=== design 1 ===
design_1/met1.png
Scale: 6 px per micron. Supply wires on this layer in gray.
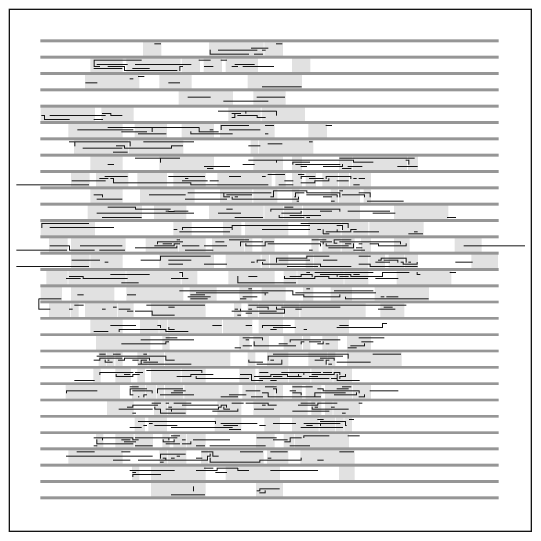
design_1/final_placement.png
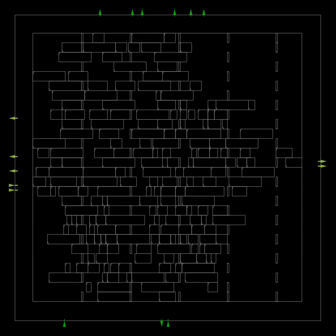
design_1/port_nets.png
Scale: 3 px per micron.
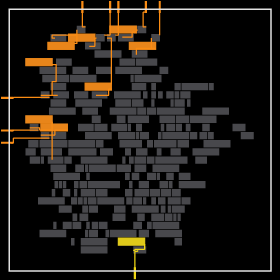
`src/rtl/uart_pkg.sv`:
```
// Shared UART definitions: FSM state encoding, 8N1 frame constants and the
// sample-tick divider formula used by both receiver and transmitter.
package uart_pkg;

    typedef enum logic [2:0] {
        ST_IDLE      = 3'd0,
        ST_START     = 3'd1,
        ST_DATA      = 3'd2,
        ST_STOP      = 3'd3,
        ST_WAIT_HIGH = 3'd4
    } uart_state_e;

    localparam int OVERSAMPLE = 16;
    localparam int DATA_BITS  = 8;
    localparam int STOP_BITS  = 1;

    // Integer truncation; the residual baud error is absorbed by mid-bit voting.
    function automatic int tick_div(input int clk_freq, input int baud_rate);
        return clk_freq / (baud_rate * OVERSAMPLE);
    endfunction

endpackage

```
`src/rtl/uart_tick_gen.sv`:
```
// Free-running sample-tick divider with synchronous clear; tick_o is high for
// one clock when the counter reaches DIV-1.
module uart_tick_gen #(
    parameter int DIV = 325,
    parameter int W   = 9
) (
    input  logic clk_i,
    input  logic rst_i,
    input  logic clr_i,
    output logic tick_o
);

    localparam logic [W-1:0] LAST = W'(DIV - 1);

    logic [W-1:0] cnt_q, cnt_d;

    assign tick_o = (cnt_q == LAST) && !clr_i;

    always_comb begin
        cnt_d = cnt_q + W'(1);
        if (clr_i || (cnt_q == LAST)) begin
            cnt_d = '0;
        end
    end

    always_ff @(posedge clk_i or posedge rst_i) begin
        if (rst_i) begin
            cnt_q <= '0;
        end else begin
            cnt_q <= cnt_d;
        end
    end

endmodule

```
`src/rtl/rx_uart.sv`:
```
// 8N1 UART receiver: 2-flop synchronizer, 16x oversampling with a 3-sample
// majority vote, writes good bytes to a FIFO and pulses frame/overrun errors.
module rx_uart
    import uart_pkg::*;
#(
    parameter int CLK_FREQ  = 50_000_000,
    parameter int BAUD_RATE = 9600
) (
    input  logic       clk,
    input  logic       rst,
    input  logic       rxData,
    output logic [7:0] din,
    output logic       wrEn,
    input  logic       full,
    output logic       frameErr,
    output logic       overrun,
    output logic       rxBusy
);

    localparam int         TICK_DIV = tick_div(CLK_FREQ, BAUD_RATE);
    localparam logic [3:0] VOTE_A   = 4'd7;
    localparam logic [3:0] VOTE_B   = 4'd8;
    localparam logic [3:0] DECIDE   = 4'd9;
    localparam logic [2:0] LAST_BIT = 3'(DATA_BITS - 1);

    logic        sync1_q, rx_s_q;
    uart_state_e state_q;
    logic [3:0]  samp_q;
    logic [2:0]  bit_q;
    logic [1:0]  votes_q;
    logic [7:0]  shift_q;
    logic [7:0]  din_q;
    logic        wr_en_q, frame_err_q, overrun_q, busy_q;
    logic        tick, start_det, decide, vote;

    always_ff @(posedge clk or posedge rst) begin
        if (rst) begin
            sync1_q <= 1'b1;
            rx_s_q  <= 1'b1;
        end else begin
            sync1_q <= rxData;
            rx_s_q  <= sync1_q;
        end
    end

    // Restarting the divider on the start edge phase-aligns sampling to the frame.
    assign start_det = (state_q == ST_IDLE) && !rx_s_q;

    uart_tick_gen #(
        .DIV (TICK_DIV),
        .W   (9)
    ) u_tick_gen (
        .clk_i  (clk),
        .rst_i  (rst),
        .clr_i  (start_det),
        .tick_o (tick)
    );

    assign decide = tick && (samp_q == DECIDE);
    assign vote   = (votes_q[0] & votes_q[1]) | (votes_q[0] & rx_s_q) | (votes_q[1] & rx_s_q);

    always_ff @(posedge clk or posedge rst) begin
        if (rst) begin
            state_q     <= ST_IDLE;
            samp_q      <= '0;
            bit_q       <= '0;
            votes_q     <= '0;
            shift_q     <= '0;
            din_q       <= '0;
            wr_en_q     <= 1'b0;
            frame_err_q <= 1'b0;
            overrun_q   <= 1'b0;
            busy_q      <= 1'b0;
        end else begin
            wr_en_q     <= 1'b0;
            frame_err_q <= 1'b0;
            overrun_q   <= 1'b0;

            if (start_det) begin
                samp_q <= '0;
            end else if (tick) begin
                samp_q <= samp_q + 4'd1;
            end
            if (tick && (samp_q == VOTE_A)) votes_q[0] <= rx_s_q;
            if (tick && (samp_q == VOTE_B)) votes_q[1] <= rx_s_q;

            case (state_q)
                ST_IDLE: begin
                    if (!rx_s_q) begin
                        state_q <= ST_START;
                        bit_q   <= '0;
                        busy_q  <= 1'b1;
                    end
                end
                ST_START: begin
                    if (decide) begin
                        if (!vote) begin
                            state_q <= ST_DATA;
                            bit_q   <= '0;
                        end else begin
                            state_q <= ST_IDLE;
                            busy_q  <= 1'b0;
                        end
                    end
                end
                ST_DATA: begin
                    if (decide) begin
                        shift_q <= {vote, shift_q[7:1]};
                        if (bit_q == LAST_BIT) begin
                            state_q <= ST_STOP;
                        end else begin
                            bit_q <= bit_q + 3'd1;
                        end
                    end
                end
                ST_STOP: begin
                    if (decide) begin
                        if (!vote) begin
                            frame_err_q <= 1'b1;
                            state_q     <= ST_WAIT_HIGH;
                        end else begin
                            // Leaving mid stop bit lets a back-to-back start edge be caught.
                            state_q <= ST_IDLE;
                            busy_q  <= 1'b0;
                            if (full) begin
                                overrun_q <= 1'b1;
                            end else begin
                                din_q   <= shift_q;
                                wr_en_q <= 1'b1;
                            end
                        end
                    end
                end
                ST_WAIT_HIGH: begin
                    if (rx_s_q) begin
                        state_q <= ST_IDLE;
                        busy_q  <= 1'b0;
                    end
                end
                default: begin
                    state_q <= ST_IDLE;
                    busy_q  <= 1'b0;
                end
            endcase
        end
    end

    assign din      = din_q;
    assign wrEn     = wr_en_q;
    assign frameErr = frame_err_q;
    assign overrun  = overrun_q;
    assign rxBusy   = busy_q;

endmodule

```
`config.mk`:
```
export PLATFORM = sky130hd
export DESIGN_NAME = rx_uart
export DESIGN_NICKNAME = d
export VERILOG_FILES = /design/src/rtl/uart_pkg.sv /design/src/rtl/uart_tick_gen.sv /design/src/rtl/rx_uart.sv
export SDC_FILE = /design/constraint.sdc
export NUM_CORES = 1
export LEC_CHECK = 0
export ABC_CLOCK_PERIOD_IN_PS = 1820
export CAP_MARGIN = 20
export CORE_MARGIN = 5
export CORE_UTILIZATION = 34
export CTS_CLUSTER_DIAMETER = 40
export DETAILED_ROUTE_END_ITERATION = 8
export GPL_TIMING_DRIVEN = 0
export HOLD_SLACK_MARGIN = 0.12
export SYNTH_ARGS = -nofsm -noshare
export SYNTH_HDL_FRONTEND = slang
export SYNTH_SLANG_ARGS = --single-unit
```
`constraint.sdc`:
```
create_clock -name clk -period 1.82 [get_ports clk]
set_clock_uncertainty 0.2 [all_clocks]
set_input_delay 0.364 -clock clk [delete_from_list [all_inputs] [get_ports clk]]
set_output_delay 0.364 -clock clk [all_outputs]
set_load 0.02 [all_outputs]
```
==> reports/results.md <==
| Metric | Value | Unit |
| --- | --- | --- |
| Sum Neg Setup Slack | -2.940 | ns |
| Worst Setup Slack, final | -0.1764 | ns |
| Mapped Avg Cell Area | 11.92 | sq um |
| Setup violators final | 24 | - |
| Area of the multi-input gates | 1026 | sq um |
| Proportion of register bits with asynchronous set or reset after synthesis | 1.000 | - |
| WL met2 | 1853 | microns |
| Diodes inserted | 0 | - |
| Largest Register | u_tick_gen.cnt_q | - |
| Number of nets produced by synthesis | 179 | - |
| Met1 usage | 0.1683 | - |
| Adder-cell share of the synthesized area | 0.04872 | - |
| Arrival time at the worst endpoint | 1.98 | ns |
| Share of the final layout cell area in sequential cells | 0.3972 | - |
| Number of search-and-repair iterations in the first detailed-routing pass | 4 | - |
| Outcome | complete, but fails checks | - |
| Violated checks | setup timing | - |
| Crit path launch type | flip-flop | - |
| Leakage Power | 1.302 | nW |
| Fraction of the mapped netlist area in compound gates | 0.06184 | - |
## Picture notes: design_1/met1.png
nets with wire on the layer	201
share of all routed wire	48%
longest straight run	26.2 microns
wire length on this layer	1,880 microns

## Picture notes: design_1/final_placement.png
number of filler instances in the final layout: 551
final core utilization: 0.4669
num tapcells: 75
number of sequential cells: 43

## Picture notes: design_1/port_nets.png
color	port	bits	direction	end cells	buffers	wire
orange	`din`	8	output	8	8	190 microns
yellow	`overrun`	1	output	1	1	12.9 microns

-- power breakdown --
group / switching [mW] / total (mW) / internal (mW) / leakage [nW]
sequential: 0.00108 / 0.960 / 0.958 / 0.574
combinational: 0.0264 / 0.0404 / 0.0141 / 0.663
clock: 0.331 / 0.880 / 0.549 / 0.0654
-- cell usage after synthesis, types with 3 or more instances --
library cell | count | area [sq um]
mux2_2 | 16 | 180.2
nand4_1 | 3 | 18.77
xor2_1 | 7 | 61.31
nor2_1 | 16 | 60.06
dfrtp_1 | 41 | 1026
inv_1 | 7 | 26.28
xnor2_1 | 4 | 35.03
nand2_1 | 5 | 18.77
nor3_1 | 5 | 25.02
mux2_1 | 3 | 33.78
nand3_1 | 7 | 35.03
o21ai_0 | 4 | 20.02
ha_1 | 7 | 87.58
buf_2 | 4 | 20.02
a21oi_1 | 3 | 15.01
-- per-stage QoR --
stage               total power, mW  cells  hold slack [ns]
floorplan                    0.9976    168           0.1452
global placement              1.014    258           0.1460
detailed placement            1.019    259           0.1487
CTS                           1.902    280           0.1686
global route                  1.955    283           0.1799
finish                        1.880    283           0.1672

=== design 2 ===
## src/rtl/hazard_scoreboard_if.sv

```systemverilog
// Decoder <-> hazard scoreboard connection: issue request, source operands,
// flush, and the stall / forwarding / counter results.
interface hazard_scoreboard_if #(
   parameter int ADDR_W = 5,
   parameter int LAT_W  = 2,
   parameter int SEL_W  = 3,
   parameter int CNT_W  = 16
);
   logic              issue_valid;
   logic              issue_we;
   logic [ADDR_W-1:0] issue_rd;
   logic [LAT_W-1:0]  issue_lat;
   logic [ADDR_W-1:0] rs1;
   logic [ADDR_W-1:0] rs2;
   logic              rs1_used;
   logic              rs2_used;
   logic              flush;
   logic              stall;
   logic              issue_ok;
   logic [SEL_W-1:0]  fwd1_sel;
   logic [SEL_W-1:0]  fwd2_sel;
   logic [CNT_W-1:0]  stall_cnt;

   modport master (
      output issue_valid, issue_we, issue_rd, issue_lat,
      output rs1, rs2, rs1_used, rs2_used, flush,
      input  stall, issue_ok, fwd1_sel, fwd2_sel, stall_cnt
   );

   modport slave (
      input  issue_valid, issue_we, issue_rd, issue_lat,
      input  rs1, rs2, rs1_used, rs2_used, flush,
      output stall, issue_ok, fwd1_sel, fwd2_sel, stall_cnt
   );
endinterface

```

## src/rtl/hazard_scoreboard.sv

```systemverilog
// In-flight instruction tracker: age-ordered table of pending writebacks that
// drives the decode stall, per-source forwarding selects and branch squash.
module hazard_scoreboard #(
   parameter int NREGS       = 32,
   parameter int ADDR_W      = 5,
   parameter int DEPTH       = 4,
   parameter int MAX_LAT     = 2,
   parameter int FLUSH_DEPTH = 2,
   parameter int CNT_W       = 16
) (
   input logic               clk,
   input logic               reset,
   hazard_scoreboard_if.slave sb
);
   localparam int LAT_W = (MAX_LAT < 1) ? 1 : $clog2(MAX_LAT + 1);
   localparam int SEL_W = $clog2(DEPTH + 1);
   localparam logic [LAT_W-1:0] MAX_LAT_V = LAT_W'(MAX_LAT);

   typedef struct packed {
      logic              v;
      logic [ADDR_W-1:0] rd;
      logic [LAT_W-1:0]  rem;
   } slot_t;

   slot_t             r_slot [DEPTH];
   logic [CNT_W-1:0]  r_stall_cnt;

   logic [ADDR_W-1:0] w_src      [2];
   logic              w_src_used [2];
   logic              w_hit      [2];
   logic              w_ready    [2];
   logic [SEL_W-1:0]  w_idx      [2];
   logic              w_hazard   [2];
   logic [SEL_W-1:0]  w_sel      [2];
   logic              w_stall;
   logic              w_issue_ok;
   logic              w_load;
   logic [LAT_W-1:0]  w_lat;

   assign w_src[0]      = sb.rs1;
   assign w_src[1]      = sb.rs2;
   assign w_src_used[0] = sb.rs1_used;
   assign w_src_used[1] = sb.rs2_used;

   // Scan oldest to youngest so the youngest matching producer wins.
   // NOTE: every always_comb output gets a default first, otherwise a path that skips the assignment infers a latch.
   always_comb begin
      for (int s = 0; s < 2; s++) begin
         w_hit[s]    = 1'b0;
         w_ready[s]  = 1'b0;
         w_idx[s]    = '0;
         w_hazard[s] = 1'b0;
         w_sel[s]    = '0;
         for (int k = DEPTH - 1; k >= 0; k--) begin
            if (r_slot[k].v && (r_slot[k].rd == w_src[s])) begin
               w_hit[s]   = 1'b1;
               w_ready[s] = (r_slot[k].rem == '0);
               w_idx[s]   = SEL_W'(k);
            end
         end
         if (w_src_used[s] && (w_src[s] != '0) && w_hit[s]) begin
            w_hazard[s] = !w_ready[s];
            w_sel[s]    = w_ready[s] ? (w_idx[s] + SEL_W'(1)) : '0;
         end
      end
   end

   assign w_stall    = sb.issue_valid && !sb.flush && (w_hazard[0] || w_hazard[1]);
   assign w_issue_ok = sb.issue_valid && !w_stall && !sb.flush;
   assign w_load     = w_issue_ok && sb.issue_we && (sb.issue_rd != '0);
   assign w_lat      = (sb.issue_lat > MAX_LAT_V) ? MAX_LAT_V : sb.issue_lat;

   assign sb.stall     = w_stall;
   assign sb.issue_ok  = w_issue_ok;
   assign sb.fwd1_sel  = w_sel[0];
   assign sb.fwd2_sel  = w_sel[1];
   assign sb.stall_cnt = r_stall_cnt;

   // Every slot, including rd/rem, is cleared on reset: the table is tiny and
   // a known-clean state keeps pre-reset entries from ever matching.
   // NOTE: sequential state uses non-blocking assignments so all slots shift from the same pre-edge values.
   always_ff @(posedge clk or negedge reset) begin
      if (!reset) begin
         for (int i = 0; i < DEPTH; i++) begin
            r_slot[i] <= '0;
         end
         r_stall_cnt <= '0;
      end else begin
         for (int i = 1; i < DEPTH; i++) begin
            r_slot[i].v   <= r_slot[i-1].v && !(sb.flush && ((i - 1) < FLUSH_DEPTH));
            r_slot[i].rd  <= r_slot[i-1].rd;
            r_slot[i].rem <= (r_slot[i-1].rem == '0) ? '0 : (r_slot[i-1].rem - LAT_W'(1));
         end
         if (w_load) begin
            r_slot[0] <= '{v: 1'b1, rd: sb.issue_rd, rem: w_lat};
         end else begin
            r_slot[0] <= '0;
         end
         if (w_stall && !(&r_stall_cnt)) begin
            r_stall_cnt <= r_stall_cnt + CNT_W'(1);
         end
      end
   end
endmodule

```

## src/flat_wrapper.sv

```systemverilog
// flat-port wrapper written by rule: the top's interface ports become plain ports
module hazard_scoreboard_flat 
#(
   parameter int NREGS       = 32,
   parameter int ADDR_W      = 5,
   parameter int DEPTH       = 4,
   parameter int MAX_LAT     = 2,
   parameter int FLUSH_DEPTH = 2,
   parameter int CNT_W       = 16
)
  (clk, reset, sb_issue_valid, sb_issue_we, sb_issue_rd, sb_issue_lat, sb_rs1, sb_rs2, sb_rs1_used, sb_rs2_used, sb_flush, sb_stall, sb_issue_ok, sb_fwd1_sel, sb_fwd2_sel, sb_stall_cnt);
  hazard_scoreboard_if #(.ADDR_W(ADDR_W), .LAT_W(2), .SEL_W(3), .CNT_W(CNT_W)) sb_i ();
  input logic clk;
  input logic reset;
  input wire logic [$bits(sb_i.issue_valid)-1:0] sb_issue_valid;
  input wire logic [$bits(sb_i.issue_we)-1:0] sb_issue_we;
  input wire logic [$bits(sb_i.issue_rd)-1:0] sb_issue_rd;
  input wire logic [$bits(sb_i.issue_lat)-1:0] sb_issue_lat;
  input wire logic [$bits(sb_i.rs1)-1:0] sb_rs1;
  input wire logic [$bits(sb_i.rs2)-1:0] sb_rs2;
  input wire logic [$bits(sb_i.rs1_used)-1:0] sb_rs1_used;
  input wire logic [$bits(sb_i.rs2_used)-1:0] sb_rs2_used;
  input wire logic [$bits(sb_i.flush)-1:0] sb_flush;
  output wire logic [$bits(sb_i.stall)-1:0] sb_stall;
  output wire logic [$bits(sb_i.issue_ok)-1:0] sb_issue_ok;
  output wire logic [$bits(sb_i.fwd1_sel)-1:0] sb_fwd1_sel;
  output wire logic [$bits(sb_i.fwd2_sel)-1:0] sb_fwd2_sel;
  output wire logic [$bits(sb_i.stall_cnt)-1:0] sb_stall_cnt;
  assign sb_i.issue_valid = sb_issue_valid;
  assign sb_i.issue_we = sb_issue_we;
  assign sb_i.issue_rd = sb_issue_rd;
  assign sb_i.issue_lat = sb_issue_lat;
  assign sb_i.rs1 = sb_rs1;
  assign sb_i.rs2 = sb_rs2;
  assign sb_i.rs1_used = sb_rs1_used;
  assign sb_i.rs2_used = sb_rs2_used;
  assign sb_i.flush = sb_flush;
  assign sb_stall = sb_i.stall;
  assign sb_issue_ok = sb_i.issue_ok;
  assign sb_fwd1_sel = sb_i.fwd1_sel;
  assign sb_fwd2_sel = sb_i.fwd2_sel;
  assign sb_stall_cnt = sb_i.stall_cnt;
  hazard_scoreboard #(.NREGS(NREGS), .ADDR_W(ADDR_W), .DEPTH(DEPTH), .MAX_LAT(MAX_LAT), .FLUSH_DEPTH(FLUSH_DEPTH), .CNT_W(CNT_W)) u_core (.clk(clk), .reset(reset), .sb(sb_i));
endmodule
```

## config.mk

```make
export PLATFORM = sky130hd
export DESIGN_NAME = hazard_scoreboard_flat
export DESIGN_NICKNAME = d
export VERILOG_FILES = /design/src/rtl/hazard_scoreboard_if.sv /design/src/rtl/hazard_scoreboard.sv /design/src/flat_wrapper.sv
export SDC_FILE = /design/constraint.sdc
export NUM_CORES = 1
export LEC_CHECK = 0
export ABC_AREA = 1
export CORE_MARGIN = 10
export CORE_UTILIZATION = 58
export DETAILED_ROUTE_END_ITERATION = 10
export GPL_ROUTABILITY_DRIVEN = 0
export PLACE_DENSITY = 0.87
export SYNTH_ARGS = -nofsm -noshare
export SYNTH_HDL_FRONTEND = slang
export SYNTH_SLANG_ARGS = --single-unit
```

## constraint.sdc

```tcl
create_clock -name clk -period 5.35 [get_ports clk]
set_clock_uncertainty 0.2 [all_clocks]
set_input_delay 1.07 -clock clk [delete_from_list [all_inputs] [get_ports clk]]
set_output_delay 1.07 -clock clk [all_outputs]
set_load 0.05 [all_outputs]
```

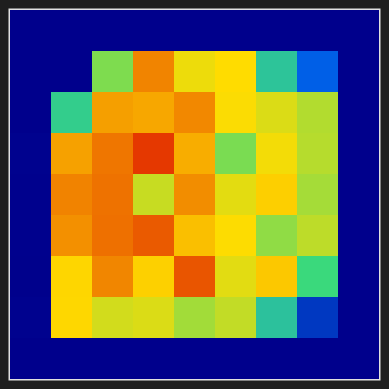
design_2/density.png
Scale: 4 px per micron. The die is cut into 9 by 9 equal tiles; dark blue is low, red is high, 0 to 100% covered.
nearly empty tiles	41%
densest ninth of the die	center
mean over tiles	42%
tiles over 75% full	27%
fullest tile	94%

[worst reg2reg max path, delay by kind of cell (launching register included)]
| kind | cells | cell delay [ns] |
|---|---|---|
| and+or+nand+nor | 7 | 1.64 |
| adders and majority gates | 1 | 0.23 |
| DFF | 1 | 0.48 |
[flip-flops by register name, summed over array words and instances, names as in the netlist]
| name | cells |
|---|---|
| u_core.sb.stall_cnt | 16 |
| u_core.r_slot | 32 |
[layout make-up]
| type | instances | area (sq um) | area share |
|---|---|---|---|
| multi-input combinational | 315 | 1564 | 0.4271 |
| sequential | 48 | 1201 | 0.3280 |
| timing repair buffer | 48 | 473.0 | 0.1291 |
| inverter | 61 | 229.0 | 0.06252 |
| tap | 70 | 87.58 | 0.02392 |
| clock buffer | 6 | 72.57 | 0.01982 |
| clock inverter | 2 | 35.03 | 0.009566 |
[cells in the mapped netlist (all sizes together)]
cell	count
or2	1
o21ai	16
dfrtp	48
buf	4
nor2	77
nand2	141
a21oi	7
ha	3
xor2	14
nand3	19
inv	61
nor3	10
or3	1
nand4	22
clkbuf	1
nor4	1
xnor2	3
==> reports/results.md <==
| Metric | Value | Unit |
| --- | --- | --- |
| Syn Inst Count | 429 | - |
| Unrepaired setup endpoints after global routing | false | - |
| Worst Setup Slack, final | 0.3238 | ns |
| Overflow left after global routing | 0 | - |
| Proportion of synthesized area in mux cells | 0 | - |
| Largest stage delay on the critical path | 0.82 | ns |
| Met2 layer usage reported by global route | 0.3182 | - |
| Yosys cell count | 429 | - |
| Number of buffers created by CTS | 5 | - |
| H-tree lvl count | 2 | - |
| Leakage Power | 1.801 | nW |
| Pwr Total | 0.7253 | mW |
| Headroom to the max-slew limit | 0.2871 | - |
| Number of sinks driven by the clock tree | 48 | - |
| Starting density of the core | 0.5969 | - |
| Part of the Yosys area used for sequential elements | 0.3965 | - |
| Standard-cell row count | 26 | - |
| Number of search-and-repair iterations in the first detailed-routing pass | 4 | - |
| Basic Gates by Area | 0.4155 | - |
| Die extent in x | 92.27 | microns |
| Met1 routed wirelength after detailed routing | 3167 | microns |
| Hold path endpoint | u_core.r_slot[4] | - |
| Iteration-0 DRC Markers | 264 | - |
| Core box area | 5075 | sq um |
| Fraction of the mapped netlist area in compound gates | 0.03924 | - |
| Diodes inserted | 0 | - |
| Share of final-layout standard cells stronger than drive strength 1 | 0.1000 | - |
| Outcome | complete, no violations | - |
| Crit path launch type | primary input | - |
| Overall die area | 8514 | sq um |
| Initial antenna violation count | 0 | - |
| Number of register bits inferred by synthesis | 48 | - |

=== design 3 ===
<file path="config.mk">
export PLATFORM = sky130hd
export DESIGN_NAME = bop_ctrl
export DESIGN_NICKNAME = d
export VERILOG_FILES = /design/src/rtl/bop_ctrl_pkg.sv /design/src/rtl/bop_ctrl.sv
export SDC_FILE = /design/constraint.sdc
export NUM_CORES = 1
export LEC_CHECK = 0
export CAP_MARGIN = 10
export CELL_PAD_IN_SITES_DETAIL_PLACEMENT = 1
export CELL_PAD_IN_SITES_GLOBAL_PLACEMENT = 1
export CORE_MARGIN = 3
export CORE_UTILIZATION = 12
export CTS_CLUSTER_DIAMETER = 120
export DETAILED_ROUTE_END_ITERATION = 8
export PLACE_DENSITY_LB_ADDON = 0.1
export SLEW_MARGIN = 30
export SYNTH_ARGS = -nofsm -noshare
export SYNTH_HDL_FRONTEND = slang
export SYNTH_SLANG_ARGS = --single-unit
</file>
<file path="constraint.sdc">
create_clock -name s_clk_i -period 1.1 [get_ports s_clk_i]
set_input_delay 0.275 -clock s_clk_i [delete_from_list [all_inputs] [get_ports s_clk_i]]
set_output_delay 0.275 -clock s_clk_i [all_outputs]
set_load 0.05 [all_outputs]
</file>
<file path="src/rtl/bop_ctrl_pkg.sv">
// Shared definitions for the BOP sequencer: prediction width and FSM states.
package bop_ctrl_pkg;

  localparam int BOP_WIDTH = 32;

  typedef enum logic [1:0] {
    BOPC_INIT = 2'd0,
    BOPC_RUN  = 2'd1,
    BOPC_HOLD = 2'd2
  } bopc_state_t;

endpackage

</file>
<file path="src/rtl/bop_ctrl.sv">
// Sequencer between the fetch predictor, MA-stage evaluation and the external
// buffer of predictions (BOP). Gates push/pop/flush, stalls fetch when the BOP
// has no room, and keeps a credit count of stored predictions that is
// cross-checked against the BOP status flags to catch upsets.
//
// state     | meaning
// ----------+-----------------------------------------------------------
// BOPC_INIT | after reset: BOP flushed, fetch stalled for INIT_CYCLES
// BOPC_RUN  | normal push/pop traffic, status cross-check active
// BOPC_HOLD | after a flush: fetch blocked for HOLD_CYCLES
module bop_ctrl
  import bop_ctrl_pkg::*;
#(
  parameter int SIZE        = 2,
  parameter int HOLD_CYCLES = 1,
  parameter int INIT_CYCLES = 2
) (
  input  logic                        s_clk_i,
  input  logic                        s_reset_i,
  input  logic                        s_flush_i,
  input  logic                        s_pred_i,
  input  logic [BOP_WIDTH-1:0]        s_pred_data_i,
  output logic                        s_pred_stall_o,
  input  logic                        s_eval_i,
  output logic                        s_eval_valid_o,
  output logic [BOP_WIDTH-1:0]        s_eval_data_o,
  output logic                        s_bop_push_o,
  output logic                        s_bop_pop_o,
  output logic                        s_bop_flush_o,
  output logic [BOP_WIDTH-1:0]        s_bop_data_o,
  input  logic [BOP_WIDTH-1:0]        s_bop_data_i,
  input  logic                        s_bop_ready_i,
  input  logic                        s_bop_full_i,
  output logic [$clog2(SIZE+1)-1:0]   s_inflight_o,
  output logic                        s_underflow_o,
  output logic                        s_mismatch_o
);

  localparam int CW   = $clog2(SIZE + 1);
  localparam int HMAX = (INIT_CYCLES > HOLD_CYCLES) ? INIT_CYCLES : HOLD_CYCLES;
  localparam int HW   = $clog2(HMAX + 1);

  localparam logic [CW-1:0] CNT_FULL  = CW'(SIZE);
  localparam logic [HW-1:0] HOLD_INIT = HW'(INIT_CYCLES - 1);
  localparam logic [HW-1:0] HOLD_FLSH = HW'(HOLD_CYCLES - 1);

  bopc_state_t   r_state, w_next_state;
  logic [CW-1:0] r_cnt, w_next_cnt;
  logic [HW-1:0] r_hold, w_next_hold;
  logic          r_underflow, r_mismatch;

  logic w_push, w_pop, w_stall, w_flush;
  logic w_set_uf, w_set_mis;

  // Output gating and next-state/credit computation for all FSM states.
  always_comb begin
    w_next_state = r_state;
    w_next_cnt   = r_cnt;
    w_next_hold  = r_hold;
    w_push       = 1'b0;
    w_pop        = 1'b0;
    w_stall      = 1'b0;
    w_flush      = 1'b0;
    w_set_uf     = 1'b0;
    w_set_mis    = 1'b0;

    if (s_reset_i) begin
      // State is being reinitialised; hold the BOP flushed and fetch stalled.
      w_flush = 1'b1;
      w_stall = 1'b1;
    end else begin
      case (r_state)
        BOPC_INIT: begin
          w_flush    = 1'b1;
          w_stall    = 1'b1;
          w_next_cnt = '0;
          if (r_hold == '0) w_next_state = BOPC_RUN;
          else              w_next_hold  = r_hold - HW'(1);
        end

        BOPC_RUN: begin
          if (s_flush_i) begin
            w_flush      = 1'b1;
            w_next_cnt   = '0;
            w_next_hold  = HOLD_FLSH;
            w_next_state = BOPC_HOLD;
          end else begin
            w_pop     = s_eval_i & s_bop_ready_i;
            // A pop in the same cycle frees the head, so a full BOP can still accept.
            w_push    = s_pred_i & (~s_bop_full_i | w_pop);
            w_stall   = s_pred_i & ~w_push;
            w_set_uf  = s_eval_i & ~s_bop_ready_i;
            w_set_mis = ((r_cnt == CNT_FULL) != s_bop_full_i) |
                        ((r_cnt == '0) & s_bop_ready_i);
            if (w_push & ~w_pop & (r_cnt != CNT_FULL))
              w_next_cnt = r_cnt + CW'(1);
            else if (w_pop & ~w_push & (r_cnt != '0))
              w_next_cnt = r_cnt - CW'(1);
          end
        end

        BOPC_HOLD: begin
          w_stall    = 1'b1;
          w_next_cnt = '0;
          if (s_flush_i)          w_next_hold  = HOLD_FLSH;
          else if (r_hold == '0)  w_next_state = BOPC_RUN;
          else                    w_next_hold  = r_hold - HW'(1);
        end

        default: begin
          w_flush      = 1'b1;
          w_stall      = 1'b1;
          w_next_cnt   = '0;
          w_next_hold  = HOLD_INIT;
          w_next_state = BOPC_INIT;
        end
      endcase
    end
  end

  // State, credit counter, hold timer and sticky error flags.
  always_ff @(posedge s_clk_i) begin
    if (s_reset_i) begin
      r_state     <= BOPC_INIT;
      r_cnt       <= '0;
      r_hold      <= HOLD_INIT;
      r_underflow <= 1'b0;
      r_mismatch  <= 1'b0;
    end else begin
      r_state     <= w_next_state;
      r_cnt       <= w_next_cnt;
      r_hold      <= w_next_hold;
      r_underflow <= r_underflow | w_set_uf;
      r_mismatch  <= r_mismatch | w_set_mis;
    end
  end

  assign s_bop_push_o   = w_push;
  assign s_bop_pop_o    = w_pop;
  assign s_bop_flush_o  = w_flush;
  assign s_pred_stall_o = w_stall;
  assign s_eval_valid_o = w_pop;
  assign s_eval_data_o  = s_bop_data_i;
  assign s_bop_data_o   = s_pred_data_i;
  assign s_inflight_o   = r_cnt;
  assign s_underflow_o  = r_underflow;
  assign s_mismatch_o   = r_mismatch;

endmodule

</file>
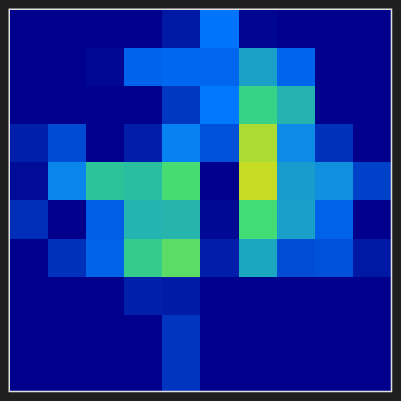
design_3/density.png
Scale: 4 px per micron. The die is cut into 10 by 10 equal tiles; dark blue is low, red is high, 0 to 100% covered.
mean over tiles	12%
fullest tile	68%
nearly empty tiles	52%
densest ninth of the die	center
core box area: 7486 sq um
starting density of the core: 0.1275

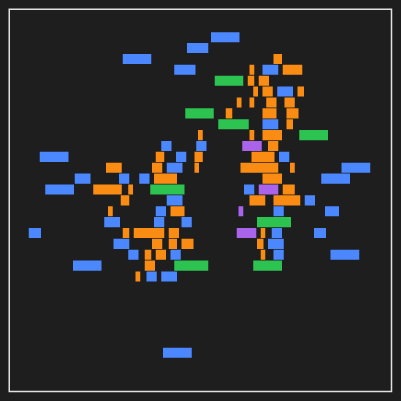
design_3/cell_classes.png
Scale: 4 px per micron.
color	class	cells
orange	all other logic	51
green	flip-flops	8
blue	other buffers and delay cells	41
purple	clock drivers and dummy loads	4
standard-cell row count: 31
final core utilization: 0.1655
share of the final layout cell area in sequential cells: 0.1394
post-route standard cell area excluding fillers: 1239 sq um

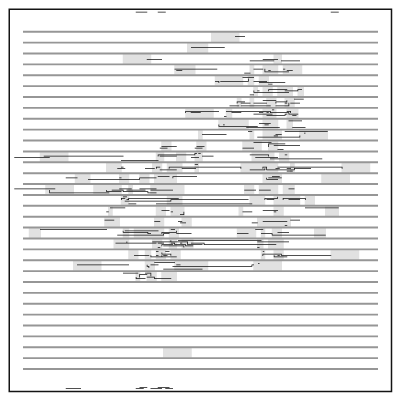
design_3/met1.png
Scale: 4 px per micron. Supply wires on this layer in gray.
main direction	horizontal
longest straight run	23.9 microns
wire length on this layer	942 microns
share of all routed wire	38%
nets with wire on the layer	109

==> reports/results.md <==
| Metric | Value | Unit |
| --- | --- | --- |
| Violated checks | setup timing | - |
| Largest stage delay on the critical path | 0.34 | ns |
| Die height | 95.20 | microns |
| Number of register bits inferred by synthesis | 8 | - |
| Critical-path maximum fanout | 3 | - |
| Count of non-filler cells in the finished layout | 203 | - |
| DRC | 0 | - |
| Max Clock Skew | 0.006456 | ns |
| Clock transition at the registers of the reported paths | 0.04 | ns |
| Met3 routing resource usage after global routing | 0.02762 | - |
| Die extent in x | 95.20 | microns |
| Setup violators final | 12 | - |
| Diodes inserted | 0 | - |
| Critical Path End Type | primary output | - |
| Worst Setup Slack, final | -0.4845 | ns |
| Number of top-level pins | 144 | - |
| Internal power | 0.7870 | mW |
| Layout buffering overhead excluding clock cells | 0.3859 | - |
| Count of library flops with an enable pin | 0 | - |
| Count of distinct cell types in the synthesized netlist | 24 | - |
| Number of warnings in the stage logs | 29 | - |
| Number of clock buffer instances in the layout | 4 | - |
| Clock latency reported for the late side of the worst-skew pair | 0.23 | ns |
| Crit path launch type | flip-flop | - |
| H-tree lvl count | 1 | - |
| Cells along the critical path | nor3b_4 > nand2_4 > a211oi_4 > buf_12 | - |
| Unrepaired setup endpoints after global routing | true | - |
| Part of the Yosys area used for sequential elements | 0.1678 | - |
| Combinational fraction of design power | 0.370 | - |
| Yosys cell count | 124 | - |
| Met1 usage | 0.05910 | - |
| Overall die area | 9062 | sq um |
| Top cell type by instance count after synthesis | buf_4 | - |
| Wire per inst | 12.08 | microns |
| Outcome | complete, but fails checks | - |
| Detailed-route vias per instance | 3.389 | - |
logic make-up (layout without fill, tap and decap cells):
logic type	count (synthesis)	count (layout)
AND-OR/OR-AND	21	21
AND/OR/NAND/NOR	25	25
flip-flops	8	8
buffers and inverters	70	50
repair_timing:
item                       CTS  global route
setup endpoints to repair   15            14
hold endpoints to repair     0             0
resized                     43            13
hold buffers                 0             0
buffers inserted            10             4
pin swaps                   12            11
power by group through the flow:
stage	Sequential, mW	Clock, mW	Combinational [mW]
2_1_floorplan	0.347	0	0.756
6_report	0.330	0.381	0.417
3_5_place_dp	0.333	0	0.319
5_1_grt	0.334	0.412	0.449
3_3_place_gp	0.336	0	0.323
4_1_cts	0.328	0.396	0.391
metal layers:
metal	up-vias	routed length (microns)
met5	-	0
met3	34	303
li1	305	-
met2	41	1050
met4	0	157
met1	308	941
stage by stage:
| stage | hold WS (ns) | power [mW] | setup TNS (ns) |
|---|---|---|---|
| after CTS | 0.4286 | 1.115 | -2.506 |
| after floorplan | 0.3367 | 1.102 | -1.870 |
| after detailed placement | 0.4922 | 0.6521 | -6.597 |
| after global routing | 0.4617 | 1.195 | -3.082 |
| final | 0.4241 | 1.128 | -2.400 |
| after global placement | 0.4884 | 0.6583 | -6.720 |

=== design 4 ===
**src/rtl/servo_pkg.sv**
```systemverilog
// servo_pkg: shared types and default constants for the servo slew limiter.
// Provides the pulse-width type, the slew state enum, default clamp/centre
// values and a clamp helper.
package servo_pkg;

    localparam int unsigned PW_W         = 11;
    localparam int unsigned PW_MIN_DEF   = 1000;
    localparam int unsigned PW_MAX_DEF   = 2000;
    localparam int unsigned PW_INIT_DEF  = 1500;
    localparam int unsigned MAX_STEP_DEF = 16;

    typedef logic [PW_W-1:0] pw_t;

    typedef enum logic [1:0] {
        SETTLED = 2'd0,
        SLEWING = 2'd1,
        HOLD    = 2'd2
    } slew_state_t;

    // Saturate a requested pulse width into [lo, hi].
    function automatic pw_t clamp_pw(input pw_t x, input pw_t lo, input pw_t hi);
        if (x < lo) return lo;
        if (x > hi) return hi;
        return x;
    endfunction

endpackage

```
**src/rtl/servo_slew_limiter_if.sv**
```systemverilog
// servo_slew_limiter_if: target/command bundle between the coordinate
// transform (master) and the slew limiter (slave).
//   target_valid/target_pan/target_tilt : new target strobe and values
//   hold                                : freeze commanded outputs
//   pan_pw/tilt_pw                      : commanded pulse widths, us
//   settled                             : both axes at target, not held
//   tick                                : one-cycle slew update pulse
interface servo_slew_limiter_if;

    logic             target_valid;
    servo_pkg::pw_t   target_pan;
    servo_pkg::pw_t   target_tilt;
    logic             hold;
    servo_pkg::pw_t   pan_pw;
    servo_pkg::pw_t   tilt_pw;
    logic             settled;
    logic             tick;

    modport master (
        output target_valid, target_pan, target_tilt, hold,
        input  pan_pw, tilt_pw, settled, tick
    );

    modport slave (
        input  target_valid, target_pan, target_tilt, hold,
        output pan_pw, tilt_pw, settled, tick
    );

endinterface

```
**src/rtl/slew_channel.sv**
```systemverilog
// slew_channel: one servo axis. Clamps and latches a target, then moves the
// commanded pulse width toward it by a bounded step whenever step_en is high.
// Optional macro SERVO_SLEW_ACCEL_EN: step size ramps 1..MAX_STEP while the
// axis keeps moving the same way; reset to 1 on reversal, arrival or hold.
// Ports:
//   clk, rst      : clock, synchronous active-high reset
//   tgt_valid     : latch tgt_in (clamped) this cycle
//   tgt_in        : requested pulse width, us
//   step_en       : perform one slew step this cycle
//   hold          : outputs frozen
//   pw            : commanded pulse width (registered)
//   at_target     : pw equals latched target (registered)
module slew_channel
    import servo_pkg::*;
#(
    parameter int unsigned MAX_STEP = MAX_STEP_DEF,
    parameter int unsigned PW_MIN   = PW_MIN_DEF,
    parameter int unsigned PW_MAX   = PW_MAX_DEF,
    parameter int unsigned PW_INIT  = PW_INIT_DEF
) (
    input  logic clk,
    input  logic rst,
    input  logic tgt_valid,
    input  pw_t  tgt_in,
    input  logic step_en,
    input  logic hold,
    output pw_t  pw,
    output logic at_target
);

    pw_t               tgt_q, tgt_d;
    pw_t               pw_q, pw_d;
    logic              at_target_q, at_target_d;
    logic signed [11:0] diff_c;
    pw_t               mag_c;
    logic              up_c;
    pw_t               step_c;
    pw_t               move_c;
    logic              move_c_en;

`ifdef SERVO_SLEW_ACCEL_EN
    pw_t  step_q, step_d;
    logic dir_up_q, dir_up_d;
`endif

    // Target latch, step sizing and next pulse width.
    always_comb begin
        tgt_d = tgt_q;
        if (tgt_valid) begin
            tgt_d = clamp_pw(tgt_in, pw_t'(PW_MIN), pw_t'(PW_MAX));
        end

        diff_c = signed'({1'b0, tgt_q}) - signed'({1'b0, pw_q});
        up_c   = ~diff_c[11];
        mag_c  = diff_c[11] ? pw_t'(-diff_c) : pw_t'(diff_c);

`ifdef SERVO_SLEW_ACCEL_EN
        // A reversal restarts the ramp on this very move.
        step_c = (dir_up_q != up_c) ? pw_t'(1) : step_q;
`else
        step_c = pw_t'(MAX_STEP);
`endif
        move_c    = (mag_c <= step_c) ? mag_c : step_c;
        move_c_en = step_en && !hold && (mag_c != '0);

        pw_d = pw_q;
        if (move_c_en) begin
            pw_d = up_c ? (pw_q + move_c) : (pw_q - move_c);
        end

        at_target_d = (pw_d == tgt_d);

`ifdef SERVO_SLEW_ACCEL_EN
        step_d   = step_q;
        dir_up_d = dir_up_q;
        if (hold) begin
            step_d = pw_t'(1);
        end else if (move_c_en) begin
            dir_up_d = up_c;
            if (mag_c <= step_c) begin
                step_d = pw_t'(1);
            end else if (step_c >= pw_t'(MAX_STEP)) begin
                step_d = pw_t'(MAX_STEP);
            end else begin
                step_d = step_c + pw_t'(1);
            end
        end
`endif
    end

    // Channel registers.
    always_ff @(posedge clk) begin
        if (rst) begin
            tgt_q       <= pw_t'(PW_INIT);
            pw_q        <= pw_t'(PW_INIT);
            at_target_q <= 1'b1;
`ifdef SERVO_SLEW_ACCEL_EN
            step_q      <= pw_t'(1);
            dir_up_q    <= 1'b1;
`endif
        end else begin
            tgt_q       <= tgt_d;
            pw_q        <= pw_d;
            at_target_q <= at_target_d;
`ifdef SERVO_SLEW_ACCEL_EN
            step_q      <= step_d;
            dir_up_q    <= dir_up_d;
`endif
        end
    end

    assign pw        = pw_q;
    assign at_target = at_target_q;

endmodule

```
**src/rtl/servo_slew_limiter.sv**
```systemverilog
// servo_slew_limiter: rate-limits pan/tilt servo pulse-width commands.
// Owns the update tick counter, the SETTLED/SLEWING/HOLD state machine and
// the settled flag; each axis is a slew_channel instance.
// Optional macro SERVO_SLEW_ACCEL_EN enables per-axis step acceleration.
// Ports:
//   clk, rst : clock, synchronous active-high reset
//   bus      : servo_slew_limiter_if.slave (targets, hold, pw outputs,
//              settled, tick)
module servo_slew_limiter
    import servo_pkg::*;
#(
    parameter int unsigned CLOCK_FREQUENCY_MHZ = 50,
    parameter int unsigned UPDATE_PERIOD_US    = 20000,
    parameter int unsigned MAX_STEP            = MAX_STEP_DEF,
    parameter int unsigned PW_MIN              = PW_MIN_DEF,
    parameter int unsigned PW_MAX              = PW_MAX_DEF,
    parameter int unsigned PW_INIT             = PW_INIT_DEF
) (
    input  logic                 clk,
    input  logic                 rst,
    servo_slew_limiter_if.slave  bus
);

    localparam int unsigned TICK_CYCLES = CLOCK_FREQUENCY_MHZ * UPDATE_PERIOD_US;
    localparam int unsigned CNT_W       = (TICK_CYCLES > 1) ? $clog2(TICK_CYCLES) : 1;

    logic [CNT_W-1:0] cnt_q, cnt_d;
    logic             wrap_c;
    logic             tick_q;
    logic             settled_q, settled_d;
    slew_state_t      state_q, state_d;
    logic             step_en_c;
    logic             pan_at_c, tilt_at_c;
    logic             all_at_c;

    // Free-running update counter; the step lands on the wrap edge so pw and
    // tick change together.
    always_comb begin
        wrap_c = (cnt_q == CNT_W'(TICK_CYCLES - 1));
        cnt_d  = wrap_c ? '0 : cnt_q + CNT_W'(1);
    end

    assign all_at_c = pan_at_c && tilt_at_c;

    // State register.
    always_ff @(posedge clk) begin
        if (rst) begin
            state_q <= SETTLED;
        end else begin
            state_q <= state_d;
        end
    end

    // Next-state logic.
    always_comb begin
        state_d = state_q;
        case (state_q)
            SETTLED: begin
                if (bus.hold)       state_d = HOLD;
                else if (!all_at_c) state_d = SLEWING;
            end
            SLEWING: begin
                if (bus.hold)       state_d = HOLD;
                else if (all_at_c)  state_d = SETTLED;
            end
            HOLD: begin
                if (!bus.hold)      state_d = all_at_c ? SETTLED : SLEWING;
            end
            default:                state_d = SETTLED;
        endcase
    end

    // State-derived outputs.
    always_comb begin
        step_en_c = 1'b0;
        settled_d = (state_d == SETTLED);
        if ((state_q == SLEWING) && wrap_c && !bus.hold) begin
            step_en_c = 1'b1;
        end
    end

    // Counter, tick and settled registers.
    always_ff @(posedge clk) begin
        if (rst) begin
            cnt_q     <= '0;
            tick_q    <= 1'b0;
            settled_q <= 1'b1;
        end else begin
            cnt_q     <= cnt_d;
            tick_q    <= wrap_c;
            settled_q <= settled_d;
        end
    end

    assign bus.tick    = tick_q;
    assign bus.settled = settled_q;

    slew_channel #(
        .MAX_STEP (MAX_STEP),
        .PW_MIN   (PW_MIN),
        .PW_MAX   (PW_MAX),
        .PW_INIT  (PW_INIT)
    ) u_pan (
        .clk       (clk),
        .rst       (rst),
        .tgt_valid (bus.target_valid),
        .tgt_in    (bus.target_pan),
        .step_en   (step_en_c),
        .hold      (bus.hold),
        .pw        (bus.pan_pw),
        .at_target (pan_at_c)
    );

    slew_channel #(
        .MAX_STEP (MAX_STEP),
        .PW_MIN   (PW_MIN),
        .PW_MAX   (PW_MAX),
        .PW_INIT  (PW_INIT)
    ) u_tilt (
        .clk       (clk),
        .rst       (rst),
        .tgt_valid (bus.target_valid),
        .tgt_in    (bus.target_tilt),
        .step_en   (step_en_c),
        .hold      (bus.hold),
        .pw        (bus.tilt_pw),
        .at_target (tilt_at_c)
    );

endmodule

```
**src/flat_wrapper.sv**
```systemverilog
// flat-port wrapper written by rule: the top's interface ports become plain ports
module servo_slew_limiter_flat import servo_pkg::*;
#(
    parameter int unsigned CLOCK_FREQUENCY_MHZ = 50,
    parameter int unsigned UPDATE_PERIOD_US    = 20000,
    parameter int unsigned MAX_STEP            = MAX_STEP_DEF,
    parameter int unsigned PW_MIN              = PW_MIN_DEF,
    parameter int unsigned PW_MAX              = PW_MAX_DEF,
    parameter int unsigned PW_INIT             = PW_INIT_DEF
)
  (clk, rst, bus_target_valid, bus_target_pan, bus_target_tilt, bus_hold, bus_pan_pw, bus_tilt_pw, bus_settled, bus_tick);
  servo_slew_limiter_if bus_i ();
  input  logic clk;
  input  logic rst;
  input wire logic [$bits(bus_i.target_valid)-1:0] bus_target_valid;
  input wire logic [$bits(bus_i.target_pan)-1:0] bus_target_pan;
  input wire logic [$bits(bus_i.target_tilt)-1:0] bus_target_tilt;
  input wire logic [$bits(bus_i.hold)-1:0] bus_hold;
  output wire logic [$bits(bus_i.pan_pw)-1:0] bus_pan_pw;
  output wire logic [$bits(bus_i.tilt_pw)-1:0] bus_tilt_pw;
  output wire logic [$bits(bus_i.settled)-1:0] bus_settled;
  output wire logic [$bits(bus_i.tick)-1:0] bus_tick;
  assign bus_i.target_valid = bus_target_valid;
  assign bus_i.target_pan = bus_target_pan;
  assign bus_i.target_tilt = bus_target_tilt;
  assign bus_i.hold = bus_hold;
  assign bus_pan_pw = bus_i.pan_pw;
  assign bus_tilt_pw = bus_i.tilt_pw;
  assign bus_settled = bus_i.settled;
  assign bus_tick = bus_i.tick;
  servo_slew_limiter #(.CLOCK_FREQUENCY_MHZ(CLOCK_FREQUENCY_MHZ), .UPDATE_PERIOD_US(UPDATE_PERIOD_US), .MAX_STEP(MAX_STEP), .PW_MIN(PW_MIN), .PW_MAX(PW_MAX), .PW_INIT(PW_INIT)) u_core (.clk(clk), .rst(rst), .bus(bus_i));
endmodule
```
**config.mk**
```make
export PLATFORM = sky130hd
export DESIGN_NAME = servo_slew_limiter_flat
export DESIGN_NICKNAME = d
export VERILOG_FILES = /design/src/rtl/servo_pkg.sv /design/src/rtl/servo_slew_limiter_if.sv /design/src/rtl/slew_channel.sv /design/src/rtl/servo_slew_limiter.sv /design/src/flat_wrapper.sv
export SDC_FILE = /design/constraint.sdc
export NUM_CORES = 1
export LEC_CHECK = 0
export ABC_CLOCK_PERIOD_IN_PS = 5800
export CAP_MARGIN = 40
export CORE_UTILIZATION = 45
export CTS_BUF_LIST = sky130_fd_sc_hd__clkbuf_8 sky130_fd_sc_hd__clkbuf_16
export DETAILED_ROUTE_END_ITERATION = 10
export GPL_TIMING_DRIVEN = 0
export PLACE_DENSITY = 0.67
export SLEW_MARGIN = 20
export SYNTH_ARGS = -nofsm -noshare
export SYNTH_HDL_FRONTEND = slang
export SYNTH_SLANG_ARGS = --single-unit
```
**constraint.sdc**
```tcl
create_clock -name clk -period 5.8 [get_ports clk]
set_input_delay 1.45 -clock clk [delete_from_list [all_inputs] [get_ports clk]]
set_output_delay 1.45 -clock clk [all_outputs]
set_load 0.01 [all_outputs]
```
==> reports/results.md <==
| Metric | Value | Unit |
| --- | --- | --- |
| Outcome | complete, but fails checks | - |
| Violated checks | setup timing | - |
| Leakage Power | 3.338 | nW |
| Total vias in the final route | 6,190 | - |
| Detailed-route vias per instance | 5.935 | - |
| Clock-cell share of area | 0.03850 | - |
| Combinational Gates | 629 | - |
| Power share of the clock group | 0.337 | - |
| Hpwl dp | 13,290 | microns |
| Setup violators final | 1 | - |
| Worst min path class | reg2reg | - |
| Overall die area | 14,250 | sq um |
| Clock latency reported for the late side of the worst-skew pair | 0.33 | ns |
| Sequential share of power | 0.292 | - |
| Pre-CTS setup slack | -0.9166 | ns |
| Initial antenna violation count | 0 | - |
| Number of antenna-violating nets in the routed design | 0 | - |
| Root cell of the clock tree | clkbuf_16 | - |
| Count of distinct cell types in the synthesized netlist | 84 | - |
| Flip-flop cell with the highest count after synthesis | dfxtp_1 | - |
| Wire per inst | 17.50 | microns |
| Count of non-CTS inverters in the layout | 46 | - |
| Launch point of the critical path | u_core.u_pan.tgt_q[0] | - |
| Global-route total usage across every layer | 0.2487 | - |
| Final-layout worst hold slack | 0.4697 | ns |
| Synth area leader | dfxtp_1 | - |
| Transition time at the pin with the least slew margin | 0.6772 | ns |
| Register-to-register setup slack | -0.09 | ns |
| Cells taking the most area after synthesis | dfxtp_1 23%, ha_1 9.9%, xnor2_1 7.6% | - |
| Share of final-layout standard cells stronger than drive strength 1 | 0.2226 | - |
| Wire length after detailed routing | 18,260 | microns |
| H-tree lvl count | 3 | - |
| Area share, top type | 0.2260 | - |
| Headroom to the max-slew limit | 0.5438 | - |
| Unrepaired setup endpoints after global routing | true | - |
| Plain + repair buffers | 107 | - |
| Diodes inserted | 0 | - |
| Critical path type | reg2reg | - |
| Vias in the first global route | 5,745 | - |
| Dominant delay contributor by cell family on the critical path | AND-OR/OR-AND gates | - |
| Top cell type by instance count after synthesis | nor2_1 | - |
| Area of all sequential standard cells | 1430 | sq um |
| Arrival time at the worst endpoint | 6.12 | ns |
| Top pwr grp | combinational cells | - |
| Cell area after synthesis | 6200 | sq um |
| Part of the Yosys area used for sequential elements | 0.2260 | - |
| Mapped Avg Cell Area | 8.125 | sq um |
| Worst Setup Slack, final | -0.09028 | ns |
| Number of clock buffer instances in the layout | 9 | - |
| Sequential power | 0.501 | mW |
| Number of instances on the worst hold path | 1 | - |
| Standard-cell row count | 42 | - |
| Final Wtd Congestion | 0.9252 | - |
| Multi-input logic portion of the cell area | 0.6281 | - |
| Pwr Total | 1.717 | mW |
| Flip-flop count of the largest register, all copies and words added | 20 | - |
| Worst path depth | 28 | - |
| Startpoint of the lowest-slack hold path | u_core.cnt_q[0] | - |
| Crit path launch type | flip-flop | - |
| Combinational fraction of design power | 0.371 | - |
| Number of sinks driven by the clock tree | 70 | - |
| Layout buffering overhead excluding clock cells | 0.1090 | - |
| Final core utilization | 0.6086 | - |
| Cell types with the highest counts after synthesis | 75 x nor2_1, 70 x dfxtp_1, 54 x xnor2_1, 53 x nand2_1, 49 x ha_1 | - |
| Highest ir drop seen on vdd | 0.2082 | mV |
| Final-report max-slew violation count | 0 | - |
| Max Cap Violations | 0 | - |
| Number of register bits inferred by synthesis | 70 | - |
| Count of buffers from port buffering | 48 | - |
| Number of warnings in the stage logs | 30 | - |
==> cells by family (layout without fill, tap and decap cells) <==
group           count (synthesis)  after routing  synth area share
flops                          70             70            0.2260
buf+inv                        64            168           0.04016
simple gates                  280            280            0.2371
fa+ha+maj                      53             53            0.1118
mux                            24             24           0.03996
xor+xnor                       90             90            0.1318
compound gates                182            182            0.2131
==> routing by layer <==
layer  up-vias  share of wire  GRT usage
li1       2947              -          -
met1      2976           0.46     0.3400
met2       233           0.46     0.4004
met3        34          0.066    0.04837
met4         0          0.019    0.06172
met5         -              0          0
==> stage by stage <==
stage	cells	area (sq um)	TNS (ns)
floorplan	763	6200	0
global placement	987	6900	-2.056
detailed placement	987	6900	-2.062
CTS	1025	7719	-0.05715
global route	1043	8124	-0.6727
finish	1043	8124	-0.09028
==> worst reg2reg max path: cells and delay by family (launching register included) <==
kind,cells,cell delay (ns)
compound gates,11,2.05
xor+xnor,3,0.59
fa+ha+maj,5,1.51
buf+inv,2,0.20
flops,1,0.32
mux,2,0.45
simple gates,5,0.70
==> what timing repair did <==
action / in CTS / in global routing
buffers inserted: 24 / 18
hold endpoints to repair: 0 / 0
pin swaps: 44 / 49
resized: 84 / 55
setup endpoints to repair: 6 / 4
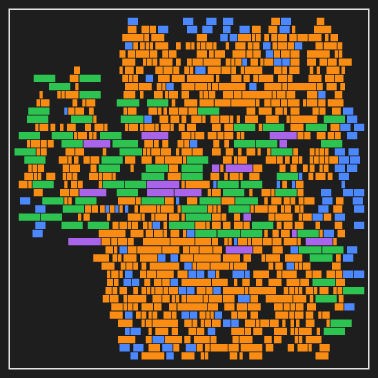
design_4/cell_classes.png
Scale: 3 px per micron.
color	class	cells
purple	clock drivers and dummy loads	15
orange	all other logic	675
green	flip-flops	70
blue	other buffers and delay cells	107

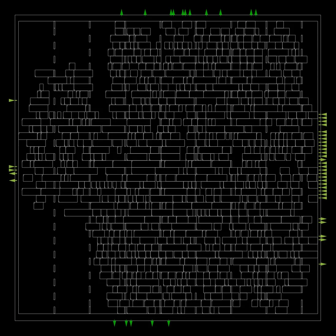
design_4/final_placement.png
number of filler instances in the final layout: 1,134
number of sequential cells: 70
count of non-filler cells in the finished layout: 1,043
share of the final layout cell area in sequential cells: 0.1760


=== design 5 ===
$ cat src/rtl/mem_ctrl.sv
// mem_ctrl: byte-serial memory controller between a CPU and a byte-wide
// synchronous RAM (read data arrives one cycle after the address).
// Two requesters share the RAM: instruction fetch (always 4 bytes) and data
// access (1/2/4 bytes, read or write). Data wins when both ask in IDLE.
// FSM: IDLE -> READ/WRITE -> DONE (one-cycle ack) -> IDLE.
//
// Ports:
//   clk_in, rst_in (sync, active-low), rdy_in (low = freeze)
//   if_req/if_addr -> if_ack/if_inst                   : fetch channel
//   mem_req/we/size/signed/addr/wdata -> mem_ack/rdata : data channel
//   ram_a/ram_dout/ram_wr -> RAM, ram_din <- RAM
//   pc_flag : high in READ/DONE of a fetch
//   io_buffer_full : only used with MEM_CTRL_IO_STALL_EN
//
// Build option: define MEM_CTRL_IO_STALL_EN to hold off data writes to
// address window mem_addr[17:16]==2'b11 while io_buffer_full is high.
module mem_ctrl #(
   parameter int LEN        = 32,
   parameter int ADDR_WIDTH = 17
) (
   input  logic                  clk_in,
   input  logic                  rst_in,
   input  logic                  rdy_in,
   input  logic                  if_req,
   input  logic [LEN-1:0]        if_addr,
   output logic                  if_ack,
   output logic [LEN-1:0]        if_inst,
   input  logic                  mem_req,
   input  logic                  mem_we,
   input  logic [1:0]            mem_size,
   input  logic                  mem_signed,
   input  logic [LEN-1:0]        mem_addr,
   input  logic [LEN-1:0]        mem_wdata,
   output logic                  mem_ack,
   output logic [LEN-1:0]        mem_rdata,
   output logic [ADDR_WIDTH-1:0] ram_a,
   output logic [7:0]            ram_dout,
   output logic                  ram_wr,
   input  logic [7:0]            ram_din,
   output logic                  pc_flag,
   input  logic                  io_buffer_full
);

   typedef enum logic [1:0] {IDLE, READ, WRITE, DONE} state_e;

   state_e         state_q, state_d;
   logic [2:0]     cnt_q, cnt_d;
   logic           fetch_q, fetch_d;
   logic [LEN-1:0] addr_q, addr_d;
   logic [LEN-1:0] wdata_q, wdata_d;
   logic [1:0]     size_q, size_d;
   logic           signed_q, signed_d;
   logic [LEN-1:0] buf_q, buf_d;
   logic           issued_q, issued_d;
   logic [1:0]     issued_idx_q, issued_idx_d;
   logic [LEN-1:0] if_inst_q, if_inst_d;
   logic [LEN-1:0] mem_rdata_q, mem_rdata_d;

   logic [2:0]     nbytes;
   logic [LEN-1:0] byte_addr;
   logic [LEN-1:0] rd_result;
   logic           issue;
   logic           io_block;

`ifdef MEM_CTRL_IO_STALL_EN
   assign io_block = io_buffer_full && mem_req && mem_we && (mem_addr[17:16] == 2'b11);
`else
   assign io_block = 1'b0;
`endif

   // size 11 is treated as word; fetches latch size 10
   assign nbytes    = (size_q == 2'b00) ? 3'd1 : (size_q == 2'b01) ? 3'd2 : 3'd4;
   assign byte_addr = addr_q + LEN'(cnt_q);
   assign issue     = ((state_q == READ) && (cnt_q < nbytes)) || (state_q == WRITE);

   assign ram_a    = issue ? byte_addr[ADDR_WIDTH-1:0] : '0;
   assign ram_wr   = (state_q == WRITE) && rdy_in;
   assign ram_dout = (state_q == WRITE) ? wdata_q[{cnt_q[1:0], 3'b000} +: 8] : '0;
   assign if_ack   = (state_q == DONE) && fetch_q;
   assign mem_ack  = (state_q == DONE) && !fetch_q;
   assign pc_flag  = fetch_q && ((state_q == READ) || (state_q == DONE));
   assign if_inst  = if_inst_q;
   assign mem_rdata = mem_rdata_q;

   logic unused_bits;
   assign unused_bits = ^{byte_addr[LEN-1:ADDR_WIDTH], io_buffer_full};

   // Capture tracks which byte was on ram_a last cycle, independent of
   // rdy_in: the RAM keeps answering during a freeze, so the byte that was
   // in flight is taken as it arrives and the re-issued address lines up.
   always_comb begin
      buf_d = buf_q;
      if (issued_q) buf_d[{issued_idx_q, 3'b000} +: 8] = ram_din;
   end

   assign issued_d     = (state_q == READ) && (cnt_q < nbytes);
   assign issued_idx_d = cnt_q[1:0];

   always_comb begin
      case (size_q)
         2'b00:   rd_result = {{(LEN-8){signed_q & buf_d[7]}}, buf_d[7:0]};
         2'b01:   rd_result = {{(LEN-16){signed_q & buf_d[15]}}, buf_d[15:0]};
         default: rd_result = buf_d;
      endcase
   end

   always_comb begin
      state_d     = state_q;
      cnt_d       = cnt_q;
      fetch_d     = fetch_q;
      addr_d      = addr_q;
      wdata_d     = wdata_q;
      size_d      = size_q;
      signed_d    = signed_q;
      if_inst_d   = if_inst_q;
      mem_rdata_d = mem_rdata_q;
      if (rdy_in) begin
         case (state_q)
            IDLE: begin
               if (!io_block && mem_req) begin
                  fetch_d  = 1'b0;
                  addr_d   = mem_addr;
                  wdata_d  = mem_wdata;
                  size_d   = mem_size;
                  signed_d = mem_signed;
                  cnt_d    = '0;
                  state_d  = mem_we ? WRITE : READ;
               end else if (!io_block && if_req) begin
                  fetch_d  = 1'b1;
                  addr_d   = if_addr;
                  size_d   = 2'b10;
                  signed_d = 1'b0;
                  cnt_d    = '0;
                  state_d  = READ;
               end
            end
            READ: begin
               // cnt == nbytes: last byte arrives this cycle, nothing issued
               if (cnt_q == nbytes) begin
                  state_d = DONE;
                  if (fetch_q) if_inst_d = buf_d;
                  else         mem_rdata_d = rd_result;
               end else begin
                  cnt_d = cnt_q + 3'd1;
               end
            end
            WRITE: begin
               if (cnt_q == nbytes - 3'd1) begin
                  state_d = DONE;
                  cnt_d   = '0;
               end else begin
                  cnt_d = cnt_q + 3'd1;
               end
            end
            DONE: begin
               state_d = IDLE;
               cnt_d   = '0;
            end
            default: state_d = IDLE;
         endcase
      end
   end

   always_ff @(posedge clk_in) begin
      if (!rst_in) begin
         state_q      <= IDLE;
         cnt_q        <= '0;
         fetch_q      <= 1'b0;
         addr_q       <= '0;
         wdata_q      <= '0;
         size_q       <= '0;
         signed_q     <= 1'b0;
         buf_q        <= '0;
         issued_q     <= 1'b0;
         issued_idx_q <= '0;
         if_inst_q    <= '0;
         mem_rdata_q  <= '0;
      end else begin
         state_q      <= state_d;
         cnt_q        <= cnt_d;
         fetch_q      <= fetch_d;
         addr_q       <= addr_d;
         wdata_q      <= wdata_d;
         size_q       <= size_d;
         signed_q     <= signed_d;
         buf_q        <= buf_d;
         issued_q     <= issued_d;
         issued_idx_q <= issued_idx_d;
         if_inst_q    <= if_inst_d;
         mem_rdata_q  <= mem_rdata_d;
      end
   end

endmodule

$ cat config.mk
export PLATFORM = sky130hd
export DESIGN_NAME = mem_ctrl
export DESIGN_NICKNAME = d
export VERILOG_FILES = /design/src/rtl/mem_ctrl.sv
export SDC_FILE = /design/constraint.sdc
export NUM_CORES = 1
export LEC_CHECK = 0
export ABC_CLOCK_PERIOD_IN_PS = 2800
export CORE_MARGIN = 3
export CORE_UTILIZATION = 40
export DETAILED_ROUTE_END_ITERATION = 12
export GPL_TIMING_DRIVEN = 1
export PLACE_DENSITY = 0.73
export SLEW_MARGIN = 20
export SYNTH_ARGS = -nofsm -noshare
export SYNTH_HDL_FRONTEND = slang
export SYNTH_SLANG_ARGS = --single-unit
$ cat constraint.sdc
create_clock -name clk_in -period 2.8 [get_ports clk_in]
set_input_delay 0.42 -clock clk_in [delete_from_list [all_inputs] [get_ports clk_in]]
set_output_delay 0.42 -clock clk_in [all_outputs]
set_load 0.01 [all_outputs]
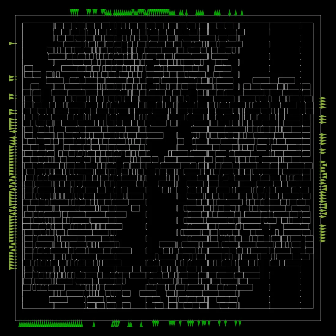
design_5/final_placement.png
num tapcells: 220
standard-cell row count: 47
share of the final layout cell area in sequential cells: 0.3317

==> reports/results.md <==
| Metric | Value | Unit |
| --- | --- | --- |
| Adder-cell share of the synthesized area | 0.03406 | - |
| Vias in the first global route | 5,548 | - |
| Signed area change from the synthesized netlist to the final layout | 38.95 | % |
| Critical register-to-register path endpoint | mem_rdata[29] | - |
| Power per unit of standard cell area | 575.2 | nW/um^2 |
| Final Hold Fails | 0 | - |
| Power attributed to the clock group | 2.26 | mW |
| Reported combinational group power | 0.790 | mW |
| Clock latency reported for the late side of the worst-skew pair | 0.42 | ns |
| Combinational fraction of design power | 0.145 | - |
| Fraction of the mapped netlist area in compound gates | 0.2227 | - |
| R2R cell count | 8 | - |
| Wire length after detailed routing | 18,400 | microns |
| Leakage Power | 3.417 | nW |
| Syn Inst Count | 757 | - |
| Worst Setup Slack, final | 0.09051 | ns |
| Count of nets after finishing | 1,055 | - |
| Arrival time at the worst endpoint | 2.29 | ns |
| Initial antenna violation count | 0 | - |
| Top pwr grp | registers | - |
| Cells along the critical path | ha_1 > a21o_1 > a31oi_4 > or3_2 > a21oi_1 > dlygate4sd2_1 | - |
| Final Wtd Congestion | 0.8471 | - |
| Number of antenna-violating nets in the routed design | 0 | - |
| Area of all sequential standard cells | 3149 | sq um |
| Register-to-register setup slack | 0.52 | ns |
| Count of non-CTS inverters in the layout | 11 | - |
| Number of clock buffer instances in the layout | 19 | - |
| Cell area after synthesis | 6833 | sq um |
| Overflow left after global routing | 0 | - |
| Clock transition at the registers of the reported paths | 0.06 | ns |
| Net load switching power | 1.415 | mW |
| Top layer used by detailed routing | met4 | - |
| Layout buffering overhead excluding clock cells | 0.2084 | - |
| Core box area | 16,640 | sq um |
| Startpoint of the lowest-slack hold path | wdata_q[17] | - |
| Critical path type | reg2out | - |
| Clock Tree Buf Depth | 2 | - |
| Proportion of synthesized area in mux cells | 0.05274 | - |
| Flip-flop cell with the highest count after synthesis | dfxtp_1 | - |
| Plain + repair buffers | 206 | - |
| Outcome | complete, no violations | - |
| Mapped Avg Cell Area | 9.026 | sq um |
| Count of distinct cell types in the synthesized netlist | 63 | - |
| Launch point of the critical path | addr_q[1] | - |
| Share of final-layout standard cells stronger than drive strength 1 | 0.1348 | - |
## stage by stage
| stage | hold WS (ns) | total power [mW] | cell area (sq um) |
|---|---|---|---|
| after floorplan | 0.4331 | 2.878 | 6833 |
| after global placement | 0.4394 | 3.232 | 8902 |
| after detailed placement | 0.4440 | 3.246 | 8902 |
| after CTS | 0.4525 | 5.494 | 9487 |
| after global routing | 0.4626 | 5.707 | 9494 |
| final | 0.4511 | 5.461 | 9494 |
## layout by cell type (no fill, tap or decap), drive strengths merged, types with 2 or more instances in the layout
cell	n
clkdlybuf4s50	158
dfxtp	157
nor2	126
nand2	79
a211oi	57
a21oi	45
buf	32
clkbuf	25
o221a	24
a31oi	21
a21boi	19
mux2i	18
ha	17
and2	14
inv	13
a32oi	12
o21ai	12
nand3	11
dlygate4sd2	10
mux4	8
nor2b	7
xor2	7
clkinv	7
or3	6
o31ai	4
nor3	4
nand4	4
and3	3
a21o	2
o21a	2
nor3b	2
a22oi	2
bufinv	2
or4	2
and4	2
or4b	2
nor4b	2
## what timing repair did
action,CTS,global route
pin swaps,0,0
gates cloned,0,1
resized,26,26
setup buffers,0,0
endpoints found under the setup margin,17,17

=== design 6 ===
design_6/port_nets.png
Scale: 2 px per micron.
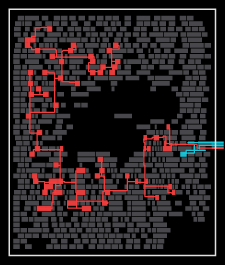
design_6/final_placement.png
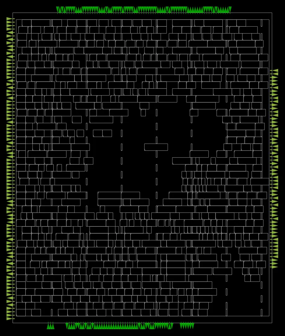
[src/rtl/cpu0_mem_pkg.sv]
// Shared types and defaults for the cpu0 memory0 arbiter: size codes,
// memory map defaults and the arbiter state encoding.
package cpu0_mem_pkg;

  typedef enum logic [1:0] {
    SZ_BYTE  = 2'b00,
    SZ_INT16 = 2'b01,
    SZ_INT24 = 2'b10,
    SZ_INT32 = 2'b11
  } size_e;

  localparam logic [31:0] MEMSIZE_DEF = 32'h0008_0000;
  localparam logic [31:0] IOADDR_DEF  = 32'h0008_0000;

  typedef enum logic [1:0] {
    IDLE     = 2'b00,
    ACCESS   = 2'b01,
    COMPLETE = 2'b10
  } arb_state_e;

endpackage

[src/rtl/cpu0_mem_arbiter_if.sv]
// Requester and memory0 bus bundle for cpu0_mem_arbiter; the arbiter uses the
// slave view, the requesters/memory side uses the master view.
interface cpu0_mem_arbiter_if
  import cpu0_mem_pkg::*;
#(
  parameter int NREQ = 2
);
  logic [NREQ-1:0]      req;
  logic [NREQ-1:0]      req_rw;
  logic [2*NREQ-1:0]    req_size;
  logic [32*NREQ-1:0]   req_addr;
  logic [32*NREQ-1:0]   req_wdata;
  logic [NREQ-1:0]      gnt;
  logic [NREQ-1:0]      ack;
  logic [NREQ-1:0]      err;
  logic [31:0]          rdata;
  logic                 m_en;
  logic                 m_rw;
  size_e                m_size;
  logic [31:0]          mar;
  logic [31:0]          mdr;
  logic [31:0]          dbus;

  modport slave (
    input  req, req_rw, req_size, req_addr, req_wdata, dbus,
    output gnt, ack, err, rdata, m_en, m_rw, m_size, mar, mdr
  );

  modport master (
    output req, req_rw, req_size, req_addr, req_wdata, dbus,
    input  gnt, ack, err, rdata, m_en, m_rw, m_size, mar, mdr
  );
endinterface

[src/rtl/mem_rr_picker.sv]
// Combinational one-hot requester pick, round-robin after rr_last;
// ARB_FIXED_PRIO_EN switches to fixed priority (lowest index wins).
module mem_rr_picker #(
  parameter int NREQ  = 2,
  parameter int IDX_W = 1
) (
  input  logic [NREQ-1:0]  req,
  input  logic [IDX_W-1:0] rr_last,
  output logic [NREQ-1:0]  pick,
  output logic [IDX_W-1:0] pick_idx
);

`ifdef ARB_FIXED_PRIO_EN
  logic unused_rr_last;
  assign unused_rr_last = ^rr_last;

  always_comb begin
    pick     = '0;
    pick_idx = '0;
    for (int i = NREQ - 1; i >= 0; i--) begin
      if (req[i]) begin
        pick     = '0;
        pick[i]  = 1'b1;
        pick_idx = IDX_W'(i);
      end
    end
  end
`else
  logic found;

  // Search order rr_last+1, rr_last+2, ... wrapping, so the last owner goes last.
  always_comb begin
    pick     = '0;
    pick_idx = '0;
    found    = 1'b0;
    for (int k = 1; k <= NREQ; k++) begin
      for (int i = 0; i < NREQ; i++) begin
        if (!found && req[i] && (((int'(rr_last) + k) % NREQ) == i)) begin
          found    = 1'b1;
          pick[i]  = 1'b1;
          pick_idx = IDX_W'(i);
        end
      end
    end
  end
`endif

endmodule

[src/rtl/cpu0_mem_arbiter.sv]
// Arbitrates NREQ masters onto the single memory0 port, one transaction at a time.
// Optional macro ARB_FIXED_PRIO_EN selects fixed priority instead of round-robin.
module cpu0_mem_arbiter
  import cpu0_mem_pkg::*;
#(
  parameter int          NREQ     = 2,
  parameter logic [31:0] MEMSIZE  = MEMSIZE_DEF,
  parameter logic [31:0] IO_ADDR  = IOADDR_DEF,
  parameter int          WAIT_CYC = 0
) (
  input  logic              clock,
  input  logic              reset,
  cpu0_mem_arbiter_if.slave bus
);

  localparam int          IDX_W = $clog2(NREQ);
  localparam logic [3:0]  WLAST = 4'(WAIT_CYC);

  arb_state_e       state, state_n;
  logic [3:0]       wcnt;
  logic [IDX_W-1:0] rr_last, owner, pick_idx;
  logic [NREQ-1:0]  pick, gnt_q;
  logic             lat_rw, lat_legal;
  logic [31:0]      rdata_q, mar_q, mdr_q;
  logic             m_rw_q;
  size_e            m_size_q;
  logic [31:0]      win_addr, win_wdata;
  logic             win_rw, win_legal, last_acc;
  size_e            win_size;

  function automatic logic addr_legal(input logic [31:0] a);
    return (a <= (MEMSIZE - 32'd4)) || (a == IO_ADDR);
  endfunction

  mem_rr_picker #(.NREQ(NREQ), .IDX_W(IDX_W)) u_picker (
    .req      (bus.req),
    .rr_last  (rr_last),
    .pick     (pick),
    .pick_idx (pick_idx)
  );

  always_comb begin
    win_addr  = '0;
    win_wdata = '0;
    win_rw    = 1'b1;
    win_size  = SZ_INT32;
    for (int i = 0; i < NREQ; i++) begin
      if (pick[i]) begin
        win_addr  = bus.req_addr[32*i +: 32];
        win_wdata = bus.req_wdata[32*i +: 32];
        win_rw    = bus.req_rw[i];
        win_size  = size_e'(bus.req_size[2*i +: 2]);
      end
    end
  end

  assign win_legal = addr_legal(win_addr);
  assign last_acc  = (state == ACCESS) && (wcnt == WLAST);

  always_comb begin
    state_n = state;
    case (state)
      IDLE:     if (|bus.req) state_n = ACCESS;
      ACCESS:   if (last_acc) state_n = COMPLETE;
      COMPLETE: state_n = IDLE;
      default:  state_n = IDLE;
    endcase
  end

  always_ff @(posedge clock) begin
    if (reset) state <= IDLE;
    else       state <= state_n;
  end

  // Grant latch on the IDLE edge, wait count in ACCESS, release in COMPLETE.
  always_ff @(posedge clock) begin
    if (reset) begin
      gnt_q     <= '0;
      owner     <= '0;
      rr_last   <= IDX_W'(NREQ - 1);
      wcnt      <= '0;
      lat_rw    <= 1'b1;
      lat_legal <= 1'b0;
      rdata_q   <= '0;
      m_rw_q    <= 1'b1;
      m_size_q  <= SZ_INT32;
      mar_q     <= '0;
      mdr_q     <= '0;
    end else begin
      case (state)
        IDLE: begin
          if (|bus.req) begin
            gnt_q     <= pick;
            owner     <= pick_idx;
            lat_rw    <= win_rw;
            lat_legal <= win_legal;
            wcnt      <= '0;
            // Illegal accesses never touch the memory bus, so it keeps its last values.
            if (win_legal) begin
              m_rw_q   <= win_rw;
              m_size_q <= win_size;
              mar_q    <= win_addr;
              mdr_q    <= win_wdata;
            end
          end
        end
        ACCESS: begin
          wcnt <= wcnt + 4'd1;
          if (last_acc) rdata_q <= (lat_legal && lat_rw) ? bus.dbus : 32'd0;
        end
        COMPLETE: begin
          rr_last <= owner;
          gnt_q   <= '0;
        end
        default: gnt_q <= '0;
      endcase
    end
  end

  assign bus.gnt    = gnt_q;
  assign bus.ack    = (state == COMPLETE) ? gnt_q : '0;
  assign bus.err    = ((state == COMPLETE) && !lat_legal) ? gnt_q : '0;
  assign bus.rdata  = rdata_q;
  assign bus.m_en   = (state == ACCESS) && lat_legal;
  assign bus.m_rw   = m_rw_q;
  assign bus.m_size = m_size_q;
  assign bus.mar    = mar_q;
  assign bus.mdr    = mdr_q;

endmodule

[src/flat_wrapper.sv]
// flat-port wrapper written by rule: the top's interface ports become plain ports
module cpu0_mem_arbiter_flat import cpu0_mem_pkg::*;
#(
  parameter int          NREQ     = 2,
  parameter logic [31:0] MEMSIZE  = MEMSIZE_DEF,
  parameter logic [31:0] IO_ADDR  = IOADDR_DEF,
  parameter int          WAIT_CYC = 0
)
  (clock, reset, bus_req, bus_req_rw, bus_req_size, bus_req_addr, bus_req_wdata, bus_dbus, bus_gnt, bus_ack, bus_err, bus_rdata, bus_m_en, bus_m_rw, bus_m_size, bus_mar, bus_mdr);
  cpu0_mem_arbiter_if #(.NREQ(NREQ)) bus_i ();
  input  logic clock;
  input  logic reset;
  input wire logic [$bits(bus_i.req)-1:0] bus_req;
  input wire logic [$bits(bus_i.req_rw)-1:0] bus_req_rw;
  input wire logic [$bits(bus_i.req_size)-1:0] bus_req_size;
  input wire logic [$bits(bus_i.req_addr)-1:0] bus_req_addr;
  input wire logic [$bits(bus_i.req_wdata)-1:0] bus_req_wdata;
  input wire logic [$bits(bus_i.dbus)-1:0] bus_dbus;
  output wire logic [$bits(bus_i.gnt)-1:0] bus_gnt;
  output wire logic [$bits(bus_i.ack)-1:0] bus_ack;
  output wire logic [$bits(bus_i.err)-1:0] bus_err;
  output wire logic [$bits(bus_i.rdata)-1:0] bus_rdata;
  output wire logic [$bits(bus_i.m_en)-1:0] bus_m_en;
  output wire logic [$bits(bus_i.m_rw)-1:0] bus_m_rw;
  output wire logic [$bits(bus_i.m_size)-1:0] bus_m_size;
  output wire logic [$bits(bus_i.mar)-1:0] bus_mar;
  output wire logic [$bits(bus_i.mdr)-1:0] bus_mdr;
  assign bus_i.req = bus_req;
  assign bus_i.req_rw = bus_req_rw;
  assign bus_i.req_size = bus_req_size;
  assign bus_i.req_addr = bus_req_addr;
  assign bus_i.req_wdata = bus_req_wdata;
  assign bus_i.dbus = bus_dbus;
  assign bus_gnt = bus_i.gnt;
  assign bus_ack = bus_i.ack;
  assign bus_err = bus_i.err;
  assign bus_rdata = bus_i.rdata;
  assign bus_m_en = bus_i.m_en;
  assign bus_m_rw = bus_i.m_rw;
  assign bus_m_size = bus_i.m_size;
  assign bus_mar = bus_i.mar;
  assign bus_mdr = bus_i.mdr;
  cpu0_mem_arbiter #(.NREQ(NREQ), .MEMSIZE(MEMSIZE), .IO_ADDR(IO_ADDR), .WAIT_CYC(WAIT_CYC)) u_core (.clock(clock), .reset(reset), .bus(bus_i));
endmodule
[config.mk]
export PLATFORM = sky130hd
export DESIGN_NAME = cpu0_mem_arbiter_flat
export DESIGN_NICKNAME = d
export VERILOG_FILES = /design/src/rtl/cpu0_mem_pkg.sv /design/src/rtl/cpu0_mem_arbiter_if.sv /design/src/rtl/mem_rr_picker.sv /design/src/rtl/cpu0_mem_arbiter.sv /design/src/flat_wrapper.sv
export SDC_FILE = /design/constraint.sdc
export NUM_CORES = 1
export LEC_CHECK = 0
export ABC_AREA = 0
export CORE_ASPECT_RATIO = 1.2
export CORE_UTILIZATION = 38
export DETAILED_ROUTE_END_ITERATION = 16
export PLACE_DENSITY = 0.92
export SLEW_MARGIN = 40
export SYNTH_ARGS = -nofsm -noshare
export SYNTH_HDL_FRONTEND = slang
export SYNTH_SLANG_ARGS = --single-unit
[constraint.sdc]
create_clock -name clock -period 3.25 [get_ports clock]
set_input_delay 0.8125 -clock clock [delete_from_list [all_inputs] [get_ports clock]]
set_output_delay 0.8125 -clock clock [all_outputs]
set_load 0.02 [all_outputs]
==> reports/results.md <==
| Metric | Value | Unit |
| --- | --- | --- |
| Mapped Avg Cell Area | 9.849 | sq um |
| Unrepaired setup endpoints after global routing | false | - |
| Cell area after placement | 7512 | sq um |
| Post_cts resized | 0 | - |
| Diodes inserted | 0 | - |
| Cell area after synthesis | 4589 | sq um |
| Number of sinks driven by the clock tree | 111 | - |
| Leakage Power | 2.750 | nW |
| Maximum number of pins on one net before global-route repair | 65 | - |
| Die height | 122.4 | microns |
| Clock-cell share of area | 0.03395 | - |
| Detailed-route vias per instance | 5.634 | - |
| Flip-flop cell with the highest count after synthesis | dfxtp_1 | - |
| Number of antenna-violating nets in the routed design | 0 | - |
| Number of warnings in the stage logs | 27 | - |
| Global-route total usage across every layer | 0.2556 | - |
| Final-report max-slew violation count | 0 | - |
| Highest ir drop seen on vdd | 0.3779 | mV |
| Arrival time at the worst endpoint | 3.30 | ns |
| Area of all sequential standard cells | 2222 | sq um |
| Multi-input logic portion of the cell area | 0.2681 | - |
| Dominant delay contributor by cell family on the critical path | AND-OR/OR-AND gates | - |
| Max Freq | 327.0 | MHz |
| Global-route wire length before repair | 24,590 | microns |
| Yosys cell count | 466 | - |
| Required time of the critical path | 3.49 | ns |
| Vias in the first global route | 4,951 | - |
| Plain + repair buffers | 300 | - |
| Area of the multi-input gates | 2085 | sq um |
| Proportion of register bits with asynchronous set or reset after synthesis | 0 | - |
| Number of buffers inserted by post-CTS setup repair | 0 | - |
| Pwr Total | 3.178 | mW |
| Critical register-to-register path endpoint | u_core.bus.mdr[14] | - |
| Top cell type by instance count after synthesis | dfxtp_1 | - |
| Overflow left after global routing | 0 | - |
| Headroom to the max-slew limit | 0.5142 | - |
| Hpwl dp | 12,450 | microns |
| Critical Path End Type | flip-flop | - |
| Count of placed standard cells including taps | 875 | - |
| Final Hold Fails | 0 | - |
| Cell type of the slowest stage on the worst timing path | clkdlybuf4s50_1 | - |
| Wire per inst | 18.54 | microns |
| Count of library flops with an enable pin | 0 | - |
| Setup violators final | 0 | - |
| Final period util | 0.9409 | - |
| Count of non-filler cells in the finished layout | 890 | - |
| Critical-path maximum fanout | 52 | - |
| Signed area change from the synthesized netlist to the final layout | 69.44 | % |
| Number of buffers and inverters on the critical path | 3 | - |
| Part of the Yosys area used for sequential elements | 0.4842 | - |
| Outcome | complete, no violations | - |
| Number of clock buffer instances in the layout | 10 | - |
| Number of register bits inferred by synthesis | 111 | - |
| Sum Neg Setup Slack | 0 | ns |
| Pre-CTS setup slack | -0.09656 | ns |
| Root cell of the clock tree | clkbuf_16 | - |
| Max Cap Violations | 0 | - |
| DRC | 0 | - |
| Clock Tree Buf Depth | 2 | - |
| Count of distinct cell types in the synthesized netlist | 42 | - |
| Cell types with the highest counts after synthesis | 111 x dfxtp_1, 62 x a21oi_1, 44 x a211oi_1, 34 x a22oi_1, 32 x a22o_1 | - |
| Synth area leader | dfxtp_1 | - |
| H-tree lvl count | 3 | - |
| Final Wtd Congestion | 0.8697 | - |
| Final-layout worst hold slack | 0.4728 | ns |
| Number of search-and-repair iterations in the first detailed-routing pass | 5 | - |
About design_6/port_nets.png:
color	port	bits	direction	end cells	buffers	wire
red	`reset`	1	input	65	2	553 microns
cyan	`bus_req_rw`	2	input	1	2	43.1 microns

About design_6/final_placement.png:
standard-cell row count: 43
number of filler instances in the final layout: 895
num tapcells: 157
core box area: 11,670 sq um
number of sequential cells: 111

-- logic make-up (layout without fill, tap and decap cells) --
family,after synthesis,after routing,share of synthesized area
buffers and inverters,51,318,0.06352
adders and majority gates,2,2,0.005452
DFF,111,111,0.4842
and+or+nand+nor,78,78,0.09051
AOI/OAI and AO/OA,223,223,0.3541
muxes,1,1,0.002181
-- per-layer routing --
layer	part of all wire	vias up	GRT usage	routed length [microns]
li1	-	2339	-	-
met1	0.37	2349	0.2809	6135
met2	0.52	293	0.4627	8524
met3	0.087	33	0.06150	1430
met4	0.025	0	0.1089	414
met5	0	-	0	0
-- worst max-delay path by stage --
stage	slack, ns	cells after the start	start	endpoint
after detailed placement	-0.1	9	bus_req[0]	u_core.bus.mdr[14]
after global placement	0.02	9	bus_req[0]	u_core.bus.mar[8]
final	0.19	9	bus_req[0]	u_core.bus.mdr[14]
after global routing	0.05	9	bus_req[1]	u_core.bus.mdr[28]
after CTS	0.24	9	bus_req[1]	u_core.bus.mdr[14]
after floorplan	0.55	11	bus_req[0]	u_core.bus.mar[11]
-- power breakdown --
part | internal [mW] | switching, mW
Combinational | 0.387 | 0.340
Sequential | 1.41 | 0.0373
Clock | 0.518 | 0.484

=== design 7 ===
===== src/rtl/generators.sv =====
// Generators: 16-bit Fibonacci LFSR that publishes a registered 4-bit
// pseudo-random value, optionally forcing consecutive values to differ.
module generators #(
   parameter logic [15:0] SEED_DEFAULT = 16'hACE1,
   parameter bit          NO_REPEAT    = 1'b1
) (
   input  logic        clk,
   input  logic        rst,
   input  logic        enable,
   input  logic        seed_load,
   input  logic [15:0] seed,
   output logic [3:0]  result,
   output logic        valid
);

   logic [15:0] lfsr;
   logic [15:0] lfsr_next;
   logic        fb;
   logic [3:0]  cand;
   logic [3:0]  pub;

   // Next LFSR state from taps 16,14,13,11, and the value to publish; when
   // repeats are suppressed a candidate equal to the current result is bumped
   // by one (wrapping F to 0) so two consecutive results can never match.
   always_comb begin
      fb        = lfsr[15] ^ lfsr[13] ^ lfsr[12] ^ lfsr[10];
      lfsr_next = {lfsr[14:0], fb};
      cand      = lfsr_next[3:0];
      pub       = cand;
      if (NO_REPEAT && (cand == result)) begin
         pub = cand + 4'd1;
      end
   end

   // State update: reset beats seed load, which beats a normal step. A zero
   // seed would lock the LFSR, so it is replaced by the default seed.
   always_ff @(posedge clk) begin
      if (rst) begin
         lfsr   <= SEED_DEFAULT;
         result <= 4'h0;
         valid  <= 1'b0;
      end else if (seed_load) begin
         lfsr  <= (seed == 16'h0000) ? SEED_DEFAULT : seed;
         valid <= 1'b0;
      end else if (enable) begin
         lfsr   <= lfsr_next;
         result <= pub;
         valid  <= 1'b1;
      end
   end

endmodule


===== config.mk =====
export PLATFORM = sky130hd
export DESIGN_NAME = generators
export DESIGN_NICKNAME = d
export VERILOG_FILES = /design/src/rtl/generators.sv
export SDC_FILE = /design/constraint.sdc
export NUM_CORES = 1
export LEC_CHECK = 0
export CORE_ASPECT_RATIO = 1.4
export CORE_MARGIN = 2
export CORE_UTILIZATION = 52
export CTS_CLUSTER_DIAMETER = 50
export DETAILED_ROUTE_END_ITERATION = 8
export HOLD_SLACK_MARGIN = 0.1
export PLACE_DENSITY = 0.82
export SYNTH_ARGS = -nofsm -noshare
export SYNTH_HDL_FRONTEND = slang
export SYNTH_SLANG_ARGS = --single-unit

===== constraint.sdc =====
create_clock -name clk -period 5.9 [get_ports clk]
set_input_delay 1.77 -clock clk [delete_from_list [all_inputs] [get_ports clk]]
set_output_delay 1.77 -clock clk [all_outputs]
set_load 0.02 [all_outputs]

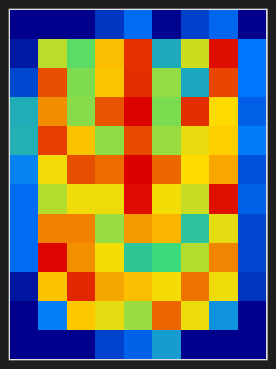
design_7/density.png
Scale: 6 px per micron. The die is cut into 9 by 12 equal tiles; dark blue is low, red is high, 0 to 100% covered.
fullest tile	100%
nearly empty tiles	12%
mean over tiles	53%
tiles over 75% full	35%
densest ninth of the die	center

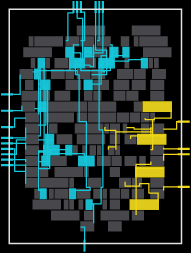
design_7/port_nets.png
Scale: 4 px per micron.
color	port	bits	direction	end cells	buffers	wire
yellow	`result`	4	output	4	4	114 microns
cyan	`seed`	16	input	20	16	439 microns

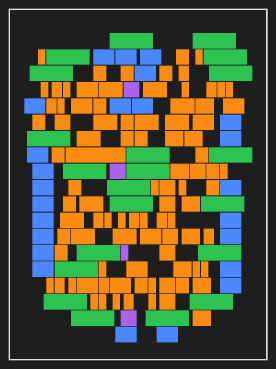
design_7/cell_classes.png
Scale: 6 px per micron.
color	class	cells
orange	all other logic	92
purple	clock drivers and dummy loads	4
blue	other buffers and delay cells	24
green	flip-flops	21

-- power by group through the flow --
| stage | logic [mW] | clock network [mW] | registers (mW) |
|---|---|---|---|
| 4_1_cts | 0.0731 | 0.0736 | 0.161 |
| 5_1_grt | 0.0799 | 0.0791 | 0.162 |
| 6_report | 0.0729 | 0.0731 | 0.161 |
| 2_1_floorplan | 0.0445 | 0 | 0.165 |
| 3_3_place_gp | 0.0715 | 0 | 0.163 |
| 3_5_place_dp | 0.0728 | 0 | 0.164 |
-- metrics by stage --
step | std cells | hold slack, ns | power [mW] | setup WS [ns] | util
floorplan | 121 | 0.5141 | 0.2092 | 2.827 | -
global placement | 158 | 0.4594 | 0.2348 | 2.221 | 0.6715
detailed placement | 158 | 0.4749 | 0.2367 | 2.156 | 0.6715
CTS | 162 | 0.5029 | 0.3073 | 2.504 | 0.6848
global route | 162 | 0.5189 | 0.3212 | 2.377 | 0.6848
finish | 162 | 0.4965 | 0.3066 | 2.491 | 0.6848
-- sequential cells by signal, summed over array words and instances (netlist names) --
register	flops
lfsr	16
result	4
valid	1
==> reports/results.md <==
| Metric | Value | Unit |
| --- | --- | --- |
| Outcome | complete, no violations | - |
| R2R cell count | 4 | - |
| Count of non-CTS inverters in the layout | 1 | - |
| Vias in the first global route | 902 | - |
| Hold path endpoint | valid | - |
| Internal power | 0.2174 | mW |
| Worst min path class | reg2reg | - |
| Flip-flop cell with the highest count after synthesis | dfxtp_1 | - |
| Power per unit of standard cell area | 226.9 | nW/um^2 |
| Cell area after placement | 1325 | sq um |
| Required time of the critical path | 6.12 | ns |
| Chip area in the Yosys report | 1090 | sq um |
| Cell area after synthesis | 1090 | sq um |
| Global-route wire length before repair | 3767 | microns |
| Sum Neg Setup Slack | 0 | ns |
| Critical-path maximum fanout | 20 | - |
| Number of top-level pins | 25 | - |
| H-tree lvl count | 1 | - |
| Number of antenna-violating nets in the routed design | 0 | - |
| Adder-cell share of the synthesized area | 0 | - |
| Max Cap Violations | 0 | - |
| Die extent in x | 42.69 | microns |

=== design 8 ===
$ cat src/rtl/multi_clock_divider.sv
// Multi-channel programmable clock divider with per-channel divisor, high time and phase.
// Configuration goes through a shadow register that is applied at period wrap, sync, or while disabled.
module multi_clock_divider #(
  parameter int NUM_CH      = 4,
  parameter int CNT_W       = 32,
  parameter int DEFAULT_DIV = 62500000,
  parameter int CH_W        = (NUM_CH > 1) ? $clog2(NUM_CH) : 1
) (
  input  logic              clock,
  input  logic              reset,
  input  logic              cfg_valid,
  output logic              cfg_ready,
  input  logic [CH_W-1:0]   cfg_ch,
  input  logic [CNT_W-1:0]  cfg_divisor,
  input  logic [CNT_W-1:0]  cfg_high,
  input  logic [CNT_W-1:0]  cfg_phase,
  input  logic              sync,
  input  logic [NUM_CH-1:0] enable,
  output logic [NUM_CH-1:0] divClk,
  output logic [NUM_CH-1:0] tick
);

  localparam logic [CNT_W-1:0] DIV_RST  = CNT_W'(DEFAULT_DIV);
  localparam logic [CNT_W-1:0] HIGH_RST = CNT_W'(DEFAULT_DIV / 2);
  localparam logic [CNT_W-1:0] DIV_MIN  = CNT_W'(2);

  logic [NUM_CH-1:0] pending;

  // Out-of-range channel selects never match, so they are always ready and go nowhere.
  always_comb begin
    cfg_ready = 1'b1;
    for (int i = 0; i < NUM_CH; i++) begin
      if (cfg_ch == CH_W'(i)) cfg_ready = !pending[i];
    end
  end

  for (genvar g = 0; g < NUM_CH; g++) begin : g_ch
    logic [CNT_W-1:0] div_q, high_q, phase_q, cnt_q;
    logic [CNT_W-1:0] div_sh, high_sh, phase_sh;
    logic [CNT_W-1:0] div_san, div_n, high_n, phase_n, cnt_n;
    logic             pend_q, en_q, div_clk_q, tick_q;
    logic             accept, wrap, apply;

    always_comb begin
      accept  = cfg_valid && !pend_q && (cfg_ch == CH_W'(g));
      wrap    = enable[g] && (cnt_q >= div_q - 1'b1);
      apply   = pend_q && (wrap || sync || !enable[g]);
      div_san = (div_sh < DIV_MIN) ? DIV_MIN : div_sh;
      div_n   = apply ? div_san : div_q;
      high_n  = apply ? high_sh : high_q;
      phase_n = phase_q;
      if (apply) phase_n = (phase_sh >= div_san) ? '0 : phase_sh;
      // Sync outranks both the wrap and the enable-rising restart.
      if (!enable[g])          cnt_n = '0;
      else if (sync)           cnt_n = phase_n;
      else if (!en_q || wrap)  cnt_n = '0;
      else                     cnt_n = cnt_q + 1'b1;
    end

    always_ff @(posedge clock or posedge reset) begin
      if (reset) begin
        div_q     <= DIV_RST;
        high_q    <= HIGH_RST;
        phase_q   <= '0;
        div_sh    <= '0;
        high_sh   <= '0;
        phase_sh  <= '0;
        cnt_q     <= '0;
        pend_q    <= 1'b0;
        en_q      <= 1'b0;
        div_clk_q <= 1'b0;
        tick_q    <= 1'b0;
      end else begin
        div_q     <= div_n;
        high_q    <= high_n;
        phase_q   <= phase_n;
        cnt_q     <= cnt_n;
        en_q      <= enable[g];
        div_clk_q <= enable[g] && (cnt_n < high_n);
        tick_q    <= enable[g] && (cnt_n == '0);
        if (accept) begin
          div_sh   <= cfg_divisor;
          high_sh  <= cfg_high;
          phase_sh <= cfg_phase;
        end
        if (apply)       pend_q <= 1'b0;
        else if (accept) pend_q <= 1'b1;
      end
    end

    assign pending[g] = pend_q;
    assign divClk[g]  = div_clk_q;
    assign tick[g]    = tick_q;
  end

endmodule

$ cat config.mk
export PLATFORM = sky130hd
export DESIGN_NAME = multi_clock_divider
export DESIGN_NICKNAME = d
export VERILOG_FILES = /design/src/rtl/multi_clock_divider.sv
export SDC_FILE = /design/constraint.sdc
export NUM_CORES = 2
export LEC_CHECK = 0
export CORE_ASPECT_RATIO = 1.1
export CORE_MARGIN = 5
export CORE_UTILIZATION = 65
export DETAILED_ROUTE_END_ITERATION = 16
export PLACE_DENSITY = 0.83
export SETUP_SLACK_MARGIN = 0.2
export SLEW_MARGIN = 20
export SYNTH_ARGS = -nofsm -noshare
export SYNTH_HDL_FRONTEND = slang
export SYNTH_SLANG_ARGS = --single-unit
$ cat constraint.sdc
create_clock -name clock -period 96.9 [get_ports clock]
set_input_delay 19.38 -clock clock [delete_from_list [all_inputs] [get_ports clock]]
set_output_delay 19.38 -clock clock [all_outputs]
set_load 0.02 [all_outputs]
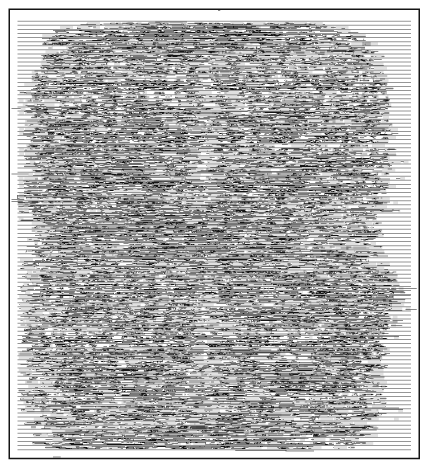
design_8/met1.png
Scale: 1.5 px per micron. Supply wires on this layer in gray.
nets with wire on the layer	5,119
wire length on this layer	56.4 mm
share of all routed wire	36%
main direction	horizontal

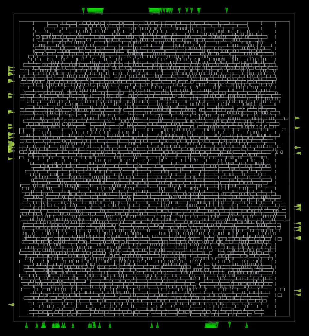
design_8/final_placement.png
number of sequential cells: 912
num tapcells: 963
number of filler instances in the final layout: 5,230

[registers in the layout, summed over array words and instances (netlist names), 128 cells and up]
signal and cells:
g_ch.div_sh 128, g_ch.phase_sh 128, g_ch.high_q 128, g_ch.high_sh 128
g_ch.phase_q 128, g_ch.div_q 128, g_ch.cnt_q 128
[power groups by stage]
stage	clock network, mW	registers [mW]	logic [mW]
final	0.376	0.630	0.532
after global placement	0	0.624	0.487
after floorplan	0	0.594	0.385
after CTS	0.377	0.626	0.524
after global routing	0.393	0.642	0.594
after detailed placement	0	0.630	0.514
[cell type report]
cell class	count	area (sq um)	share of cell area
antenna	48	120.1	0.002204
clock buffer	132	2705	0.04963
clock inverter	43	473.0	0.008676
inverter	329	1242	0.02279
multi-input combinational	3432	24280	0.4453
sequential	912	22950	0.4211
tap	963	1205	0.02210
timing repair buffer	164	1536	0.02819
==> reports/results.md <==
| Metric | Value | Unit |
| --- | --- | --- |
| Total vias in the final route | 39,740 | - |
| Cell type of the slowest stage on the worst timing path | mux4_2 | - |
| CTS tree | done | - |
| H-tree lvl count | 3 | - |
| Count of distinct cell types in the synthesized netlist | 90 | - |
| Max Freq | 24.54 | MHz |
| Critical register-to-register path endpoint | g_ch[2].div_clk_q | - |
| Number of warnings in the stage logs | 34 | - |
| Combinational fraction of design power | 0.346 | - |
| Hpwl dp | 108,400 | microns |
| Mapped Avg Cell Area | 10.08 | sq um |
| Signed area change from the synthesized netlist to the final layout | 10.81 | % |
| Count of warnings emitted by yosys | 0 | - |
| Met3 wire length | 17,900 | microns |
| Crit path launch type | primary input | - |
| Part of the Yosys area used for sequential elements | 0.4666 | - |
| Count of library flops with an enable pin | 0 | - |
| Outcome | complete, no violations | - |
| Max Clock Skew | 0.03008 | ns |
| Net load switching power | 0.5811 | mW |
| Fin crit period | 40.75 | ns |
| Sequential share of power | 0.410 | - |
| Flip-flop cell with the highest count after synthesis | dfrtp_1 | - |

=== design 9 ===
design_9/port_nets.png
Scale: 4 px per micron.
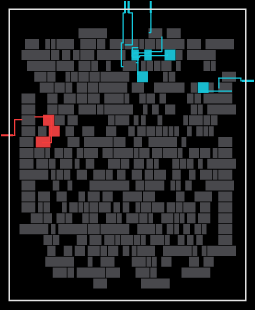
### config.mk
export PLATFORM = sky130hd
export DESIGN_NAME = microwave_timer
export DESIGN_NICKNAME = d
export VERILOG_FILES = /design/src/rtl/microwave_timer.sv
export SDC_FILE = /design/constraint.sdc
export NUM_CORES = 1
export LEC_CHECK = 0
export ABC_CLOCK_PERIOD_IN_PS = 3000
export CAP_MARGIN = 20
export CORE_ASPECT_RATIO = 1.25
export CORE_MARGIN = 2
export CORE_UTILIZATION = 53
export CTS_CLUSTER_SIZE = 20
export DETAILED_ROUTE_END_ITERATION = 6
export PLACE_DENSITY = 0.8
export SLEW_MARGIN = 10
export SYNTH_ARGS = -nofsm -noshare
export SYNTH_HDL_FRONTEND = slang
export SYNTH_SLANG_ARGS = --single-unit
### constraint.sdc
create_clock -name clk -period 3 [get_ports clk]
set_input_delay 0.6 -clock clk [delete_from_list [all_inputs] [get_ports clk]]
set_output_delay 0.6 -clock clk [all_outputs]
set_load 0.005 [all_outputs]
### src/rtl/microwave_timer.sv
// Microwave cook timer: keypad-entered BCD MM:SS counted down on 1 Hz ticks,
// with door interlock, pause/resume, quick start and a timed completion beep.
module microwave_timer #(
  parameter logic [15:0] QUICK_START = 16'h0030,
  parameter logic [3:0]  BEEP_SECS   = 4'd3
) (
  input  logic       clk,
  input  logic       rst,
  input  logic       tick_1hz,
  input  logic       key_valid,
  input  logic [3:0] key_digit,
  input  logic       start,
  input  logic       stop_clear,
  input  logic       door_closed,
  output logic [3:0] min_tens,
  output logic [3:0] min_ones,
  output logic [3:0] sec_tens,
  output logic [3:0] sec_ones,
  output logic       magnetron_on,
  output logic       beep,
  output logic       done,
  output logic [2:0] state
);

  typedef enum logic [2:0] {
    StIdle  = 3'd0,
    StSet   = 3'd1,
    StCook  = 3'd2,
    StPause = 3'd3,
    StDone  = 3'd4
  } state_e;

  state_e      state_q;
  logic [15:0] time_q;
  logic [15:0] time_dec;
  logic [3:0]  beep_cnt_q;
  logic        key_ok;
  logic        start_ok;
  logic        time_zero;

  assign state = state_q;
  assign {min_tens, min_ones, sec_tens, sec_ones} = time_q;

  assign key_ok    = key_valid && (key_digit <= 4'd9);
  assign start_ok  = start && door_closed;
  assign time_zero = (time_q == 16'h0000);

  // Per-digit borrow chain; seconds tens wrap to 5, other digits to 9.
  always_comb begin
    time_dec = time_q;
    if (time_q[3:0] != 4'd0) begin
      time_dec[3:0] = time_q[3:0] - 4'd1;
    end else begin
      time_dec[3:0] = 4'd9;
      if (time_q[7:4] != 4'd0) begin
        time_dec[7:4] = time_q[7:4] - 4'd1;
      end else begin
        time_dec[7:4] = 4'd5;
        if (time_q[11:8] != 4'd0) begin
          time_dec[11:8] = time_q[11:8] - 4'd1;
        end else begin
          time_dec[11:8]  = 4'd9;
          time_dec[15:12] = time_q[15:12] - 4'd1;
        end
      end
    end
  end

  always_ff @(posedge clk) begin
    if (rst) begin
      state_q      <= StIdle;
      time_q       <= 16'h0000;
      beep_cnt_q   <= 4'd0;
      magnetron_on <= 1'b0;
      beep         <= 1'b0;
      done         <= 1'b0;
    end else begin
      done <= 1'b0;
      case (state_q)
        StIdle: begin
          if (stop_clear) begin
            time_q <= 16'h0000;
          end else if (start_ok) begin
            time_q       <= QUICK_START;
            state_q      <= StCook;
            magnetron_on <= 1'b1;
          end else if (key_ok) begin
            time_q  <= {time_q[11:0], key_digit};
            state_q <= StSet;
          end
        end
        StSet: begin
          if (stop_clear) begin
            time_q  <= 16'h0000;
            state_q <= StIdle;
          end else if (start_ok) begin
            if (time_zero) time_q <= QUICK_START;
            state_q      <= StCook;
            magnetron_on <= 1'b1;
          end else if (key_ok) begin
            time_q <= {time_q[11:0], key_digit};
          end
        end
        StCook: begin
          if (stop_clear || !door_closed) begin
            state_q      <= StPause;
            magnetron_on <= 1'b0;
          end else if (tick_1hz) begin
            time_q <= time_dec;
            if (time_dec == 16'h0000) begin
              state_q      <= StDone;
              magnetron_on <= 1'b0;
              beep         <= 1'b1;
              done         <= 1'b1;
              beep_cnt_q   <= 4'd0;
            end
          end
        end
        StPause: begin
          if (stop_clear) begin
            time_q  <= 16'h0000;
            state_q <= StIdle;
          end else if (start_ok) begin
            state_q      <= StCook;
            magnetron_on <= 1'b1;
          end
        end
        StDone: begin
          if (stop_clear || !door_closed || start || key_valid) begin
            state_q    <= StIdle;
            beep       <= 1'b0;
            beep_cnt_q <= 4'd0;
          end else if (tick_1hz) begin
            if (beep_cnt_q == BEEP_SECS - 4'd1) begin
              state_q    <= StIdle;
              beep       <= 1'b0;
              beep_cnt_q <= 4'd0;
            end else begin
              beep_cnt_q <= beep_cnt_q + 4'd1;
            end
          end
        end
        default: begin
          state_q      <= StIdle;
          time_q       <= 16'h0000;
          beep_cnt_q   <= 4'd0;
          magnetron_on <= 1'b0;
          beep         <= 1'b0;
        end
      endcase
    end
  end

endmodule

==> reports/results.md <==
| Metric | Value | Unit |
| --- | --- | --- |
| Number of nets produced by synthesis | 280 | - |
| Detailed-route vias per instance | 6.527 | - |
| Number of search-and-repair iterations in the first detailed-routing pass | 6 | - |
| Final period util | 0.8737 | - |
| Critical Path End Type | flip-flop | - |
| Overflow left after global routing | 0 | - |
| Transition time at the pin with the least slew margin | 0.6274 | ns |
| Critical path type | reg2reg | - |
| Cells taking the most area after synthesis | dfxtp_1 26%, a21oi_1 6.0%, nor2_1 6.0% | - |
| Dominant logic cell types in the final layout | 32 x nor2_1, 32 x clkdlybuf4s50_1, 26 x dfxtp_1, 24 x a21oi_1, 19 x nand2_1 | - |
| Diodes inserted | 0 | - |
| Chip area in the Yosys report | 1987 | sq um |
| Number of sinks driven by the clock tree | 26 | - |
| Setup crit end | beep_cnt_q[1] | - |
| Violated checks | DRC | - |
| Leakage Power | 0.8320 | nW |
| Headroom to the max-slew limit | 0.5792 | - |
| Critical-path maximum fanout | 11 | - |
| Proportion of synthesized area in mux cells | 0.02078 | - |
| Initial antenna violation count | 0 | - |
| Core box area | 3543 | sq um |
| Max Cap Violations | 0 | - |
| Count of nets after finishing | 309 | - |
| Final core utilization | 0.6811 | - |
| Count of buffers from port buffering | 32 | - |
| Launch point of the critical path | time_q[0] | - |
| Outcome | complete, but fails checks | - |
| Post-route standard cell area excluding fillers | 2414 | sq um |
| Combinational family with the most area after synthesis | AND-OR/OR-AND gates | - |
| Max Freq | 381.5 | MHz |
| Count of warnings emitted by yosys | 0 | - |
| DRC | 1 | - |
| Worst Setup Slack, final | 0.3788 | ns |
| H-tree lvl count | 1 | - |
| Pre-CTS setup slack | 0.2244 | ns |
| Basic Gates by Area | 0.3117 | - |
| Unrepaired setup endpoints after global routing | false | - |
About design_9/port_nets.png:
color	port	bits	direction	end cells	buffers	wire
red	`key_valid`	1	input	3	1	19.3 microns
cyan	`key_digit`	4	input	5	4	79.3 microns

==> worst max-delay path: stages, from the launching register on <==
cell and delay (ns):
dfxtp_1 0.43, or4_1 0.74, o41ai_1 0.50, a211oi_1 0.25, a31oi_2 0.26, mux2_1 0.33
==> power by group <==
group	total, mW	internal, mW	switching (mW)
sequential	0.622	0.425	0.197
clock	0.236	0.118	0.119
combinational	1.36	0.615	0.744
==> routing by layer <==
| layer | share of wire | GRT usage | routed length [microns] |
|---|---|---|---|
| met1 | 0.43 | 0.3541 | 2298 |
| met2 | 0.49 | 0.4160 | 2614 |
| met3 | 0.058 | 0.03387 | 306 |
| met4 | 0.015 | 0.09091 | 78 |
| met5 | 0 | 0 | 0 |
==> cell type report <==
| class | count | area (sq um) |
|---|---|---|
| Clock buffer | 4 | 55.05 |
| Fill cell | 311 | 1130 |
| Inverter | 6 | 22.52 |
| Multi-Input combinational cell | 213 | 1356 |
| Sequential cell | 26 | 520.5 |
| Tap cell | 39 | 48.80 |
| Timing Repair Buffer | 44 | 410.4 |
==> state kept, by name (all words and copies together) (netlist names) <==
name,count
state,3
done,1
magnetron_on,1
time_q,16
beep,1
beep_cnt_q,4

=== design 10 ===
<file path="src/rtl/io_bus_bridge.sv">
// CPU-side bus bridge: zero-wait CODE/DATA memory paths plus a stalling
// handshake to N_IO one-hot IO channels. Optional timeout: IO_BUS_BRIDGE_TIMEOUT_EN.
module io_bus_bridge #(
    parameter int unsigned N_IO        = 4,
    parameter int unsigned TIMEOUT     = 255,
    parameter logic [31:0] UNMAPPED_RD = 32'h10203040
) (
    input  logic                 CLK,
    input  logic                 RESET_N,
    input  logic [29:0]          CPU_ADDR,
    input  logic                 CPU_REQ,
    input  logic                 CPU_WE,
    input  logic [3:0]           CPU_BE,
    input  logic [31:0]          CPU_WD,
    output logic [31:0]          CPU_RD,
    output logic                 CPU_STALL,
    output logic                 BUS_ERR,
    output logic [29:0]          STACK_MEM_A,
    output logic                 STACK_MEM_WE,
    output logic [3:0]           STACK_MEM_BE,
    output logic [31:0]          STACK_MEM_WD,
    input  logic [31:0]          STACK_MEM_RD,
    output logic [29:0]          CODE_MEM_A,
    output logic                 CODE_MEM_WE,
    output logic [31:0]          CODE_MEM_WD,
    input  logic [31:0]          CODE_MEM_RD,
    output logic [N_IO-1:0]      IO_REQ,
    output logic                 IO_WE,
    output logic [3:0]           IO_BE,
    output logic [31:0]          IO_WD,
    input  logic [32*N_IO-1:0]   IO_RD,
    input  logic [N_IO-1:0]      IO_ACK
);

    localparam int unsigned DW    = 32;
    localparam int unsigned IDX_W = $clog2(N_IO);

    if (N_IO != 2 && N_IO != 4 && N_IO != 8 && N_IO != 16) begin : g_bad_n_io
        $error("io_bus_bridge: N_IO must be 2, 4, 8 or 16");
    end
    if (TIMEOUT < 1 || TIMEOUT > 65535) begin : g_bad_timeout
        $error("io_bus_bridge: TIMEOUT must be in 1..65535");
    end

    typedef enum logic [1:0] {IDLE, IO_WAIT, DONE} state_t;

    state_t            state, state_next;
    logic [IDX_W-1:0]  sel, sel_next;
    logic [DW-1:0]     rdata, rdata_next;
    logic [N_IO-1:0]   req_next;
    logic              seg_io, seg_code, seg_data, mapped, io_start, mem_open;
    logic              ack_sel;
    logic [DW-1:0]     rd_sel;

`ifdef IO_BUS_BRIDGE_TIMEOUT_EN
    localparam int unsigned CNT_W = 16;
    localparam logic [DW-1:0] TIMEOUT_RD = 32'hDEADBEEF;
    logic [CNT_W-1:0]  cnt;
    logic              timeout_hit;
`endif

    assign seg_io   = (CPU_ADDR[29:28] == 2'b00);
    assign seg_code = (CPU_ADDR[29:28] == 2'b01);
    assign seg_data = CPU_ADDR[29];
    assign mapped   = (32'(CPU_ADDR[3:0]) < N_IO);
    assign io_start = (state == IDLE) && CPU_REQ && seg_io;
    // Memory writes are only allowed while no IO transaction owns the CPU.
    assign mem_open = (state == IDLE) || !RESET_N;

    assign STACK_MEM_A  = CPU_ADDR;
    assign STACK_MEM_BE = CPU_BE;
    assign STACK_MEM_WD = CPU_WD;
    assign CODE_MEM_A   = CPU_ADDR;
    assign CODE_MEM_WD  = CPU_WD;

    // Next-state, channel select and combinational CPU-side outputs.
    always_comb begin
        state_next   = state;
        sel_next     = sel;
        rdata_next   = rdata;
        req_next     = '0;
        ack_sel      = 1'b0;
        rd_sel       = '0;
        CPU_RD       = rdata;
        CPU_STALL    = 1'b0;
        STACK_MEM_WE = 1'b0;
        CODE_MEM_WE  = 1'b0;
`ifdef IO_BUS_BRIDGE_TIMEOUT_EN
        timeout_hit  = 1'b0;
`endif

        for (int k = 0; k < N_IO; k++) begin
            if (sel == IDX_W'(k)) begin
                ack_sel = IO_ACK[k];
                rd_sel  = IO_RD[32*k +: 32];
            end
        end

        case (state)
            IDLE: begin
                if (io_start) begin
                    sel_next = CPU_ADDR[IDX_W-1:0];
                    if (mapped) begin
                        state_next = IO_WAIT;
                    end else begin
                        state_next = DONE;
                        rdata_next = UNMAPPED_RD;
                    end
                end
            end
            IO_WAIT: begin
                if (ack_sel) begin
                    state_next = DONE;
                    rdata_next = rd_sel;
                end
`ifdef IO_BUS_BRIDGE_TIMEOUT_EN
                else if (cnt == CNT_W'(TIMEOUT - 1)) begin
                    state_next  = DONE;
                    rdata_next  = TIMEOUT_RD;
                    timeout_hit = 1'b1;
                end
`endif
            end
            DONE:    state_next = IDLE;
            default: state_next = IDLE;
        endcase

        for (int k = 0; k < N_IO; k++) begin
            req_next[k] = (state_next == IO_WAIT) && (sel_next == IDX_W'(k));
        end

        if (state != DONE) begin
            if (seg_data)      CPU_RD = STACK_MEM_RD;
            else if (seg_code) CPU_RD = CODE_MEM_RD;
        end

        CPU_STALL    = RESET_N && (io_start || (state == IO_WAIT));
        STACK_MEM_WE = mem_open && CPU_REQ && CPU_WE && seg_data;
        CODE_MEM_WE  = mem_open && CPU_REQ && CPU_WE && seg_code;
    end

    always_ff @(posedge CLK) begin
        if (!RESET_N) begin
            state  <= IDLE;
            sel    <= '0;
            rdata  <= '0;
            IO_REQ <= '0;
            IO_WE  <= 1'b0;
            IO_BE  <= '0;
            IO_WD  <= '0;
        end else begin
            state  <= state_next;
            sel    <= sel_next;
            rdata  <= rdata_next;
            IO_REQ <= req_next;
            if (io_start) begin
                IO_WE <= CPU_WE;
                IO_BE <= CPU_BE;
                IO_WD <= CPU_WD;
            end
        end
    end

`ifdef IO_BUS_BRIDGE_TIMEOUT_EN
    // Wait-cycle counter restarts on every entry into IO_WAIT.
    always_ff @(posedge CLK) begin
        if (!RESET_N) begin
            cnt     <= '0;
            BUS_ERR <= 1'b0;
        end else begin
            cnt     <= (state == IO_WAIT && state_next == IO_WAIT) ? cnt + CNT_W'(1) : '0;
            BUS_ERR <= timeout_hit;
        end
    end
`else
    assign BUS_ERR = 1'b0;
`endif

endmodule

</file>
<file path="config.mk">
export PLATFORM = sky130hd
export DESIGN_NAME = io_bus_bridge
export DESIGN_NICKNAME = d
export VERILOG_FILES = /design/src/rtl/io_bus_bridge.sv
export SDC_FILE = /design/constraint.sdc
export NUM_CORES = 1
export LEC_CHECK = 0
export CAP_MARGIN = 15
export CORE_AREA = 8 8 176 178
export DETAILED_ROUTE_END_ITERATION = 8
export DIE_AREA = 0 0 184 186
export PLACE_DENSITY = 0.52
export SLEW_MARGIN = 20
export SYNTH_ARGS = -nofsm -noshare
export SYNTH_HDL_FRONTEND = slang
export SYNTH_SLANG_ARGS = --single-unit
</file>
<file path="constraint.sdc">
create_clock -name CLK -period 4.39 [get_ports CLK]
set_input_delay 0.439 -clock CLK [delete_from_list [all_inputs] [get_ports CLK]]
set_output_delay 0.439 -clock CLK [all_outputs]
set_load 0.02 [all_outputs]
</file>
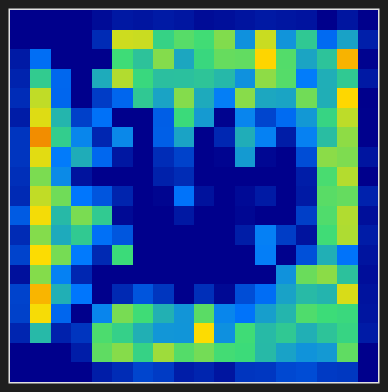
design_10/density.png
Scale: 2 px per micron. The die is cut into 18 by 19 equal tiles; dark blue is low, red is high, 0 to 100% covered.
emptiest ninth of the die	center
nearly empty tiles	24%
tiles over 75% full	1.5%
mean over tiles	25%
final core utilization: 0.3143
core box area: 28,240 sq um

==> reports/results.md <==
| Metric | Value | Unit |
| --- | --- | --- |
| Wire per inst | 20.59 | microns |
| Number of sinks driven by the clock tree | 77 | - |
| Clock latency reported for the late side of the worst-skew pair | 0.34 | ns |
| Cell area after synthesis | 5205 | sq um |
| Number of search-and-repair iterations in the first detailed-routing pass | 5 | - |
| Largest regs | IO_WD: 32 flops, rdata: 32 flops | - |
| Overall die area | 34,220 | sq um |
| Number of register bits inferred by synthesis | 77 | - |
| Met1 usage | 0.1520 | - |
| Met3 routing resource usage after global routing | 0.05270 | - |
| Top cell type by instance count after synthesis | nand2_1 | - |
| Maximum number of pins on one net before global-route repair | 46 | - |
| Yosys cell count | 619 | - |
| Max Freq | 286.0 | MHz |
| Number of top-level pins | 471 | - |
| Root cell of the clock tree | clkbuf_16 | - |
| Number of antenna-violating nets in the routed design | 0 | - |
| Count of non-filler cells in the finished layout | 1,253 | - |
| Number of buffers created by CTS | 9 | - |
| Clock transition at the registers of the reported paths | 0.06 | ns |
| Number of nets produced by synthesis | 885 | - |
| Outcome | complete, no violations | - |
| Syn Inst Count | 619 | - |
| Setup violators final | 0 | - |
| Cts-stage hold buffer count | 0 | - |
| Unrepaired setup endpoints after global routing | false | - |
| Met2 layer usage reported by global route | 0.2539 | - |
| Number of instances on the worst hold path | 2 | - |
| Fin crit period | 3.496 | ns |
| DRC | 0 | - |
| Final-report max-slew violation count | 0 | - |
| Commonest Layout Cell | clkdlybuf4s50_1 | - |
| Area of the multi-input gates | 2449 | sq um |
| Synth area leader | dfxtp_1 | - |
| Critical register-to-register path endpoint | rdata[9] | - |
| Count of nets after finishing | 1,129 | - |
| Pwr Total | 2.170 | mW |
| Global-route wire length before repair | 36,270 | microns |
| Iteration-0 DRC Markers | 270 | - |
| Count of library flops with an enable pin | 0 | - |
| Area of all sequential standard cells | 1546 | sq um |
| Worst min path class | reg2reg | - |
| Chip area in the Yosys report | 5205 | sq um |
| Count of placed standard cells including taps | 1,236 | - |
| Pre-CTS setup slack | 0.8792 | ns |
| Post-route standard cell area excluding fillers | 8874 | sq um |
| Cells taking the most area after synthesis | dfxtp_1 30%, buf_4 19%, mux4_2 14% | - |
| Final Wtd Congestion | 0.7731 | - |
| Cell area after placement | 8568 | sq um |
| Count of warnings emitted by yosys | 0 | - |
| Max Cap Violations | 0 | - |
| Post_cts resized | 0 | - |
| Grt peak-use layer | met2 | - |
| Transition time at the pin with the least slew margin | 0.9011 | ns |
| Arrival time at the worst endpoint | 3.06 | ns |
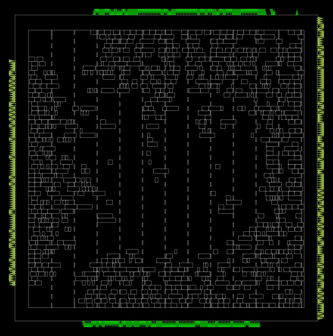
design_10/final_placement.png
standard-cell row count: 62
share of the final layout cell area in sequential cells: 0.1743
number of sequential cells: 77
number of filler instances in the final layout: 3,024
num tapcells: 384

==> cells by family after synthesis <==
group / count (synthesis) / share of synthesized area
AND-OR/OR-AND: 133 / 0.1594
buffers and inverters: 190 / 0.2382
flip-flops: 77 / 0.2962
multiplexers: 47 / 0.1678
other: 1 / 0.0007205
AND/OR/NAND/NOR: 171 / 0.1377
==> power by group <==
group / total [mW] / internal [mW] / switching, mW
combinational: 0.663 / 0.383 / 0.280
sequential: 0.729 / 0.714 / 0.0152
clock: 0.778 / 0.445 / 0.332
==> critical path, cell delays in order <==
cell and delay (ns):
clkdlybuf4s50_1 0.68, nor2b_4 0.72, buf_4 0.30, a22oi_1 0.08, o21ai_0 0.18, clkdlybuf4s50_1 0.64
==> routing by layer <==
| layer | wire, microns | part of all wire |
|---|---|---|
| met3 | 2419 | 0.094 |
| met1 | 9622 | 0.37 |
| met5 | 0 | 0 |
| met4 | 691 | 0.027 |
| met2 | 13070 | 0.51 |
==> final cells by class <==
type,count,area share
multi-input combinational,352,0.2759
sequential,77,0.1743
clock inverter,6,0.008037
tap,384,0.05415
clock buffer,10,0.02580
timing repair buffer,406,0.4543
inverter,17,0.007191
antenna,1,0.0002820

=== design 11 ===
<file path="config.mk">
export PLATFORM = sky130hd
export DESIGN_NAME = imem_load_sink
export DESIGN_NICKNAME = d
export VERILOG_FILES = /design/src/rtl/imem_load_sink_pkg.sv /design/src/rtl/imem_load_sink_fifo.sv /design/src/rtl/imem_load_sink.sv
export SDC_FILE = /design/constraint.sdc
export NUM_CORES = 1
export LEC_CHECK = 0
export CAP_MARGIN = 20
export CORE_MARGIN = 3
export CORE_UTILIZATION = 57
export CTS_CLUSTER_SIZE = 10
export DETAILED_ROUTE_END_ITERATION = 7
export HOLD_SLACK_MARGIN = 0.05
export PLACE_DENSITY_LB_ADDON = 0.08
export SLEW_MARGIN = 20
export SYNTH_ARGS = -nofsm -noshare
export SYNTH_HDL_FRONTEND = slang
export SYNTH_SLANG_ARGS = --single-unit
</file>
<file path="constraint.sdc">
create_clock -name clk -period 9.5 [get_ports clk]
set_clock_uncertainty 0.15 [all_clocks]
set_input_delay 1.9 -clock clk [delete_from_list [all_inputs] [get_ports clk]]
set_output_delay 1.9 -clock clk [all_outputs]
set_load 0.005 [all_outputs]
</file>
<file path="src/rtl/imem_load_sink_pkg.sv">
// Shared definitions for the instruction-memory load sink: FSM state encodings
// and the default instruction-memory word-address width.
package imem_load_sink_pkg;

    localparam int ADDR_W_DEFAULT = 10;

    typedef enum logic [1:0] {
        ST_IDLE    = 2'd0,
        ST_LOADING = 2'd1,
        ST_DRAIN   = 2'd2,
        ST_DONE    = 2'd3
    } load_state_e;

endpackage

</file>
<file path="src/rtl/imem_load_sink_fifo.sv">
// imem_load_fifo: small synchronous FIFO of {word address, instruction} with a
// combinational head and simultaneous push/pop (a pop frees room for a same-edge push).
module imem_load_fifo #(
    parameter int ADDR_W = 10,
    parameter int DEPTH  = 4
) (
    input  logic              clk,
    input  logic              rst_n,
    input  logic              push_i,
    input  logic [ADDR_W-1:0] push_addr_i,
    input  logic [31:0]       push_data_i,
    input  logic              pop_i,
    output logic [ADDR_W-1:0] head_addr_o,
    output logic [31:0]       head_data_o,
    output logic              empty_o,
    output logic              full_o
);
    localparam int ENTRY_W = ADDR_W + 32;
    localparam int PTR_W   = $clog2(DEPTH);
    localparam logic [PTR_W:0] PTR_ONE = 1;

    logic [ENTRY_W-1:0] mem [DEPTH];
    logic [PTR_W:0]     wr_ptr_q, rd_ptr_q;
    logic               do_push, do_pop;

    // Extra pointer MSB distinguishes full from empty when the indices match.
    assign empty_o = (wr_ptr_q == rd_ptr_q);
    assign full_o  = (wr_ptr_q[PTR_W] != rd_ptr_q[PTR_W]) &&
                     (wr_ptr_q[PTR_W-1:0] == rd_ptr_q[PTR_W-1:0]);
    assign do_pop  = pop_i && !empty_o;
    assign do_push = push_i && (!full_o || do_pop);

    assign {head_addr_o, head_data_o} = mem[rd_ptr_q[PTR_W-1:0]];

    always_ff @(posedge clk) begin
        if (do_push) begin
            mem[wr_ptr_q[PTR_W-1:0]] <= {push_addr_i, push_data_i};
        end
    end

    always_ff @(posedge clk or negedge rst_n) begin
        if (!rst_n) begin
            wr_ptr_q <= '0;
            rd_ptr_q <= '0;
        end else begin
            if (do_push) wr_ptr_q <= wr_ptr_q + PTR_ONE;
            if (do_pop)  rd_ptr_q <= rd_ptr_q + PTR_ONE;
        end
    end

endmodule

</file>
<file path="src/rtl/imem_load_sink.sv">
// Receiving end of the instruction-memory load interface: validates beats, queues them,
// commits them to memory and holds the CPU until drained. Optional IMEM_LOAD_CHECKSUM_EN adds a checksum port.
module imem_load_sink
    import imem_load_sink_pkg::*;
#(
    parameter int ADDR_W     = ADDR_W_DEFAULT,
    parameter int FIFO_DEPTH = 4
) (
    input  logic              clk,
    input  logic              rst_n,
    input  logic              no_op_in,
    input  logic [31:0]       pc_in,
    input  logic [31:0]       instruction_in,
    input  logic              session_end,
    input  logic              imem_ready,
    output logic              imem_we,
    output logic [ADDR_W-1:0] imem_addr,
    output logic [31:0]       imem_wdata,
    output logic              cpu_hold,
    output logic              load_done,
    output logic [ADDR_W:0]   word_count,
`ifdef IMEM_LOAD_CHECKSUM_EN
    output logic [31:0]       checksum,
`endif
    output logic              err_misaligned,
    output logic              err_range,
    output logic              err_overflow
);
    load_state_e state_q, state_d;

    logic            fifo_empty, fifo_full;
    logic            beat_valid, misaligned, out_of_range, no_room, accept;
    logic [ADDR_W:0] word_count_q;
    logic            err_misaligned_q, err_range_q, err_overflow_q;

    assign beat_valid   = !no_op_in && (state_q == ST_IDLE || state_q == ST_LOADING);
    assign misaligned   = (pc_in[1:0] != 2'b00);
    assign out_of_range = |pc_in[31:ADDR_W+2];
    // A same-cycle commit frees a slot, so a full queue still takes the beat.
    assign no_room      = fifo_full && !imem_we;
    assign accept       = beat_valid && !misaligned && !out_of_range && !no_room;

    assign imem_we = !fifo_empty && imem_ready;

    imem_load_fifo #(
        .ADDR_W (ADDR_W),
        .DEPTH  (FIFO_DEPTH)
    ) u_fifo (
        .clk         (clk),
        .rst_n       (rst_n),
        .push_i      (accept),
        .push_addr_i (pc_in[ADDR_W+1:2]),
        .push_data_i (instruction_in),
        .pop_i       (imem_we),
        .head_addr_o (imem_addr),
        .head_data_o (imem_wdata),
        .empty_o     (fifo_empty),
        .full_o      (fifo_full)
    );

    always_ff @(posedge clk or negedge rst_n) begin
        if (!rst_n) state_q <= ST_IDLE;
        else        state_q <= state_d;
    end

    always_comb begin
        state_d = state_q;
        case (state_q)
            ST_IDLE: begin
                if (session_end)  state_d = ST_DRAIN;
                else if (accept)  state_d = ST_LOADING;
            end
            ST_LOADING: if (session_end) state_d = ST_DRAIN;
            ST_DRAIN:   if (fifo_empty)  state_d = ST_DONE;
            default:    state_d = ST_DONE;
        endcase
    end

    always_comb begin
        cpu_hold  = (state_q == ST_LOADING) || (state_q == ST_DRAIN);
        load_done = (state_q == ST_DONE);
    end

    always_ff @(posedge clk or negedge rst_n) begin
        if (!rst_n) begin
            word_count_q     <= '0;
            err_misaligned_q <= 1'b0;
            err_range_q      <= 1'b0;
            err_overflow_q   <= 1'b0;
        end else begin
            if (imem_we && word_count_q != '1) word_count_q <= word_count_q + 1'b1;
            // Checks are prioritised: only the first failing reason is flagged.
            if (beat_valid && misaligned) err_misaligned_q <= 1'b1;
            if (beat_valid && !misaligned && out_of_range) err_range_q <= 1'b1;
            if (beat_valid && !misaligned && !out_of_range && no_room) err_overflow_q <= 1'b1;
        end
    end

    assign word_count     = word_count_q;
    assign err_misaligned = err_misaligned_q;
    assign err_range      = err_range_q;
    assign err_overflow   = err_overflow_q;

`ifdef IMEM_LOAD_CHECKSUM_EN
    logic [31:0] checksum_q;

    always_ff @(posedge clk or negedge rst_n) begin
        if (!rst_n)                             checksum_q <= '0;
        else if (imem_we && state_q != ST_DONE) checksum_q <= checksum_q + imem_wdata;
    end

    assign checksum = checksum_q;
`endif

endmodule

</file>
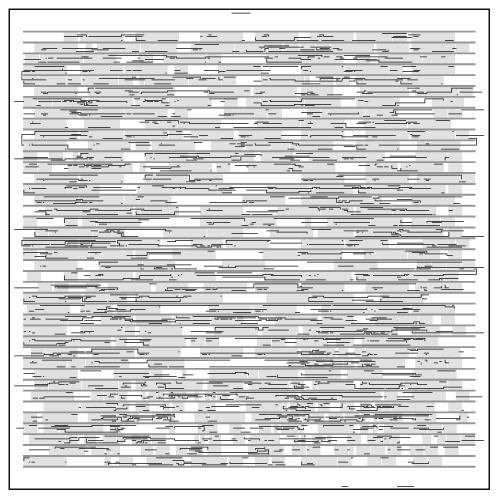
design_11/met1.png
Scale: 4 px per micron. Supply wires on this layer in gray.
wire length on this layer	5,720 microns
longest straight run	42.3 microns
share of all routed wire	43%
nets with wire on the layer	492

==> reports/results.md <==
| Metric | Value | Unit |
| --- | --- | --- |
| Combinational Gates | 128 | - |
| Wire length after detailed routing | 13,350 | microns |
| Worst Setup Slack, final | 4.103 | ns |
| Number of search-and-repair iterations in the first detailed-routing pass | 5 | - |
| Signed area change from the synthesized netlist to the final layout | 28.08 | % |
| Chip area in the Yosys report | 7361 | sq um |
| Unrepaired setup endpoints after global routing | false | - |
| Top layer used by detailed routing | met4 | - |
| Number of sinks driven by the clock tree | 190 | - |
| Worst min path class | reg2reg | - |
| Count of non-CTS inverters in the layout | 9 | - |
| Number of register bits inferred by synthesis | 190 | - |
| Critical register-to-register path endpoint | u_fifo.mem[2][16] | - |
| Num tapcells | 168 | - |
| Vias in the first global route | 4,023 | - |
| Overall die area | 14,310 | sq um |
| Diodes inserted | 0 | - |
| Power per unit of standard cell area | 242.2 | nW/um^2 |
| Library cell appearing most often on the critical path | clkdlybuf4s50_1 | - |
| Yosys cell count | 338 | - |
| Outcome | complete, no violations | - |
| Number of buffers inserted by post-CTS setup repair | 0 | - |
| Final core utilization | 0.7658 | - |
| Sequential power | 1.01 | mW |
| Net load switching power | 0.5461 | mW |
| Commonest Layout Cell | edfxtp_1 | - |
worst max path at each step:
stage / slack, ns / cells after the start / endpoint / start
after floorplan: 4.02 / 3 / u_fifo.mem[3][0] / pc_in[26]
after global placement: 4.13 / 4 / imem_we / imem_ready
after detailed placement: 4.12 / 4 / imem_we / imem_ready
after CTS: 4.11 / 4 / imem_we / imem_ready
after global routing: 4.01 / 4 / imem_we / u_fifo.rd_ptr_q[0]
final: 4.10 / 4 / imem_we / imem_ready
logic make-up (layout without fill, tap and decap cells):
group	after synthesis	after routing	synth area share
AND-OR/OR-AND	10	10	0.01258
XOR/XNOR	17	17	0.02533
adder cells (fa/ha/maj)	10	10	0.01700
buffers and inverters	20	172	0.01343
flip-flops	190	190	0.7602
multiplexers	44	44	0.1316
AND/OR/NAND/NOR	47	47	0.03995
cell usage after synthesis, drive strengths merged, types with 5 or more instances:
| library cell | number |
|---|---|
| nor2 | 6 |
| nand2 | 10 |
| dfrtp | 22 |
| edfxtp | 168 |
| ha | 10 |
| inv | 9 |
| nand3 | 6 |
| xnor2 | 5 |
| xor2 | 12 |
| nor4 | 10 |
| buf | 7 |
| mux4 | 42 |


==> screenshots <==
Placement view.
image #1
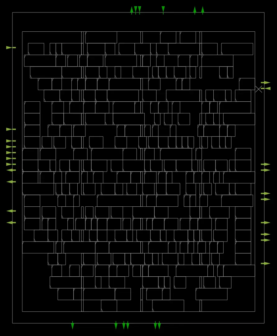
image #2
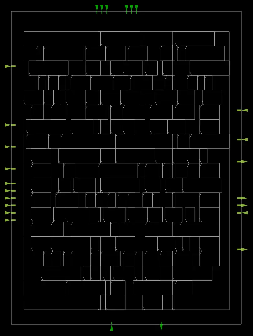
image #3
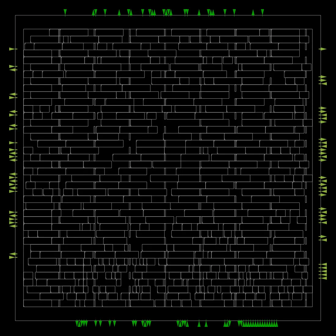
image #4
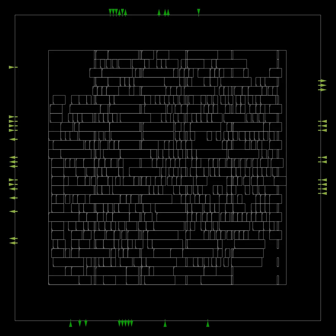
image #5
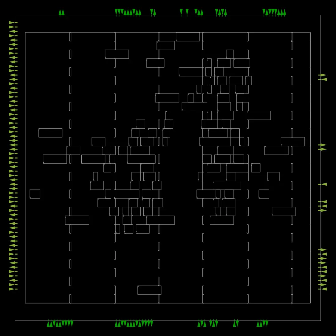
- lowest utilization: image #5
- most sequential cells: image #3
Design 7 is image #2.
Design 9 is image #1.
Design 3 is image #5.
Design 2 is image #4.
Design 11 is image #3.


==> notes/layouts.md <==
Pictures saved along the way, in no particular order.

Cell density map.
panel A
Scale: 3 px per micron. The die is cut into 12 by 12 equal tiles; dark blue is low, red is high, 0 to 100% covered.
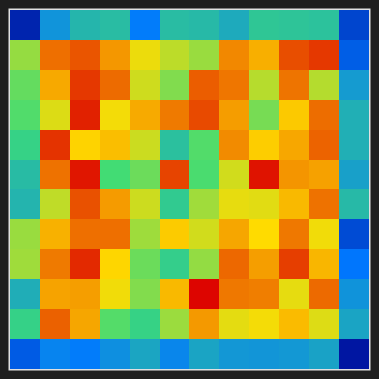
panel B
Scale: 3 px per micron. The die is cut into 12 by 12 equal tiles; dark blue is low, red is high, 0 to 100% covered.
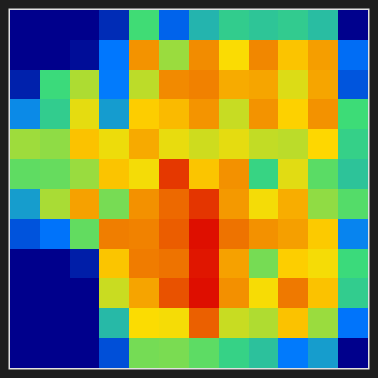
panel C
Scale: 3 px per micron. The die is cut into 14 by 14 equal tiles; dark blue is low, red is high, 0 to 100% covered.
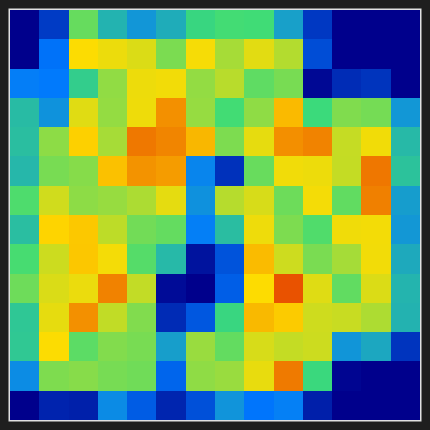
panel D
Scale: 4 px per micron. The die is cut into 9 by 9 equal tiles; dark blue is low, red is high, 0 to 100% covered.
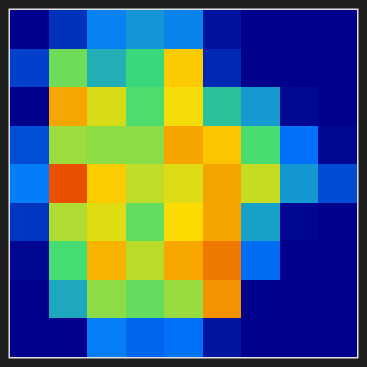
panel E
Scale: 4 px per micron. The die is cut into 6 by 7 equal tiles; dark blue is low, red is high, 0 to 100% covered.
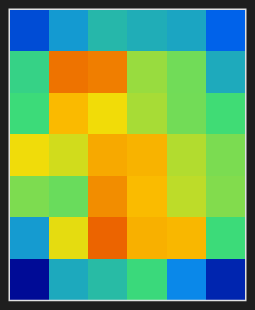
panel F
Scale: 1 px per micron. The die is cut into 27 by 30 equal tiles; dark blue is low, red is high, 0 to 100% covered.
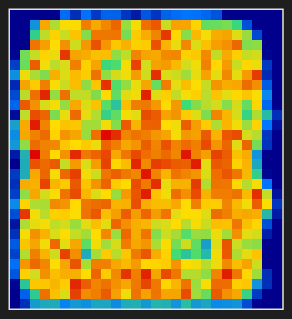
design 8 -> panel F
design 11 -> panel A
design 5 -> panel C
design 1 -> panel D
design 9 -> panel E
design 4 -> panel B
The one with the largest die is panel F.
The one with the smallest die is panel E.

Key to panel D:
emptiest ninth of the die	south-east
nearly empty tiles	31%
fullest tile	91%
densest ninth of the die	center
mean over tiles	35%
tiles over 75% full	15%

Power and IR drop assume default switching activity.
